# ---- block 1 ----
block_1/cell_classes.png
Scale bar: 20 µm.
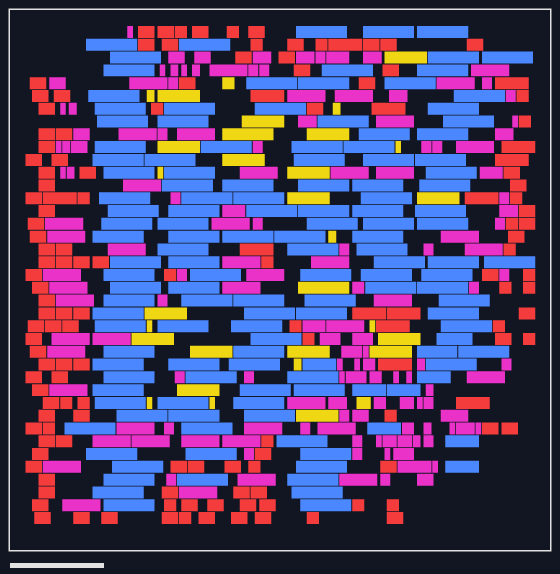
block_1/metal_stack.png
Scale bar: 20 µm. Only two layers are drawn.
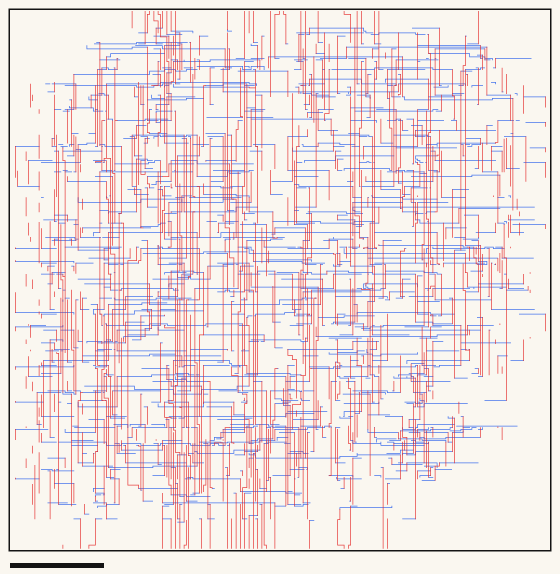
block_1/pdn.png
Scale bar: 20 µm. Pins as bars on the die edge. Tap cells in gray.
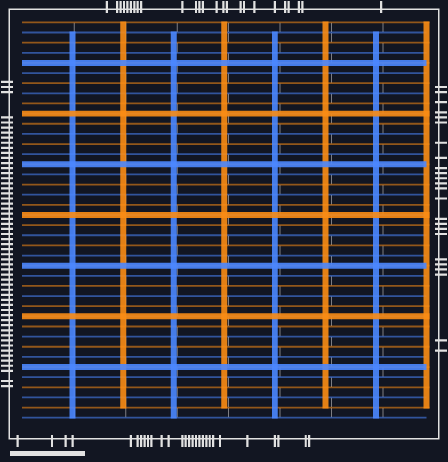
**config.mk**
```make
export PLATFORM = sky130hd
export DESIGN_NAME = riscv_inst_pack
export DESIGN_NICKNAME = d
export VERILOG_FILES = /design/src/rtl/riscv_inst_pack.sv
export SDC_FILE = /design/constraint.sdc
export NUM_CORES = 1
export LEC_CHECK = 0
export CORE_MARGIN = 3
export CORE_UTILIZATION = 50
export CTS_CLUSTER_SIZE = 40
export DETAILED_ROUTE_END_ITERATION = 8
export HOLD_SLACK_MARGIN = 0.02
export PLACE_DENSITY_LB_ADDON = 0.3
export SLEW_MARGIN = 20
export SYNTH_ARGS = -nofsm -noshare
export SYNTH_HDL_FRONTEND = slang
export SYNTH_SLANG_ARGS = --single-unit
```
**constraint.sdc**
```tcl
create_clock -name i_clk -period 3.08 [get_ports i_clk]
set_input_delay 0.924 -clock i_clk [delete_from_list [all_inputs] [get_ports i_clk]]
set_output_delay 0.924 -clock i_clk [all_outputs]
set_load 0.05 [all_outputs]
```
**src/rtl/riscv_inst_pack.sv**
```systemverilog
// Instruction packer: assembles R/I/U/J field bundles into 32-bit words and queues them in a small FIFO.
// Optional hazard padding (NOP words after flagged instructions) is enabled by defining RISCV_PACK_NOP_PAD_EN.
module riscv_inst_pack #(
    parameter int unsigned NOP_PAD  = 2,
    parameter int unsigned DEPTH    = 4,
    parameter logic [31:0] NOP_INST = 32'h0000_0013
) (
    input  logic        i_clk,
    input  logic        i_reset,
    input  logic        i_in_val,
    output logic        o_in_rdy,
    input  logic [1:0]  i_in_fmt,
    input  logic [6:0]  i_in_opcode,
    input  logic [4:0]  i_in_ra,
    input  logic [4:0]  i_in_rb,
    input  logic [4:0]  i_in_rc,
    input  logic [9:0]  i_in_funct,
    input  logic [11:0] i_in_imm,
    input  logic [19:0] i_in_bigimm,
    input  logic [26:0] i_in_target,
    input  logic        i_in_pad,
    output logic        o_out_val,
    input  logic        i_out_rdy,
    output logic [31:0] o_out_inst,
    output logic        o_out_is_nop
);

    localparam int unsigned AW = (DEPTH > 1) ? $clog2(DEPTH) : 1;
    localparam int unsigned CW = $clog2(DEPTH + 1);

    typedef enum logic {
        S_IDLE = 1'b0,
        S_PAD  = 1'b1
    } state_t;

    state_t          r_state;
    state_t          w_state_nxt;
    logic [31:0]     r_mem [DEPTH];
    logic [AW-1:0]   r_wr_ptr;
    logic [AW-1:0]   r_rd_ptr;
    logic [CW-1:0]   r_count;
    logic [31:0]     w_packed;
    logic [31:0]     w_wdata;
    logic            w_full;
    logic            w_accept;
    logic            w_pad_push;
    logic            w_push;
    logic            w_pop;
    logic            w_out_val;

`ifdef RISCV_PACK_NOP_PAD_EN
    logic [2:0]      r_pad_cnt;
    logic [2:0]      w_pad_cnt_nxt;
    logic            r_mem_nop [DEPTH];
`else
    logic            w_unused_pad;
    assign w_unused_pad = i_in_pad;
`endif

    always_comb begin
        w_packed = '0;
        case (i_in_fmt)
            2'd0: w_packed = {i_in_opcode, i_in_ra, i_in_rb, i_in_funct, i_in_rc};
            2'd1: w_packed = {i_in_opcode, i_in_ra, i_in_rb, i_in_funct[2:0], i_in_imm};
            2'd2: w_packed = {i_in_opcode, i_in_ra, i_in_bigimm};
            2'd3: w_packed = {i_in_opcode[6:2], i_in_target};
        endcase
    end

    // Readiness is taken from the registered count only, so a same-cycle pop never opens a slot.
    assign w_full    = (r_count == CW'(DEPTH));
    assign w_out_val = (r_count != '0);
    assign w_pop     = w_out_val && i_out_rdy;
    assign w_push    = w_accept || w_pad_push;
    assign w_wdata   = w_pad_push ? NOP_INST : w_packed;

    always_comb begin
        w_state_nxt = r_state;
        o_in_rdy    = 1'b0;
        w_accept    = 1'b0;
        w_pad_push  = 1'b0;
`ifdef RISCV_PACK_NOP_PAD_EN
        w_pad_cnt_nxt = r_pad_cnt;
`endif
        case (r_state)
            S_IDLE: begin
                o_in_rdy = !w_full;
                w_accept = i_in_val && !w_full;
`ifdef RISCV_PACK_NOP_PAD_EN
                if (w_accept && i_in_pad) begin
                    w_state_nxt   = S_PAD;
                    w_pad_cnt_nxt = 3'(NOP_PAD);
                end
`endif
            end
            S_PAD: begin
`ifdef RISCV_PACK_NOP_PAD_EN
                if (!w_full) begin
                    w_pad_push    = 1'b1;
                    w_pad_cnt_nxt = r_pad_cnt - 3'd1;
                    if (r_pad_cnt == 3'd1) begin
                        w_state_nxt = S_IDLE;
                    end
                end
`else
                w_state_nxt = S_IDLE;
`endif
            end
            default: w_state_nxt = S_IDLE;
        endcase
    end

    always_ff @(posedge i_clk) begin
        if (i_reset) begin
            r_state  <= S_IDLE;
            r_wr_ptr <= '0;
            r_rd_ptr <= '0;
            r_count  <= '0;
`ifdef RISCV_PACK_NOP_PAD_EN
            r_pad_cnt <= '0;
`endif
        end else begin
            r_state <= w_state_nxt;
`ifdef RISCV_PACK_NOP_PAD_EN
            r_pad_cnt <= w_pad_cnt_nxt;
`endif
            if (w_push) begin
                r_wr_ptr <= r_wr_ptr + AW'(1);
            end
            if (w_pop) begin
                r_rd_ptr <= r_rd_ptr + AW'(1);
            end
            if (w_push && !w_pop) begin
                r_count <= r_count + CW'(1);
            end else if (!w_push && w_pop) begin
                r_count <= r_count - CW'(1);
            end
        end
    end

    // Storage needs no reset: entries are only visible through the count.
    always_ff @(posedge i_clk) begin
        if (w_push) begin
            r_mem[r_wr_ptr] <= w_wdata;
`ifdef RISCV_PACK_NOP_PAD_EN
            r_mem_nop[r_wr_ptr] <= w_pad_push;
`endif
        end
    end

    assign o_out_val  = w_out_val;
    assign o_out_inst = w_out_val ? r_mem[r_rd_ptr] : 32'h0;
`ifdef RISCV_PACK_NOP_PAD_EN
    assign o_out_is_nop = w_out_val && r_mem_nop[r_rd_ptr];
`else
    assign o_out_is_nop = 1'b0;
`endif

endmodule

```
==> flow_summary.yaml <==
# synthesis and place-and-route metrics
critical_path:
  crit_required_ns: 2.16
  critPathBufInv: 2
  arrival_ns: 1.97
  crit_path_cell_trace: "buf_12, mux4_2, nor2b_1, buf_4"
  path_max_fanout: 11
  setup.worst_path.end_class: "output pin"
  rr_worst_depth: 7
  rr_startpoint: "r_count[1]"
final_layout:
  inverters: 4
  seq_cell_count: 137
  nFillCells: 741
  final_cell_area_mm2: 0.00801
  logic_gates: 139
  syn2layout_area_growth_pct: 35.2
  layout_top_cell: "edfxtp_1"
  fin_util: 0.695
  max_flop_register: "r_mem"
  clk_share: 0.0680
  layout.nets: 545
  drive_above_1_share: 0.287
  layout.nonclk_buf_frac: 0.185
grt:
  use_met2: 0.335
  busiest_layer: "met2"
  grt_util_met3: 0.0642
  grt_pass1_vias: 3481
  antenna_found_initial: 0
  grt_pass1_wl_um: 18700
yosys:
  synthXorXnorAreaFrac: 0.00444
  syn_avg_cell_area_um2: 19.9
  edf_count: 128
  netlist_area_mm2: 0.00592
  synth_chip_area_mm2: 0.00592
  top_cell: "edfxtp_1"
  fp_nets: 401
  top_logic_kind: "multiplexers"
  flop_cell: "edfxtp_1"
  area_leaders: "edfxtp_1 (65%), mux4_2 (18%), dfxtp_1 (3.0%), nor2b_1 (3.0%), mux2_1 (1.5%)"
routing:
  wire_per_inst_um: 20.3
  dr_wl_met3_um: 771
  drt_first_pass_iters: 5
  drtAntennaViolNets: 0
timing:
  setup_viol: 0
run_status:
  outcome: "finished, final reports clean"
power:
  powerSeq_mw: 2.43
  p_leak_nw: 2.75
  pwr-share-comb: 0.394
  power_mw: 7.10
  p_clk_frac: 0.265
  pg_comb_mw: 2.79
  p_sw_mw: 2.44
floorplan:
  die_area_mm2: 0.0132
  floorplan.core_util: 0.514
clocking:
  post-cts-setup-buffers: 0
  clockBufferDepth: 2
  clock-root-buffer: "clkbuf_16"
  cts.repair.resized: 0
place:
  hpwlAfterDp_um: 7630
flow_run:
  warning_count: 30
## Picture notes: block_1/cell_classes.png
class	color	cells	share of their area
other buffers and delay cells	red	142	19%
flip-flops	blue	137	51%
clock drivers and dummy loads	yellow	31	7.0%
all other logic	magenta	143	23%

## Picture notes: block_1/metal_stack.png
layer	color	wire length
met2	red	6520 µm
met1	blue	4700 µm

## Picture notes: block_1/pdn.png
net	color
VDD	orange
VSS	blue
met1 rails	40
rows	39
tap cells	143
met4 straps	8
met5 straps	7


# ---- block 2 ----
block_2/pdn.png
Scale bar: 50 µm. Pins as bars on the die edge. Tap cells in gray.
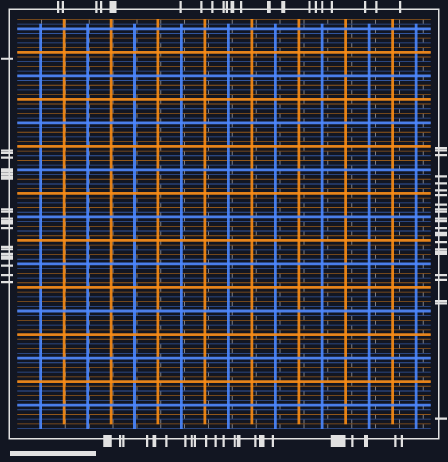
block_2/cell_classes.png
Scale bar: 50 µm.
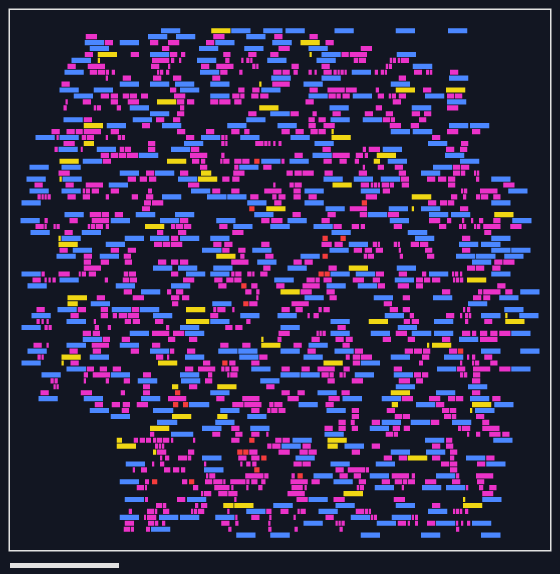
--- config.mk ---
export PLATFORM = sky130hd
export DESIGN_NAME = mm_result_writer
export DESIGN_NICKNAME = d
export VERILOG_FILES = /design/src/rtl/mm_result_writer.sv
export SDC_FILE = /design/constraint.sdc
export NUM_CORES = 1
export LEC_CHECK = 0
export CELL_PAD_IN_SITES_DETAIL_PLACEMENT = 0
export CELL_PAD_IN_SITES_GLOBAL_PLACEMENT = 1
export CORE_MARGIN = 4
export CORE_UTILIZATION = 30
export CTS_CLUSTER_DIAMETER = 100
export DETAILED_ROUTE_END_ITERATION = 8
export DONT_BUFFER_PORTS = 1
export PLACE_DENSITY_LB_ADDON = 0.1
export SETUP_SLACK_MARGIN = 0.15
export SYNTH_ARGS = -nofsm -noshare
export SYNTH_HDL_FRONTEND = slang
export SYNTH_SLANG_ARGS = --single-unit
--- constraint.sdc ---
create_clock -name clk -period 7.3 [get_ports clk]
set_input_delay 0.73 -clock clk [delete_from_list [all_inputs] [get_ports clk]]
set_output_delay 0.73 -clock clk [all_outputs]
set_load 0.01 [all_outputs]
--- src/rtl/mm_result_writer.sv ---
// Collects N*N results row-major into a C buffer, then streams the full matrix out; side port reads C any time.
// Latency: first out_valid one cycle after the last accept; rd_data one cycle after rd_addr.
// Backpressure: in_ready drops for the whole drain; out_* hold stable while out_ready is low.
module mm_result_writer #(
    parameter int DATA_W = 32,
    parameter int N      = 3,
    parameter int IDX_W  = $clog2(N*N+1)
) (
    input  logic              clk,
    input  logic              rst,
    input  logic              clear,
    input  logic              in_valid,
    input  logic [DATA_W-1:0] in_data,
    output logic              in_ready,
    output logic              out_valid,
    output logic [DATA_W-1:0] out_data,
    output logic              out_last,
    input  logic              out_ready,
    input  logic [IDX_W-1:0]  rd_addr,
    output logic [DATA_W-1:0] rd_data,
    output logic [IDX_W-1:0]  count,
    output logic              done
);

    localparam int NE   = N * N;
    localparam int RC_W = (N > 1) ? $clog2(N) : 1;
    localparam logic [IDX_W-1:0] LAST_IDX = IDX_W'(NE - 1);

    typedef enum logic [1:0] {IDLE, FILL, DRAIN} state_t;

    state_t            state, state_nxt;
    logic [RC_W-1:0]   row, col;
    logic [IDX_W-1:0]  rd_ptr;
    logic [IDX_W-1:0]  wr_idx;
    logic [DATA_W-1:0] c_mem [NE];
    logic              accept, xfer, frame_full;

    assign in_ready   = (state != DRAIN);
    assign out_valid  = (state == DRAIN);
    assign done       = (state == DRAIN);
    assign out_last   = out_valid && (rd_ptr == LAST_IDX);
    assign out_data   = out_valid ? c_mem[rd_ptr] : '0;

    // clear wins over both handshakes in the same cycle
    assign accept     = in_valid && in_ready && !clear;
    assign xfer       = out_valid && out_ready && !clear;
    assign frame_full = accept && (count == LAST_IDX);
    assign wr_idx     = IDX_W'(row) * IDX_W'(N) + IDX_W'(col);

    always_ff @(posedge clk or negedge rst) begin
        if (!rst) begin
            state <= IDLE;
        end else begin
            state <= state_nxt;
        end
    end

    always_comb begin
        state_nxt = state;
        case (state)
            IDLE:    if (accept) state_nxt = frame_full ? DRAIN : FILL;
            FILL:    if (frame_full) state_nxt = DRAIN;
            DRAIN:   if (xfer && out_last) state_nxt = IDLE;
            default: state_nxt = IDLE;
        endcase
        if (clear) begin
            state_nxt = IDLE;
        end
    end

    always_ff @(posedge clk or negedge rst) begin
        if (!rst) begin
            row    <= '0;
            col    <= '0;
            count  <= '0;
            rd_ptr <= '0;
        end else if (clear) begin
            row    <= '0;
            col    <= '0;
            count  <= '0;
            rd_ptr <= '0;
        end else begin
            if (accept) begin
                count <= count + IDX_W'(1);
                if (frame_full) begin
                    row    <= '0;
                    col    <= '0;
                    rd_ptr <= '0;
                end else if (col == RC_W'(N - 1)) begin
                    col <= '0;
                    row <= row + RC_W'(1);
                end else begin
                    col <= col + RC_W'(1);
                end
            end
            if (xfer) begin
                if (out_last) begin
                    row    <= '0;
                    col    <= '0;
                    count  <= '0;
                    rd_ptr <= '0;
                end else begin
                    rd_ptr <= rd_ptr + IDX_W'(1);
                end
            end
        end
    end

    // C survives clear and end-of-frame; only reset wipes it
    always_ff @(posedge clk or negedge rst) begin
        if (!rst) begin
            for (int i = 0; i < NE; i++) begin
                c_mem[i] <= '0;
            end
        end else if (accept) begin
            c_mem[wr_idx] <= in_data;
        end
    end

    always_ff @(posedge clk or negedge rst) begin
        if (!rst) begin
            rd_data <= '0;
        end else if (rd_addr < IDX_W'(NE)) begin
            rd_data <= c_mem[rd_addr];
        end else begin
            rd_data <= '0;
        end
    end

endmodule

==> flow_summary.yaml <==
# synthesis and place-and-route metrics
yosys:
  fp_nets: 1372
  top_logic_kind: "multiplexers"
  async_reset_ff_frac: 1.00
  yosysTopAreaCell: "dfrtp_1"
  area_leaders: "dfrtp_1 (49%), mux2_2 (15%), mux2i_1 (11%), mux2_4 (5.2%), mux4_2 (4.6%)"
  ys_sh_simple: 0.0428
  synth-seq-cells: 334
  flop_cell: "dfrtp_1"
  yosysSeqAreaShare: 0.486
  ys_types: 47
power:
  clk-power_mw: 2.00
  power_mw: 4.69
  ir_drop_mv: 0.137
  pwr-share-comb: 0.102
run_status:
  outcome: "complete, but fails checks"
  violations: "hold timing"
final_layout:
  n_antenna_cell: 0
  dominant-cell-class: "registers"
  seq_cell_count: 334
  clk_share: 0.0668
  layout_top_cell: "dfrtp_1"
  layout.cells.non_filler: 2065
  regArea_mm2: 0.00837
  largestRegisters: "c_mem (288), rd_data (32)"
  largest_reg_flops: 288
  seq_share: 0.438
  logic_area_mm2: 0.00832
timing:
  hold_viol_final: 154
  min_period_ns: 4.29
  whs_ns: -0.144
  skew_ns: 0.0164
  slew_headroom: 0.127
routing:
  wl_met2_um: 26900
  viasPerCell: 5.28
clocking:
  cts_tree: "yes"
  clock-root-buffer: "clkbuf_16"
  h-tree-depth: 2
  clockBufferDepth: 3
  cts.sinks: 334
flow_run:
  warning_count: 35
critical_path:
  critical_path.endpoint: "out_data[30]"
  crit_cells: 4
  crit_required_ns: 6.57
grt:
  grt_remaining_overflow: 0
place:
  hpwlAfterDp_um: 29800
  place_area_mm2: 0.0178
  dp.cells: 1997
  port_buffers: 0
Notes on block_2/pdn.png above:
net	color
VDD	orange
VSS	blue
tap cells	756
met5 straps	17
signal pins	113

Notes on block_2/cell_classes.png above:
class	color	cells	share of their area
clock drivers and dummy loads	yellow	68	7.0%
all other logic	magenta	884	46%
flip-flops	blue	334	46%
other buffers and delay cells	red	23	0.95%


# ---- block 3 ----
$ cat src/rtl/avg_speed_calc.sv
// Trip average-speed unit: distance * time-base constant / elapsed time via an
// internal restoring divider. Define AVG_SPEED_DECIMAL_EN for tenths-of-a-unit output.
module avg_speed_calc #(
    parameter int DIST_W    = 16,
    parameter int TIME_W    = 13,
    parameter int OUT_W     = 10,
    parameter int MAX_OUT   = 999,
    parameter int SEC_LIMIT = 6000,
    parameter int CONST_SEC = 3600,
    parameter int CONST_MIN = 60
) (
    input  logic              clk,
    input  logic              rst,
    input  logic              en,
    input  logic              start,
    input  logic [DIST_W-1:0] trip_distance,
    input  logic [TIME_W-1:0] trip_time_sec,
    input  logic [TIME_W-1:0] trip_time_min,
    output logic [OUT_W-1:0]  avg_speed,
    output logic              busy,
    output logic              valid,
    output logic              div_zero
);

    localparam int NUM_W = DIST_W + 16;
    localparam int CNT_W = $clog2(NUM_W);

`ifdef AVG_SPEED_DECIMAL_EN
    localparam int MUL_SEC = CONST_SEC * 10;
    localparam int MUL_MIN = CONST_MIN * 10;
`else
    localparam int MUL_SEC = CONST_SEC;
    localparam int MUL_MIN = CONST_MIN;
`endif

    localparam logic [NUM_W-1:0] MUL_SEC_V = NUM_W'(MUL_SEC);
    localparam logic [NUM_W-1:0] MUL_MIN_V = NUM_W'(MUL_MIN);

    typedef enum logic [1:0] {
        S_IDLE,
        S_LOAD,
        S_DIV,
        S_DONE
    } state_t;

    state_t             state_q, state_d;
    logic [NUM_W-1:0]   num_q, num_d;
    logic [NUM_W-1:0]   rem_q, rem_d;
    logic [TIME_W-1:0]  den_q, den_d;
    logic [CNT_W-1:0]   cnt_q, cnt_d;
    logic [OUT_W-1:0]   avg_q, avg_d;
    logic               busy_q, busy_d;
    logic               valid_q, valid_d;
    logic               divz_q, divz_d;

    logic               sel_min;
    logic [TIME_W-1:0]  den_sel;
    logic [NUM_W-1:0]   num_sel;
    logic [NUM_W-1:0]   r_shift;
    logic               r_ge;

    function automatic logic [OUT_W-1:0] sat_out(input logic [NUM_W-1:0] q);
        if (q > NUM_W'(MAX_OUT)) begin
            return OUT_W'(MAX_OUT);
        end
        return q[OUT_W-1:0];
    endfunction

    always_comb begin
        state_d = state_q;
        num_d   = num_q;
        rem_d   = rem_q;
        den_d   = den_q;
        cnt_d   = cnt_q;
        avg_d   = avg_q;
        busy_d  = busy_q;
        valid_d = valid_q;
        divz_d  = divz_q;

        sel_min = (trip_time_sec >= TIME_W'(SEC_LIMIT));
        den_sel = sel_min ? trip_time_min : trip_time_sec;
        num_sel = NUM_W'(trip_distance) * (sel_min ? MUL_MIN_V : MUL_SEC_V);

        // num_q doubles as the quotient: dividend bits shift out, quotient bits shift in.
        // The remainder's top bit catches the case where the shifted value overflows NUM_W.
        r_shift = {rem_q[NUM_W-2:0], num_q[NUM_W-1]};
        r_ge    = rem_q[NUM_W-1] | (r_shift >= NUM_W'(den_q));

        if (!en) begin
            valid_d = 1'b0;
        end else begin
            case (state_q)
                S_IDLE: begin
                    if (start) begin
                        state_d = S_LOAD;
                        valid_d = 1'b0;
                        busy_d  = 1'b1;
                    end
                end
                S_LOAD: begin
                    den_d = den_sel;
                    rem_d = '0;
                    if (den_sel == '0) begin
                        num_d   = '0;
                        divz_d  = 1'b1;
                        state_d = S_DONE;
                    end else begin
                        num_d   = num_sel;
                        divz_d  = 1'b0;
                        cnt_d   = CNT_W'(NUM_W - 1);
                        state_d = S_DIV;
                    end
                end
                S_DIV: begin
                    rem_d = r_ge ? (r_shift - NUM_W'(den_q)) : r_shift;
                    num_d = {num_q[NUM_W-2:0], r_ge};
                    if (cnt_q == '0) begin
                        state_d = S_DONE;
                    end else begin
                        cnt_d = cnt_q - 1'b1;
                    end
                end
                S_DONE: begin
                    avg_d   = sat_out(num_q);
                    valid_d = 1'b1;
                    busy_d  = 1'b0;
                    state_d = S_IDLE;
                end
                default: state_d = S_IDLE;
            endcase
        end
    end

    always_ff @(posedge clk or negedge rst) begin
        if (!rst) begin
            state_q <= S_IDLE;
            num_q   <= '0;
            rem_q   <= '0;
            den_q   <= '0;
            cnt_q   <= '0;
            avg_q   <= '0;
            busy_q  <= 1'b0;
            valid_q <= 1'b0;
            divz_q  <= 1'b0;
        end else begin
            state_q <= state_d;
            num_q   <= num_d;
            rem_q   <= rem_d;
            den_q   <= den_d;
            cnt_q   <= cnt_d;
            avg_q   <= avg_d;
            busy_q  <= busy_d;
            valid_q <= valid_d;
            divz_q  <= divz_d;
        end
    end

    assign avg_speed = avg_q;
    assign busy      = busy_q;
    assign valid     = valid_q;
    assign div_zero  = divz_q;

endmodule

$ cat config.mk
export PLATFORM = sky130hd
export DESIGN_NAME = avg_speed_calc
export DESIGN_NICKNAME = d
export VERILOG_FILES = /design/src/rtl/avg_speed_calc.sv
export SDC_FILE = /design/constraint.sdc
export NUM_CORES = 1
export LEC_CHECK = 0
export ABC_AREA = 1
export CORE_ASPECT_RATIO = 1.75
export CORE_MARGIN = 2
export CORE_UTILIZATION = 55
export DETAILED_ROUTE_END_ITERATION = 12
export HOLD_SLACK_MARGIN = 0.08
export PLACE_DENSITY_LB_ADDON = 0.3
export SLEW_MARGIN = 5
export SYNTH_ARGS = -nofsm -noshare
export SYNTH_HDL_FRONTEND = slang
export SYNTH_SLANG_ARGS = --single-unit
$ cat constraint.sdc
create_clock -name clk -period 3.25 [get_ports clk]
set_clock_uncertainty 0.1 [all_clocks]
set_input_delay 0.65 -clock clk [delete_from_list [all_inputs] [get_ports clk]]
set_output_delay 0.65 -clock clk [all_outputs]
set_load 0.005 [all_outputs]
==> flow_summary.yaml <==
# synthesis and place-and-route metrics
flow_run:
  warning_count: 36
grt:
  track_usage: 0.346
  grt_max_degree: 93
power:
  p_leak_nw: 7.34
  seq_power_share: 0.137
final_layout:
  logic_area_mm2: 0.00815
  layout_top_cell: "nand2_1"
place:
  port_buffers: 58
run_status:
  violations: "setup timing"
  outcome: "complete, but fails checks"
yosys:
  top_logic_kind: "adder cells"
  netlist_area_mm2: 0.0100
  synth-adder-area-share: 0.267
clocking:
  h-tree-depth: 3
timing:
  setup_viol: 22
  layout_setup_ws_ns: -2.16
  slew_viol_final: 0
floorplan:
  rows: 65
routing:
  dr_wl_met3_um: 2210
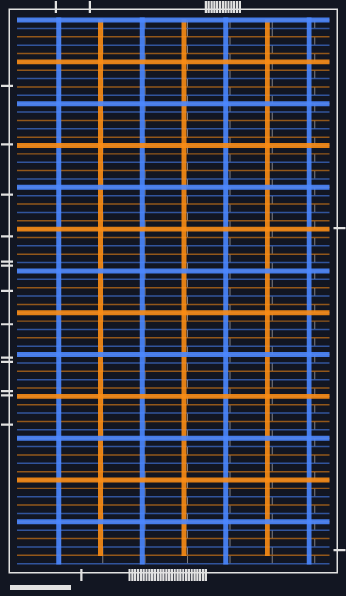
block_3/pdn.png
Scale bar: 20 µm. Pins as bars on the die edge. Tap cells in gray.
net	color
VDD	orange
VSS	blue
met4 straps	7
signal pins	59
met1 rails	66
met5 straps	13

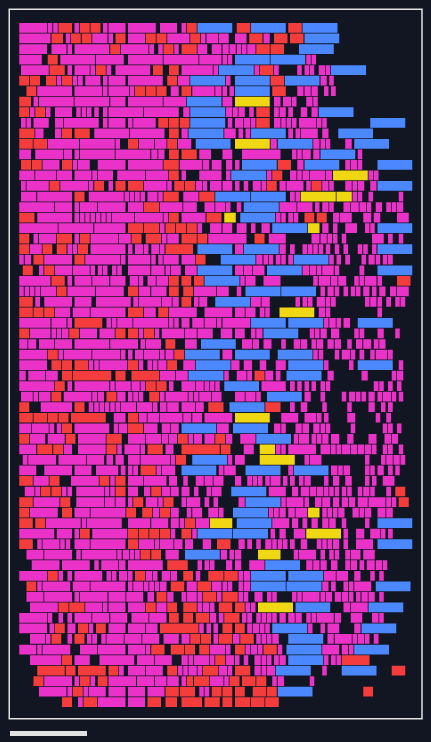
block_3/cell_classes.png
Scale bar: 20 µm.
class	color	cells	share of their area
other buffers and delay cells	red	282	18%
all other logic	magenta	1210	63%
flip-flops	blue	97	17%
clock drivers and dummy loads	yellow	16	2.1%

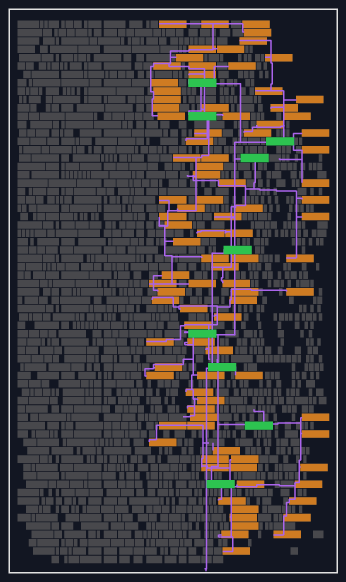
block_3/clock_map.png
[cells driving clock nets] green | count: 9
[clock wires] purple | length: 1250 µm
[flip-flops] orange | count: 97
routed clock nets	10


# ---- block 4 ----
$ cat src/rtl/fog_lut_evaluator_pkg.sv
// fog_lut_evaluator_pkg: table geometry, word field positions and load FSM states
package fog_lut_evaluator_pkg;
  localparam int FOG_LUT_WORDS = 33;
  localparam int FOG_LUT_ENTRIES = 32;
  localparam int Z0_LSB = 0;
  localparam int Z0_W = 16;
  localparam int S_LSB = 16;
  localparam int S_W = 5;
  localparam int OFF_LSB = 16;
  localparam int OFF_W = 16;
  localparam int SLOPE_LSB = 0;
  localparam int SLOPE_W = 16;
  typedef enum logic [1:0] {ST_IDLE, ST_LOAD, ST_DRAIN} load_state_t;
  // acc is offset + slope*frac scaled by 256; acc[25:8] is the Q8.8 result
  function automatic logic [7:0] clamp_intensity(input logic [25:0] acc);
    return acc[25] ? 8'd0 : (acc[24] ? 8'hFF : acc[23:16]);
  endfunction
endpackage

$ cat src/rtl/fog_lut_ram.sv
// fog_lut_ram: entry table, one write port and one registered, enabled read port
module fog_lut_ram
  import fog_lut_evaluator_pkg::*;
(
  input  logic        clk,
  input  logic        i_we,
  input  logic [4:0]  i_waddr,
  input  logic [31:0] i_wdata,
  input  logic        i_re,
  input  logic [4:0]  i_raddr,
  output logic [31:0] o_rdata
);
  logic [31:0] r_mem [0:FOG_LUT_ENTRIES-1];
  always_ff @(posedge clk) begin
    if (i_we) r_mem[i_waddr] <= i_wdata;
    if (i_re) o_rdata <= r_mem[i_raddr];
  end
endmodule

$ cat src/rtl/fog_lut_evaluator.sv
// fog_lut_evaluator: loads the 33-word fog table and maps depth to 8-bit fog intensity
module fog_lut_evaluator
  import fog_lut_evaluator_pkg::*;
#(
  parameter int CMD_STREAM_WIDTH = 32,
  parameter int USER_WIDTH = 16
) (
  input  logic                        aclk,
  input  logic                        reset,
  input  logic                        s_fog_lut_axis_tvalid,
  output logic                        s_fog_lut_axis_tready,
  input  logic                        s_fog_lut_axis_tlast,
  input  logic [CMD_STREAM_WIDTH-1:0] s_fog_lut_axis_tdata,
  input  logic                        s_depth_axis_tvalid,
  output logic                        s_depth_axis_tready,
  input  logic [15:0]                 s_depth_axis_tdata,
  input  logic [USER_WIDTH-1:0]       s_depth_axis_tuser,
  output logic                        m_fog_axis_tvalid,
  input  logic                        m_fog_axis_tready,
  output logic [7:0]                  m_fog_axis_tdata,
  output logic [USER_WIDTH-1:0]       m_fog_axis_tuser,
  output logic                        lutValid
);
  load_state_t r_state;
  logic [5:0] r_cnt;
  logic r_lut_valid;
  logic [Z0_W-1:0] r_z0;
  logic [S_W-1:0] r_shift;
  logic r_v1, r_v2, r_vo;
  logic [4:0] r_idx1;
  logic [7:0] r_frac1, r_frac2, r_datao;
  logic [USER_WIDTH-1:0] r_user1, r_user2, r_usero;
  logic w_ce, w_empty, w_we, w_last_word, w_accept;
  logic [16:0] w_d;
  logic [24:0] w_q;
  logic w_ovf;
  logic [4:0] w_idx;
  logic [7:0] w_frac;
  logic [31:0] w_entry;
  logic [25:0] w_acc;

  assign w_ce = !r_vo || m_fog_axis_tready;
  assign w_empty = !(r_v1 || r_v2 || r_vo);
  assign w_last_word = r_cnt == 6'(FOG_LUT_WORDS - 1);
  assign w_we = r_state == ST_LOAD && s_fog_lut_axis_tvalid && r_cnt != 6'd0;
  assign s_fog_lut_axis_tready = r_state != ST_IDLE;
  assign s_depth_axis_tready = w_ce && r_lut_valid && r_state == ST_IDLE && !s_fog_lut_axis_tvalid;
  assign w_accept = s_depth_axis_tvalid && s_depth_axis_tready;
  assign m_fog_axis_tvalid = r_vo;
  assign m_fog_axis_tdata = r_datao;
  assign m_fog_axis_tuser = r_usero;
  assign lutValid = r_lut_valid;

  always_ff @(posedge aclk) begin
    if (reset) begin
      r_state <= ST_IDLE;
      r_cnt <= '0;
      r_lut_valid <= 1'b0;
    end else begin
      case (r_state)
        ST_IDLE: if (s_fog_lut_axis_tvalid && w_empty) begin
          r_state <= ST_LOAD;
          r_cnt <= '0;
        end
        ST_LOAD: if (s_fog_lut_axis_tvalid) begin
          r_cnt <= r_cnt + 6'd1;
          r_lut_valid <= w_last_word;
          if (w_last_word) r_state <= s_fog_lut_axis_tlast ? ST_IDLE : ST_DRAIN;
          else if (s_fog_lut_axis_tlast) r_state <= ST_IDLE;
        end
        ST_DRAIN: if (s_fog_lut_axis_tvalid && s_fog_lut_axis_tlast) r_state <= ST_IDLE;
        default: r_state <= ST_IDLE;
      endcase
    end
  end

  always_ff @(posedge aclk) begin
    if (r_state == ST_LOAD && s_fog_lut_axis_tvalid && r_cnt == 6'd0) begin
      r_z0 <= s_fog_lut_axis_tdata[Z0_LSB +: Z0_W];
      r_shift <= s_fog_lut_axis_tdata[S_LSB +: S_W];
    end
  end

  // word n of the stream lands in entry n-1; word 32 wraps to address 31 via 5-bit subtract
  fog_lut_ram u_ram (
    .clk     (aclk),
    .i_we    (w_we),
    .i_waddr (r_cnt[4:0] - 5'd1),
    .i_wdata (s_fog_lut_axis_tdata),
    .i_re    (w_ce),
    .i_raddr (r_idx1),
    .o_rdata (w_entry)
  );

  always_comb begin
    w_d = {1'b0, s_depth_axis_tdata} - {1'b0, r_z0};
    w_q = {1'b0, w_d[15:0], 8'h00} >> r_shift;
    w_ovf = |w_q[24:13];
    w_idx = w_d[16] ? 5'd0 : (w_ovf ? 5'd31 : w_q[12:8]);
    w_frac = w_d[16] ? 8'd0 : (w_ovf ? 8'hFF : w_q[7:0]);
    w_acc = {2'b00, w_entry[OFF_LSB +: OFF_W], 8'h00}
          + {{10{w_entry[SLOPE_LSB + SLOPE_W - 1]}}, w_entry[SLOPE_LSB +: SLOPE_W]} * {18'h0, r_frac2};
  end

  always_ff @(posedge aclk) begin
    if (reset) begin
      r_v1 <= 1'b0;
      r_v2 <= 1'b0;
      r_vo <= 1'b0;
    end else if (w_ce) begin
      r_v1 <= w_accept;
      r_v2 <= r_v1;
      r_vo <= r_v2;
    end
  end

  always_ff @(posedge aclk) begin
    if (w_ce) begin
      r_idx1 <= w_idx;
      r_frac1 <= w_frac;
      r_user1 <= s_depth_axis_tuser;
      r_frac2 <= r_frac1;
      r_user2 <= r_user1;
      r_datao <= clamp_intensity(w_acc);
      r_usero <= r_user2;
    end
  end
endmodule
$ cat config.mk
export PLATFORM = sky130hd
export DESIGN_NAME = fog_lut_evaluator
export DESIGN_NICKNAME = d
export VERILOG_FILES = /design/src/rtl/fog_lut_evaluator_pkg.sv /design/src/rtl/fog_lut_ram.sv /design/src/rtl/fog_lut_evaluator.sv
export SDC_FILE = /design/constraint.sdc
export NUM_CORES = 1
export LEC_CHECK = 0
export ABC_AREA = 1
export CAP_MARGIN = 0
export CORE_MARGIN = 2
export CORE_UTILIZATION = 45
export CTS_CLUSTER_SIZE = 14
export DETAILED_ROUTE_END_ITERATION = 7
export GPL_ROUTABILITY_DRIVEN = 0
export MAX_ROUTING_LAYER = met4
export SYNTH_ARGS = -nofsm -noshare
export SYNTH_HDL_FRONTEND = slang
export SYNTH_SLANG_ARGS = --single-unit
export TNS_END_PERCENT = 30
$ cat constraint.sdc
create_clock -name aclk -period 8.11 [get_ports aclk]
set_input_delay 2.0275 -clock aclk [delete_from_list [all_inputs] [get_ports aclk]]
set_output_delay 2.0275 -clock aclk [all_outputs]
set_load 0.02 [all_outputs]
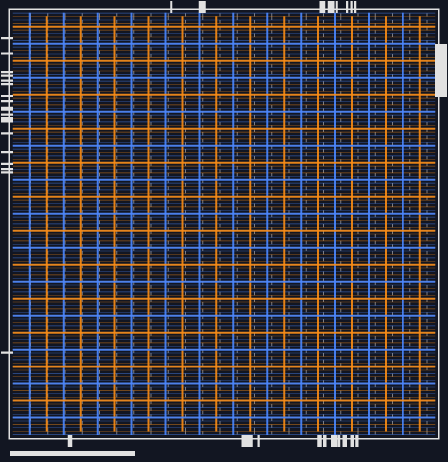
block_4/pdn.png
Scale bar: 100 µm. Pins as bars on the die edge. Tap cells in gray.
net	color
VDD	orange
VSS	blue
met4 straps	24
met5 straps	24

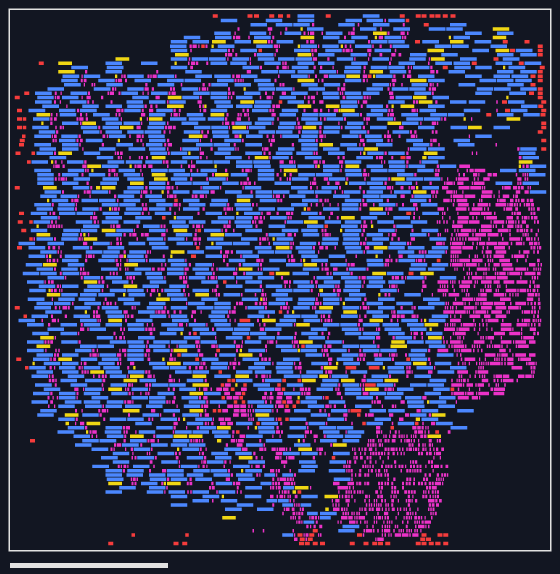
block_4/cell_classes.png
Scale bar: 100 µm.
class	color	cells	share of their area
other buffers and delay cells	red	169	2.8%
clock drivers and dummy loads	yellow	217	6.6%
all other logic	magenta	2719	28%
flip-flops	blue	1166	62%

==> flow_summary.yaml <==
# synthesis and place-and-route metrics
timing:
  setup_viol: 0
  min_period_ns: 5.83
  hold_viol_final: 0
  slew_headroom: 0.154
  rsz0062_at_grt: "no"
  setup_tns_ns: 0
  fin_crit_sh: 0.719
yosys:
  synth.cellmix.compoundShare: 0.116
  yosysTopAreaCell: "edfxtp_1"
  synth_chip_area_mm2: 0.0516
  netlist_area_mm2: 0.0516
  ys_cells: 4149
  top_logic_kind: "AND-OR/OR-AND gates"
  area_leaders: "edfxtp_1 (67%), o21ai_0 (5.5%), nor2_1 (4.7%), fa_1 (4.7%), o221ai_1 (3.5%)"
  fp_nets: 4411
  common_cells: "edfxtp_1 (1154), nor2_1 (648), o21ai_0 (568)"
  synth-seq-cells: 1166
  yosysSeqAreaShare: 0.677
  ys_sh_simple: 0.0952
  top_cell: "edfxtp_1"
  synthCells: 4149
  ys_warn_count: 0
routing:
  drc: 0
  dr_wl_met3_um: 8780
  viasPerCell: 5.75
final_layout:
  fin_util: 0.508
  n_antenna_cell: 2
  layout_top_cell: "edfxtp_1"
  most-common-layout-cells: "edfxtp_1 (1154), nor2_1 (615), o21ai_0 (568), nand2_1 (326), inv_1 (317)"
  clk_share: 0.0642
  logic_gates: 2393
  comb-cell-share: 0.252
  layout.nonclk_buf_frac: 0.0272
  drive_above_1_share: 0.0702
  nClkBuffers: 145
flow_run:
  drv_cap: 0
critical_path:
  rr_worst_depth: 16
  crit_path_cell_trace: "nand2_1, fa_1, fa_1, inv_1, fa_1, inv_1, fa_1, fa_1, inv_1, ha_1, nand2_1, nor4_1, nand4_1, nand3_1, xor2_1, nor2_1"
  critical_path.endpoint: "m_fog_axis_tdata[7]"
  crit_cells: 16
  crit_type: "flop to flop"
  path_max_fanout: 15
  slowest_stage: "fa_1"
  setup.worst_path.end_class: "flop"
place:
  place_area_mm2: 0.0542
  dp_slack_ns: 2.27
  port_buffers: 97
min_path:
  hp-start: "r_user1[5]"
  holdPathEnd: "r_user2[5]"
floorplan:
  ioPinCount: 98
  die_area_mm2: 0.117
grt:
  grt_pass1_vias: 32201
  antenna_found_initial: 5
  use_met2: 0.395
  grt_remaining_overflow: 0
run_status:
  outcome: "finished, final reports clean"
power:
  p_per_area_mw_per_mm2: 310
  clk-power_mw: 5.23
  seq_power_share: 0.391
  p_clk_frac: 0.292
clocking:
  h-tree-depth: 3
  path_clk_slew_ns: 0.06
  post-cts-setup-buffers: 0
  cts.sinks: 1166
  insertion_delay_ns: 0.71
  hold_buffers: 0
  clockBufferDepth: 3

# ---- block 5 ----
block_5/pdn.png
Scale bar: 20 µm. Pins as bars on the die edge. Tap cells in gray.
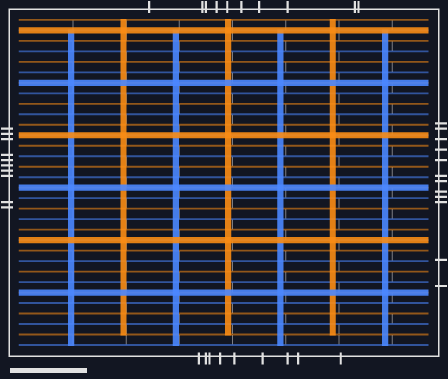
block_5/metal_stack.png
Scale bar: 20 µm. Only two layers are drawn.
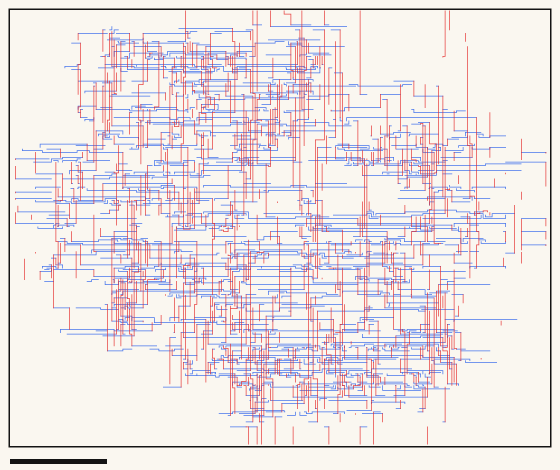
<file path="config.mk">
export PLATFORM = sky130hd
export DESIGN_NAME = th_scan_seq
export DESIGN_NICKNAME = d
export VERILOG_FILES = /design/src/rtl/th_scan_seq.sv
export SDC_FILE = /design/constraint.sdc
export NUM_CORES = 1
export LEC_CHECK = 0
export ABC_AREA = 1
export CORE_ASPECT_RATIO = 0.8
export CORE_MARGIN = 2
export CORE_UTILIZATION = 40
export CTS_BUF_LIST = sky130_fd_sc_hd__clkbuf_8
export CTS_CLUSTER_SIZE = 16
export DETAILED_ROUTE_END_ITERATION = 7
export GPL_TIMING_DRIVEN = 0
export PLACE_DENSITY = 0.67
export SYNTH_ARGS = -nofsm -noshare
export SYNTH_HDL_FRONTEND = slang
export SYNTH_SLANG_ARGS = --single-unit
</file>
<file path="constraint.sdc">
create_clock -name CLK -period 2.27 [get_ports CLK]
set_clock_uncertainty 0.2 [all_clocks]
set_input_delay 0.227 -clock CLK [delete_from_list [all_inputs] [get_ports CLK]]
set_output_delay 0.227 -clock CLK [all_outputs]
set_load 0.02 [all_outputs]
</file>
<file path="src/rtl/th_scan_seq.sv">
// th_scan_seq: runs a batch of 1, 2, 4 or 8 threshold scans over the
// ScanStart/ScanDone handshake. It averages BL over the batch and tracks the
// largest NW. Each handshake phase (ARM, RELEASE) has its own timeout.
// Optional feature: define TH_SCAN_SEQ_RETRY_EN to allow one 4-cycle retry
// gap (StateOut=6) per batch. With the retry enabled, only a second timeout
// in the batch fails it.
module th_scan_seq #(
    parameter int TIMEOUT_CYC = 50000,
    parameter int CNT_W       = 16
) (
    input  logic       CLK,
    input  logic       RST,
    input  logic       Start,
    input  logic [1:0] ScanLog2,
    input  logic       ScanDone,
    input  logic [9:0] BL,
    input  logic [3:0] NW,
    output logic       ScanStart,
    output logic       Busy,
    output logic       Done,
    output logic       Timeout,
    output logic [9:0] BLAvg,
    output logic [3:0] NWMax,
    output logic [2:0] StateOut
);

    typedef enum logic [2:0] {
        S_IDLE    = 3'd0,
        S_ARM     = 3'd1,
        S_CAPTURE = 3'd2,
        S_RELEASE = 3'd3,
        S_DONE    = 3'd4,
        S_FAIL    = 3'd5,
        S_RETRY   = 3'd6
    } state_t;

    localparam logic [CNT_W-1:0] TMO      = CNT_W'(TIMEOUT_CYC);
    localparam logic [CNT_W-1:0] GAP_LAST = CNT_W'(3);
    localparam logic [CNT_W-1:0] CNT_ONE  = CNT_W'(1);

    state_t           state_q, state_d;
    logic [CNT_W-1:0] cnt_q, cnt_d;
    logic [3:0]       scan_q, scan_d;
    logic [1:0]       log2_q, log2_d;
    logic [12:0]      sum_q, sum_d;
    logic [3:0]       nwmax_q, nwmax_d;
    logic [9:0]       blavg_q, blavg_d;
    logic [3:0]       nwout_q, nwout_d;
    logic             timeout_q, timeout_d;
`ifdef TH_SCAN_SEQ_RETRY_EN
    logic             retry_q, retry_d;
    logic             from_rel_q, from_rel_d;
`endif
    logic             expired;
    logic             tmo_hit;
    logic [3:0]       scan_n;

    assign expired = (cnt_q == TMO);
    assign scan_n  = 4'd1 << log2_q;

    // Next-state, datapath updates and the timeout/retry decision
    always_comb begin
        state_d   = state_q;
        cnt_d     = expired ? cnt_q : cnt_q + CNT_ONE;   // saturating phase counter
        scan_d    = scan_q;
        log2_d    = log2_q;
        sum_d     = sum_q;
        nwmax_d   = nwmax_q;
        blavg_d   = blavg_q;
        nwout_d   = nwout_q;
        timeout_d = timeout_q;
        tmo_hit   = 1'b0;
`ifdef TH_SCAN_SEQ_RETRY_EN
        retry_d    = retry_q;
        from_rel_d = from_rel_q;
`endif
        case (state_q)
            S_IDLE: begin
                cnt_d = '0;
                if (Start) begin
                    sum_d     = '0;
                    nwmax_d   = '0;
                    scan_d    = '0;
                    timeout_d = 1'b0;
                    log2_d    = ScanLog2;
`ifdef TH_SCAN_SEQ_RETRY_EN
                    retry_d   = 1'b0;
`endif
                    state_d   = S_ARM;
                end
            end
            S_ARM: begin
                if (ScanDone) state_d = S_CAPTURE;
                else if (expired) tmo_hit = 1'b1;
            end
            S_CAPTURE: begin
                sum_d   = sum_q + {3'b000, BL};
                nwmax_d = (NW > nwmax_q) ? NW : nwmax_q;
                scan_d  = scan_q + 4'd1;
                cnt_d   = '0;
                state_d = S_RELEASE;
            end
            S_RELEASE: begin
                if (!ScanDone) begin
                    cnt_d = '0;
                    if (scan_q == scan_n) begin
                        blavg_d = 10'(sum_q >> log2_q);
                        nwout_d = nwmax_q;
                        state_d = S_DONE;
                    end else begin
                        state_d = S_ARM;
                    end
                end else if (expired) begin
                    tmo_hit = 1'b1;
                end
            end
`ifdef TH_SCAN_SEQ_RETRY_EN
            S_RETRY: begin
                // A scan whose release timed out was already captured, so the
                // retry resumes waiting for release instead of capturing twice.
                if (cnt_q == GAP_LAST) begin
                    cnt_d   = '0;
                    state_d = from_rel_q ? S_RELEASE : S_ARM;
                end
            end
`endif
            default: state_d = S_IDLE;   // DONE and FAIL last one cycle
        endcase

        if (tmo_hit) begin
`ifdef TH_SCAN_SEQ_RETRY_EN
            if (!retry_q) begin
                retry_d    = 1'b1;
                from_rel_d = (state_q == S_RELEASE);
                cnt_d      = '0;
                state_d    = S_RETRY;
            end else begin
                timeout_d = 1'b1;
                state_d   = S_FAIL;
            end
`else
            timeout_d = 1'b1;
            state_d   = S_FAIL;
`endif
        end
    end

    // State and datapath registers, all cleared by the asynchronous reset
    always_ff @(posedge CLK or posedge RST) begin
        if (RST) begin
            state_q   <= S_IDLE;
            cnt_q     <= '0;
            scan_q    <= '0;
            log2_q    <= '0;
            sum_q     <= '0;
            nwmax_q   <= '0;
            blavg_q   <= '0;
            nwout_q   <= '0;
            timeout_q <= 1'b0;
`ifdef TH_SCAN_SEQ_RETRY_EN
            retry_q    <= 1'b0;
            from_rel_q <= 1'b0;
`endif
        end else begin
            state_q   <= state_d;
            cnt_q     <= cnt_d;
            scan_q    <= scan_d;
            log2_q    <= log2_d;
            sum_q     <= sum_d;
            nwmax_q   <= nwmax_d;
            blavg_q   <= blavg_d;
            nwout_q   <= nwout_d;
            timeout_q <= timeout_d;
`ifdef TH_SCAN_SEQ_RETRY_EN
            retry_q    <= retry_d;
            from_rel_q <= from_rel_d;
`endif
        end
    end

    assign ScanStart = (state_q == S_ARM) || (state_q == S_CAPTURE);
    assign Busy      = (state_q != S_IDLE);
    assign Done      = (state_q == S_DONE) || (state_q == S_FAIL);
    assign Timeout   = timeout_q;
    assign BLAvg     = blavg_q;
    assign NWMax     = nwout_q;
    assign StateOut  = state_q;

endmodule

</file>
==> flow_summary.yaml <==
# synthesis and place-and-route metrics
power:
  powerSeq_mw: 1.53
  internal-power_mw: 2.84
  power_leader: "combinational logic"
  pwr-share-comb: 0.502
  clk-power_uw: 984
critical_path:
  path_max_fanout: 4
  critical_path.endpoint: "ScanStart"
  critPathBufInv: 2
  crit_required_ns: 1.84
  start_kind: "flop"
  crit_path_cell_trace: "buf_4, nor3_1, or2_2, dlygate4sd2_1"
  crit_type: "flop to output pin"
  arrival_ns: 1.73
  setup.worst_path.end_class: "output pin"
grt:
  grt_max_degree: 33
  grt_pass1_wl_um: 14800
floorplan:
  ioPinCount: 41
  floorplan.core_util: 0.409
  rows: 31
  die_area_mm2: 0.00995
  chipHeight_um: 89.6
timing:
  whs_ns: 0.0667
  slew_viol_final: 0
  hold_viol_final: 0
  min_period_ns: 2.16
  max_freq_mhz: 463
  slew_headroom: 0.618
final_layout:
  n_all_buffers: 54
  logic_area_mm2: 0.00190
  nClkBuffers: 12
  inverters: 75
  max_flop_register: "cnt_q"
  logic_gates: 376
  clk_share: 0.0465
  seq_share: 0.320
  layout.nets: 611
yosys:
  synth-adder-area-share: 0.0635
  ys_cells: 518
  netlist_area_mm2: 0.00366
  synth.cellmix.compoundShare: 0.116
  top_cell: "nand2_1"
  synthXorXnorAreaFrac: 0.0143
  syn_avg_cell_area_um2: 7.07
  area_leaders: "dfrtp_1 (39%), nand2_1 (18%), inv_1 (7.2%), nand3_1 (5.9%), ha_1 (5.8%)"
  ys_sh_simple: 0.323
  synthCells: 518
  top_logic_kind: "simple AND/OR/NAND/NOR gates"
min_path:
  hp-class: "input port to async pin"
routing:
  m1WireLength_um: 4710
  dr_wl_met3_um: 352
  dr_total_vias: 3413
  routed_wl_um: 8720
  top_layer_used: "met4"
clocking:
  cts_buffers: 9
  post-cts-setup-buffers: 0
  cts_tree: "yes"
  clock-root-buffer: "clkbuf_8"
flow_run:
  drv_cap: 0
place:
  dp_slack_ns: -0.0925
run_status:
  outcome: "finished, final reports clean"
About block_5/pdn.png:
net	color
VDD	orange
VSS	blue
signal pins	41
tap cells	115
met5 straps	6

About block_5/metal_stack.png:
layer	color	wire length
met2	red	3570 µm
met1	blue	4710 µm


# ---- block 6 ----
[config.mk]
export PLATFORM = sky130hd
export DESIGN_NAME = bitplane_trigger_scheduler
export DESIGN_NICKNAME = d
export VERILOG_FILES = /design/src/rtl/bitplane_trigger_scheduler.sv
export SDC_FILE = /design/constraint.sdc
export NUM_CORES = 1
export LEC_CHECK = 0
export ABC_CLOCK_PERIOD_IN_PS = 4400
export CAP_MARGIN = 30
export CELL_PAD_IN_SITES_DETAIL_PLACEMENT = 0
export CELL_PAD_IN_SITES_GLOBAL_PLACEMENT = 1
export CORE_ASPECT_RATIO = 0.75
export CORE_MARGIN = 4
export CORE_UTILIZATION = 42
export CTS_CLUSTER_DIAMETER = 80
export DETAILED_ROUTE_END_ITERATION = 7
export PLACE_DENSITY_LB_ADDON = 0.1
export RECOVER_POWER = 25
export SYNTH_ARGS = -nofsm -noshare
export SYNTH_HDL_FRONTEND = slang
export SYNTH_SLANG_ARGS = --single-unit
export TNS_END_PERCENT = 20
[constraint.sdc]
create_clock -name clk -period 4.4 [get_ports clk]
set_input_delay 0.66 -clock clk [delete_from_list [all_inputs] [get_ports clk]]
set_output_delay 0.66 -clock clk [all_outputs]
set_load 0.01 [all_outputs]
[src/rtl/bitplane_trigger_scheduler.sv]
// Camera trigger scheduler locked to the projector bitplane stream.
// Optional define BITPLANE_SCHED_OVERRUN_EN enables the sticky overrun flag.
module bitplane_trigger_scheduler #(
    parameter int N_BIT_PLANES = 12,
    parameter int FRAME_W      = 16,
    parameter int HOLDOFF      = 1200
) (
    input  logic                    clk,
    input  logic                    rst,
    input  logic                    cfg_valid,
    output logic                    cfg_ready,
    input  logic [N_BIT_PLANES-1:0] cfg_mask,
    input  logic [FRAME_W-1:0]      cfg_frames,
    input  logic                    abort,
    input  logic                    vsync_p,
    input  logic                    bitplane_p,
    output logic                    trig,
    output logic                    armed,
    output logic                    done,
    output logic [FRAME_W-1:0]      frame_cnt,
    output logic                    overrun
);
    localparam int PW = $clog2(N_BIT_PLANES + 1);
    localparam int HW = $clog2(HOLDOFF + 1);
    localparam logic [PW-1:0] PLANE_END = PW'(N_BIT_PLANES);
    localparam logic [HW-1:0] HOLD_LOAD = HW'(HOLDOFF - 1);

    typedef enum logic [1:0] {IDLE, WAIT_VSYNC, RUN, DONE} state_t;

    state_t                  state, state_nxt;
    logic [N_BIT_PLANES-1:0] mask_q;
    logic [FRAME_W-1:0]      frames_q;
    logic [FRAME_W-1:0]      frame_cnt_nxt;
    logic [PW-1:0]           plane_idx, plane_idx_nxt, cur_idx;
    logic [HW-1:0]           holdoff;
    logic                    accept, bp_take, plane_hit, fire;

    always_ff @(posedge clk or negedge rst) begin
        if (!rst) state <= IDLE;
        else      state <= state_nxt;
    end

    always_comb begin
        // NOTE: every signal driven here gets a default first, so no path can infer a latch.
        state_nxt     = state;
        plane_idx_nxt = plane_idx;
        frame_cnt_nxt = frame_cnt;
        cur_idx       = plane_idx;
        accept        = 1'b0;
        bp_take       = 1'b0;
        case (state)
            IDLE: begin
                // abort beats a handshake presented in the same cycle
                if (cfg_ready && cfg_valid && !abort) begin
                    accept        = 1'b1;
                    frame_cnt_nxt = '0;
                    plane_idx_nxt = '0;
                    state_nxt     = WAIT_VSYNC;
                end
            end
            WAIT_VSYNC: begin
                if (abort) begin
                    state_nxt = IDLE;
                end else if (vsync_p) begin
                    plane_idx_nxt = '0;
                    state_nxt     = RUN;
                end
            end
            RUN: begin
                if (abort) begin
                    state_nxt = IDLE;
                end else begin
                    bp_take = bitplane_p;
                    // vsync first: a coincident bitplane is plane 0 of the new frame, or dropped at run end
                    if (vsync_p) begin
                        frame_cnt_nxt = frame_cnt + FRAME_W'(1);
                        if (frames_q != '0 && frame_cnt_nxt == frames_q) begin
                            state_nxt = DONE;
                            bp_take   = 1'b0;
                        end else begin
                            cur_idx = '0;
                        end
                    end
                    plane_idx_nxt = cur_idx;
                    if (bp_take && cur_idx != PLANE_END) plane_idx_nxt = cur_idx + PW'(1);
                end
            end
            DONE:    state_nxt = IDLE;
            default: state_nxt = IDLE;
        endcase
    end

    assign plane_hit = bp_take && (cur_idx != PLANE_END) && mask_q[cur_idx];
    assign fire      = plane_hit && (holdoff == '0);

    always_ff @(posedge clk or negedge rst) begin
        if (!rst) begin
            mask_q    <= '0;
            frames_q  <= '0;
            plane_idx <= '0;
            frame_cnt <= '0;
            holdoff   <= '0;
            trig      <= 1'b0;
            armed     <= 1'b0;
            done      <= 1'b0;
            cfg_ready <= 1'b1;
        end else begin
            // NOTE: sequential state uses non-blocking assignments so every register samples pre-edge values.
            if (accept) begin
                mask_q   <= cfg_mask;
                frames_q <= cfg_frames;
            end
            plane_idx <= plane_idx_nxt;
            frame_cnt <= frame_cnt_nxt;
            trig      <= fire;
            armed     <= (state_nxt == WAIT_VSYNC) || (state_nxt == RUN);
            done      <= (state_nxt == DONE);
            cfg_ready <= (state_nxt == IDLE);
            // holdoff runs regardless of state and survives abort
            if (fire)                holdoff <= HOLD_LOAD;
            else if (holdoff != '0) holdoff <= holdoff - HW'(1);
        end
    end

`ifdef BITPLANE_SCHED_OVERRUN_EN
    always_ff @(posedge clk or negedge rst) begin
        if (!rst)                            overrun <= 1'b0;
        else if (accept)                     overrun <= 1'b0;
        else if (plane_hit && holdoff != '0) overrun <= 1'b1;
    end
`else
    assign overrun = 1'b0;
`endif

endmodule
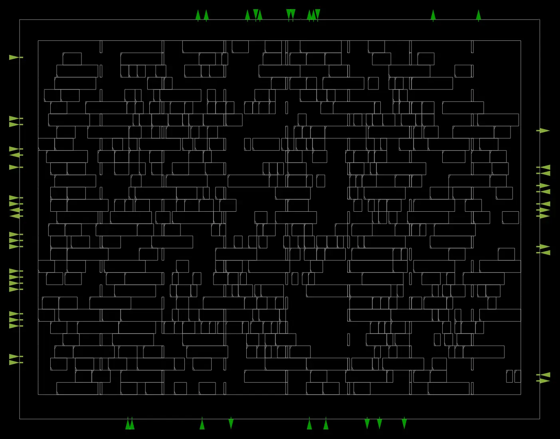
block_6/final_placement.png
tap cells: 108
Flops: 65
final core utilization: 0.542

==> flow_summary.yaml <==
# synthesis and place-and-route metrics
flow_run:
  warning_count: 28
  drv_cap: 1
timing:
  setup_tns_ns: 0
  slew_viol_final: 38
  min_period_ns: 3.58
routing:
  routed_wl_um: 8860
clocking:
  cts_buffers: 9
  insertion_delay_ns: 0.33
final_layout:
  largestRegisters: "frame_cnt (16), frames_q (16), mask_q (12)"
  seq_share: 0.354
  nFillCells: 789
  layout.nets: 457
critical_path:
  crit_path_cell_trace: "ha_1, and4_1, nand2b_1, nor3_1, xnor2_1, nand3_1, nor4_4, buf_4, o21ai_0, ha_1, nand2_1, o21a_1, nand2_1, nand2_1, mux2i_1, a221oi_2"
  critPathBufInv: 1
  critPathLaunch: "frame_cnt[0]"
yosys:
  netlist_area_mm2: 0.00367
floorplan:
  coreArea_mm2: 0.00849
run_status:
  violations: "capacitance limit, slew limit"
  outcome: "complete, but fails checks"
power:
  p_clk_frac: 0.385

# ---- block 7 ----
block_7/pdn.png
Scale bar: 50 µm. Pins as bars on the die edge. Tap cells in gray.
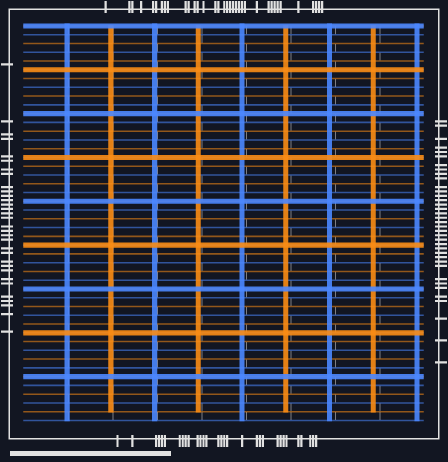
block_7/cell_classes.png
Scale bar: 50 µm.
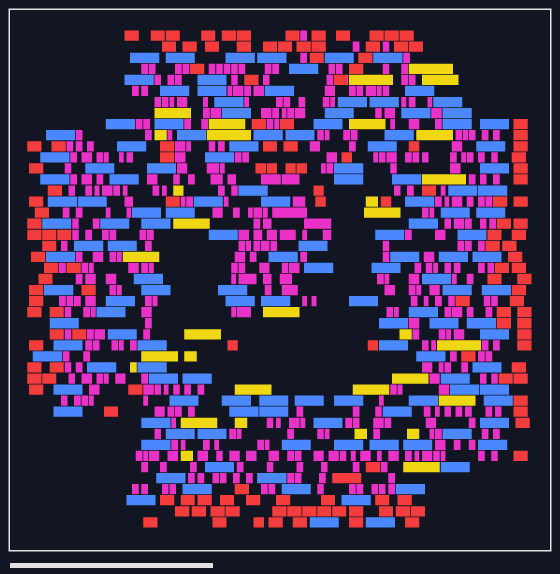
### config.mk
export PLATFORM = sky130hd
export DESIGN_NAME = signed_from_magnitude
export DESIGN_NICKNAME = d
export VERILOG_FILES = /design/src/rtl/signed_from_magnitude_pkg.sv /design/src/rtl/signed_from_magnitude_serial_negate_cell.sv /design/src/rtl/signed_from_magnitude.sv
export SDC_FILE = /design/constraint.sdc
export NUM_CORES = 1
export LEC_CHECK = 0
export CAP_MARGIN = 5
export CORE_MARGIN = 4
export CORE_UTILIZATION = 35
export DETAILED_ROUTE_END_ITERATION = 8
export PLACE_DENSITY = 0.7
export SYNTH_ARGS = -nofsm -noshare
export SYNTH_HDL_FRONTEND = slang
export SYNTH_SLANG_ARGS = --single-unit
export TNS_END_PERCENT = 10
### constraint.sdc
create_clock -name clk -period 3.8 [get_ports clk]
set_input_delay 1.14 -clock clk [delete_from_list [all_inputs] [get_ports clk]]
set_output_delay 1.14 -clock clk [all_outputs]
set_load 0.01 [all_outputs]
### src/rtl/signed_from_magnitude_pkg.sv
// signed_from_magnitude_pkg: shared FSM state type and counter sizing for the serial magnitude-to-signed converter
// Contents: state_t (IDLE, SHIFT, DONE); cnt_width(n) gives a counter that can hold n without wrapping.
package signed_from_magnitude_pkg;
    typedef enum logic [1:0] {IDLE, SHIFT, DONE} state_t;
    function automatic int cnt_width(input int n);
        return $clog2(n) + 1;
    endfunction
endpackage

### src/rtl/signed_from_magnitude_serial_negate_cell.sv
// serial_negate_cell: one bit of LSB-first serial two's-complement negation
// Ports: bit_in (current magnitude bit), sign (1 = negate), seen_one (a 1 was already passed),
//        bit_out (converted bit), seen_one_next (updated seen-one flag).
module serial_negate_cell (
    input  logic bit_in,
    input  logic sign,
    input  logic seen_one,
    output logic bit_out,
    output logic seen_one_next
);
    // -x copies bits up to and including the first 1, then inverts the rest
    assign bit_out       = bit_in ^ (sign & seen_one);
    assign seen_one_next = seen_one | bit_in;
endmodule

### src/rtl/signed_from_magnitude.sv
// signed_from_magnitude: bit-serial conversion of sign/magnitude to N-bit two's complement with overflow flag
// Ports: clk, reset (sync, active-high); start, magnitude[N-1:0], sign in;
//        busy, done (1-cycle pulse), result[N-1:0], overflow out.
// Option: define SIGNED_FROM_MAGNITUDE_ZERO_BYPASS_EN to skip the shift phase for a zero magnitude.
module signed_from_magnitude
    import signed_from_magnitude_pkg::*;
#(
    parameter int N = 64
) (
    input  logic         clk,
    input  logic         reset,
    input  logic         start,
    input  logic [N-1:0] magnitude,
    input  logic         sign,
    output logic         busy,
    output logic         done,
    output logic [N-1:0] result,
    output logic         overflow
);
    localparam int CW = cnt_width(N);
    state_t         state;
    logic [CW-1:0]  cnt;
    logic [N-1:0]   sr;
    logic           sign_q;
    logic           seen_one;
    logic           bit_out;
    logic           seen_one_next;
    logic           last;
    serial_negate_cell u_cell (
        .bit_in        (sr[0]),
        .sign          (sign_q),
        .seen_one      (seen_one),
        .bit_out       (bit_out),
        .seen_one_next (seen_one_next)
    );
    assign busy = state != IDLE;
    assign last = cnt == CW'(N - 1);
    // One register serves both roles: magnitude bits leave at the LSB while converted bits enter at the MSB.
    always_ff @(posedge clk) begin
        if (reset) begin
            state    <= IDLE;
            cnt      <= '0;
            sr       <= '0;
            sign_q   <= 1'b0;
            seen_one <= 1'b0;
            done     <= 1'b0;
            result   <= '0;
            overflow <= 1'b0;
        end else begin
            done <= 1'b0;
            case (state)
                IDLE: if (start) begin
                    sr       <= magnitude;
                    sign_q   <= sign;
                    cnt      <= '0;
                    seen_one <= 1'b0;
`ifdef SIGNED_FROM_MAGNITUDE_ZERO_BYPASS_EN
                    if (magnitude == '0) begin
                        state    <= DONE;
                        done     <= 1'b1;
                        result   <= '0;
                        overflow <= 1'b0;
                    end else
`endif
                    state <= SHIFT;
                end
                SHIFT: begin
                    sr       <= {bit_out, sr[N-1:1]};
                    seen_one <= seen_one_next;
                    cnt      <= cnt + 1'b1;
                    if (last) begin
                        state    <= DONE;
                        done     <= 1'b1;
                        result   <= {bit_out, sr[N-1:1]};
                        // MSB set overflows unless negating exactly 2^(N-1) (no lower one seen)
                        overflow <= sr[0] & (~sign_q | seen_one);
                    end
                end
                default: state <= IDLE;
            endcase
        end
    end
endmodule
==> flow_summary.yaml <==
# synthesis and place-and-route metrics
final_layout:
  seq_cell_count: 141
  clk_share: 0.0875
  layout.nets: 812
  inverters: 1
  layout.cells.non_filler: 944
  seq_share: 0.375
  most-common-layout-cells: "dfxtp_1 (141), a21oi_1 (136), clkdlybuf4s50_1 (133), nand2_1 (72), nand3_1 (68)"
floorplan:
  fp.dieW_um: 133
  chipHeight_um: 133
  tap-cell-count: 188
  rows: 45
  ioPinCount: 135
clocking:
  insertion_delay_ns: 0.42
  hold_buffers: 0
  post-cts-setup-buffers: 0
  clock-root-buffer: "clkbuf_16"
  cts.repair.resized: 0
critical_path:
  critical_path.endpoint: "busy"
  crit_required_ns: 2.66
  crit_cells: 2
  start_kind: "flop"
  crit_path_cell_trace: "or2_2, clkdlybuf4s50_1"
  setup.worst_path.end_class: "output pin"
  crit_type: "flop to output pin"
timing:
  skew_ns: 0.0107
  rsz0062_at_grt: "no"
  slew_viol_final: 0
  min_period_ns: 2.86
power:
  p_per_area_mw_per_mm2: 485
  ir_drop_mv: 0.274
  p_sw_uw: 825
  p_clk_frac: 0.504
  power_mw: 3.65
yosys:
  ys_warn_count: 0
  fp_nets: 714
  top_cell: "dfxtp_1"
  ys_sh_simple: 0.137
  ys_cells: 645
  edf_count: 0
  netlist_area_mm2: 0.00545
  synth.cellmix.compoundShare: 0.286
  top_logic_kind: "AND-OR/OR-AND gates"
  async_reset_ff_frac: 0
  flop_cell: "dfxtp_1"
  synthCells: 645
min_path:
  hp-start: "sr[29]"
  holdPathEnd: "sr[29]"
  hp-class: "flop to flop"
grt:
  track_usage: 0.174
  use_met2: 0.273
  grt_remaining_overflow: 0
  grt_util_met3: 0.0536
routing:
  top_layer_used: "met4"
  drc: 0
  drt_first_pass_iters: 5
  routed_wl_um: 15200
place:
  hpwlAfterDp_um: 9290
run_status:
  outcome: "finished, final reports clean"
## Picture notes: block_7/pdn.png
net	color
VDD	orange
VSS	blue
tap cells	188
rows	45

## Picture notes: block_7/cell_classes.png
class	color	cells	share of their area
other buffers and delay cells	red	146	20%
all other logic	magenta	437	32%
clock drivers and dummy loads	yellow	32	9.0%
flip-flops	blue	141	39%



## Gallery

Routed metal, one color a layer.
Plate I
Scale bar: 20 µm. Only two layers are drawn.
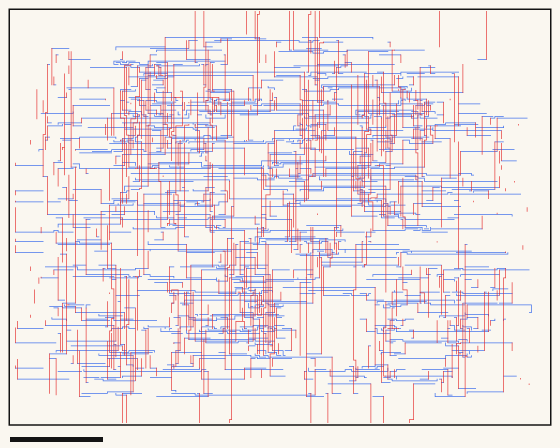
Plate II
Scale bar: 50 µm. Only two layers are drawn.
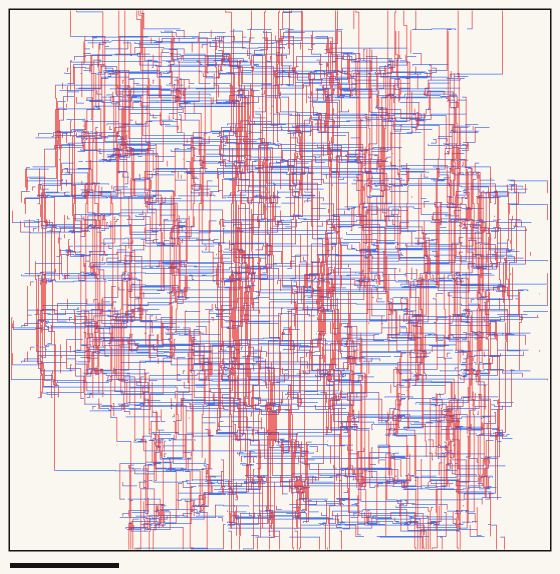
Plate III
Scale bar: 100 µm. Only two layers are drawn.
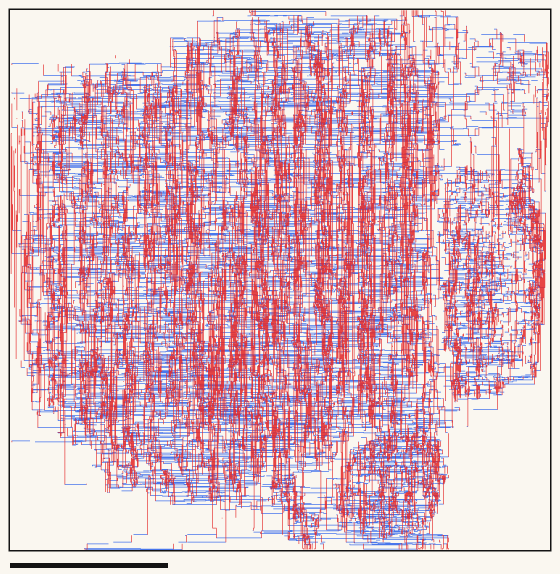
Plate IV
Scale bar: 50 µm. Only two layers are drawn.
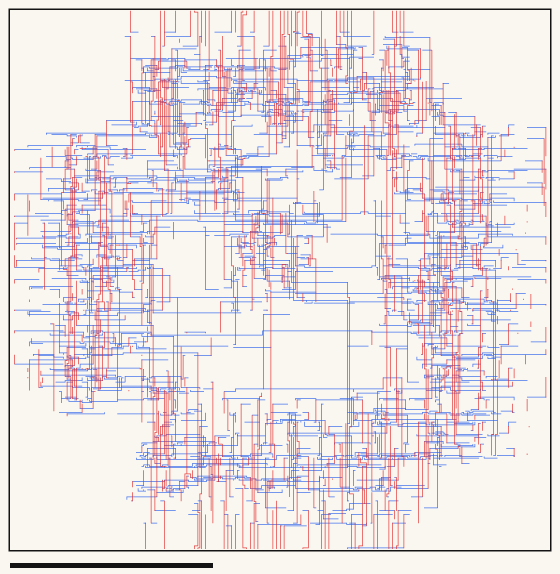
Plate V
Scale bar: 20 µm. Only two layers are drawn.
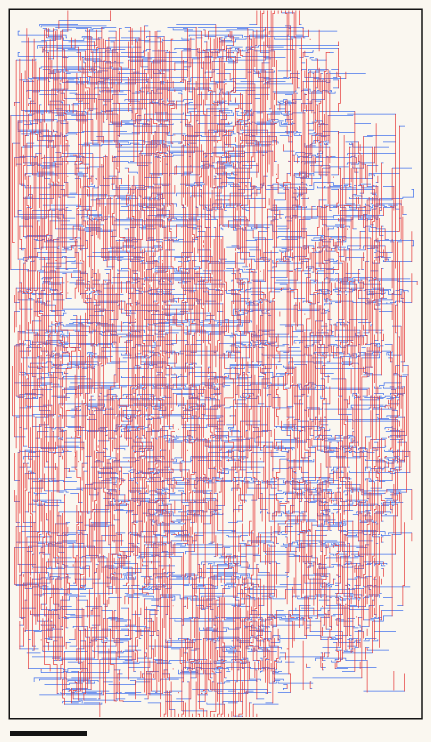
- most wire: Plate III
- least wire: Plate I
| from | picture |
|---|---|
| block 4 | Plate III |
| block 2 | Plate II |
| block 6 | Plate I |
| block 7 | Plate IV |
| block 3 | Plate V |


==> screenshots <==
Cell outlines without signal wires.
picture 1
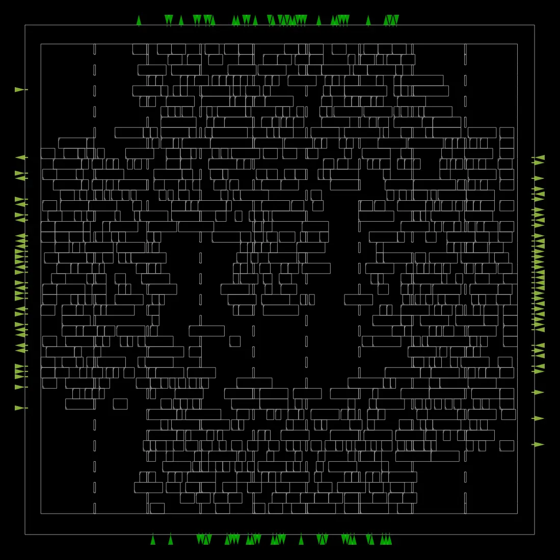
picture 2
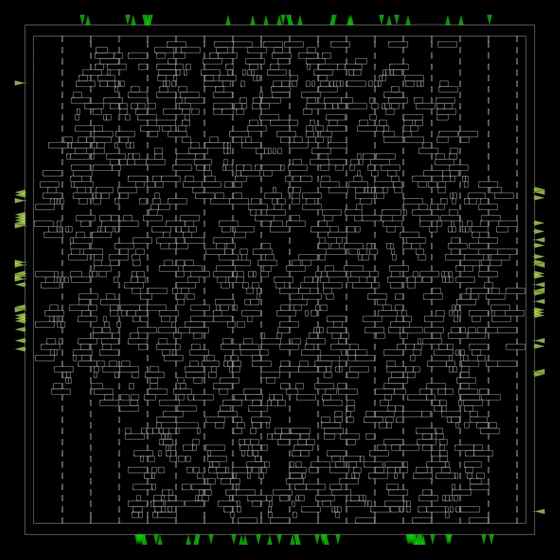
picture 3
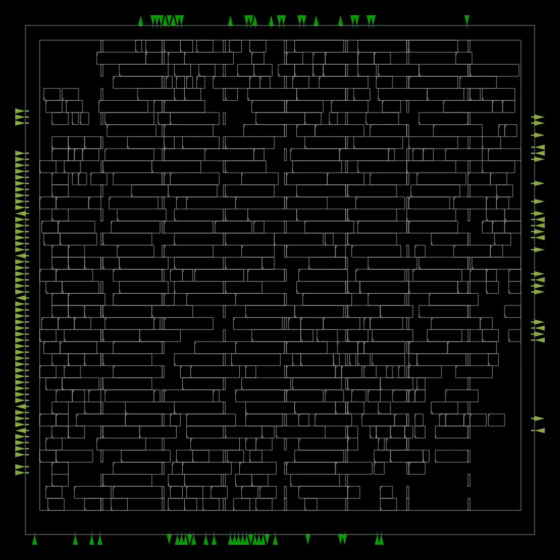
picture 4
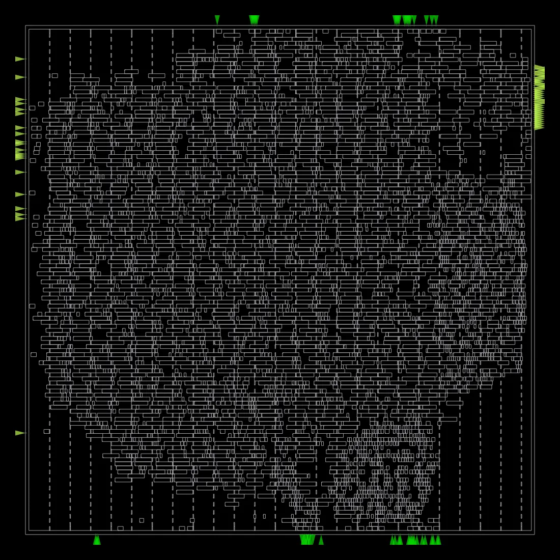
picture 5
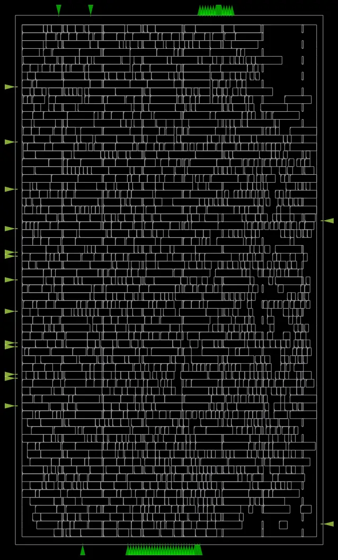
picture 6
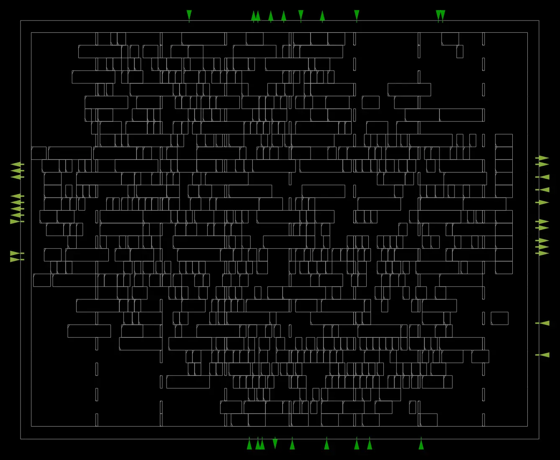
Block 3 is picture 5.
Block 1 is picture 3.
Block 4 is picture 4.
Block 5 is picture 6.
Block 2 is picture 2.
Block 7 is picture 1.
The one with the lowest utilization is picture 2.
The one with the most sequential cells is picture 4.

No activity file was given, so power comes from the tool's default toggle rates.
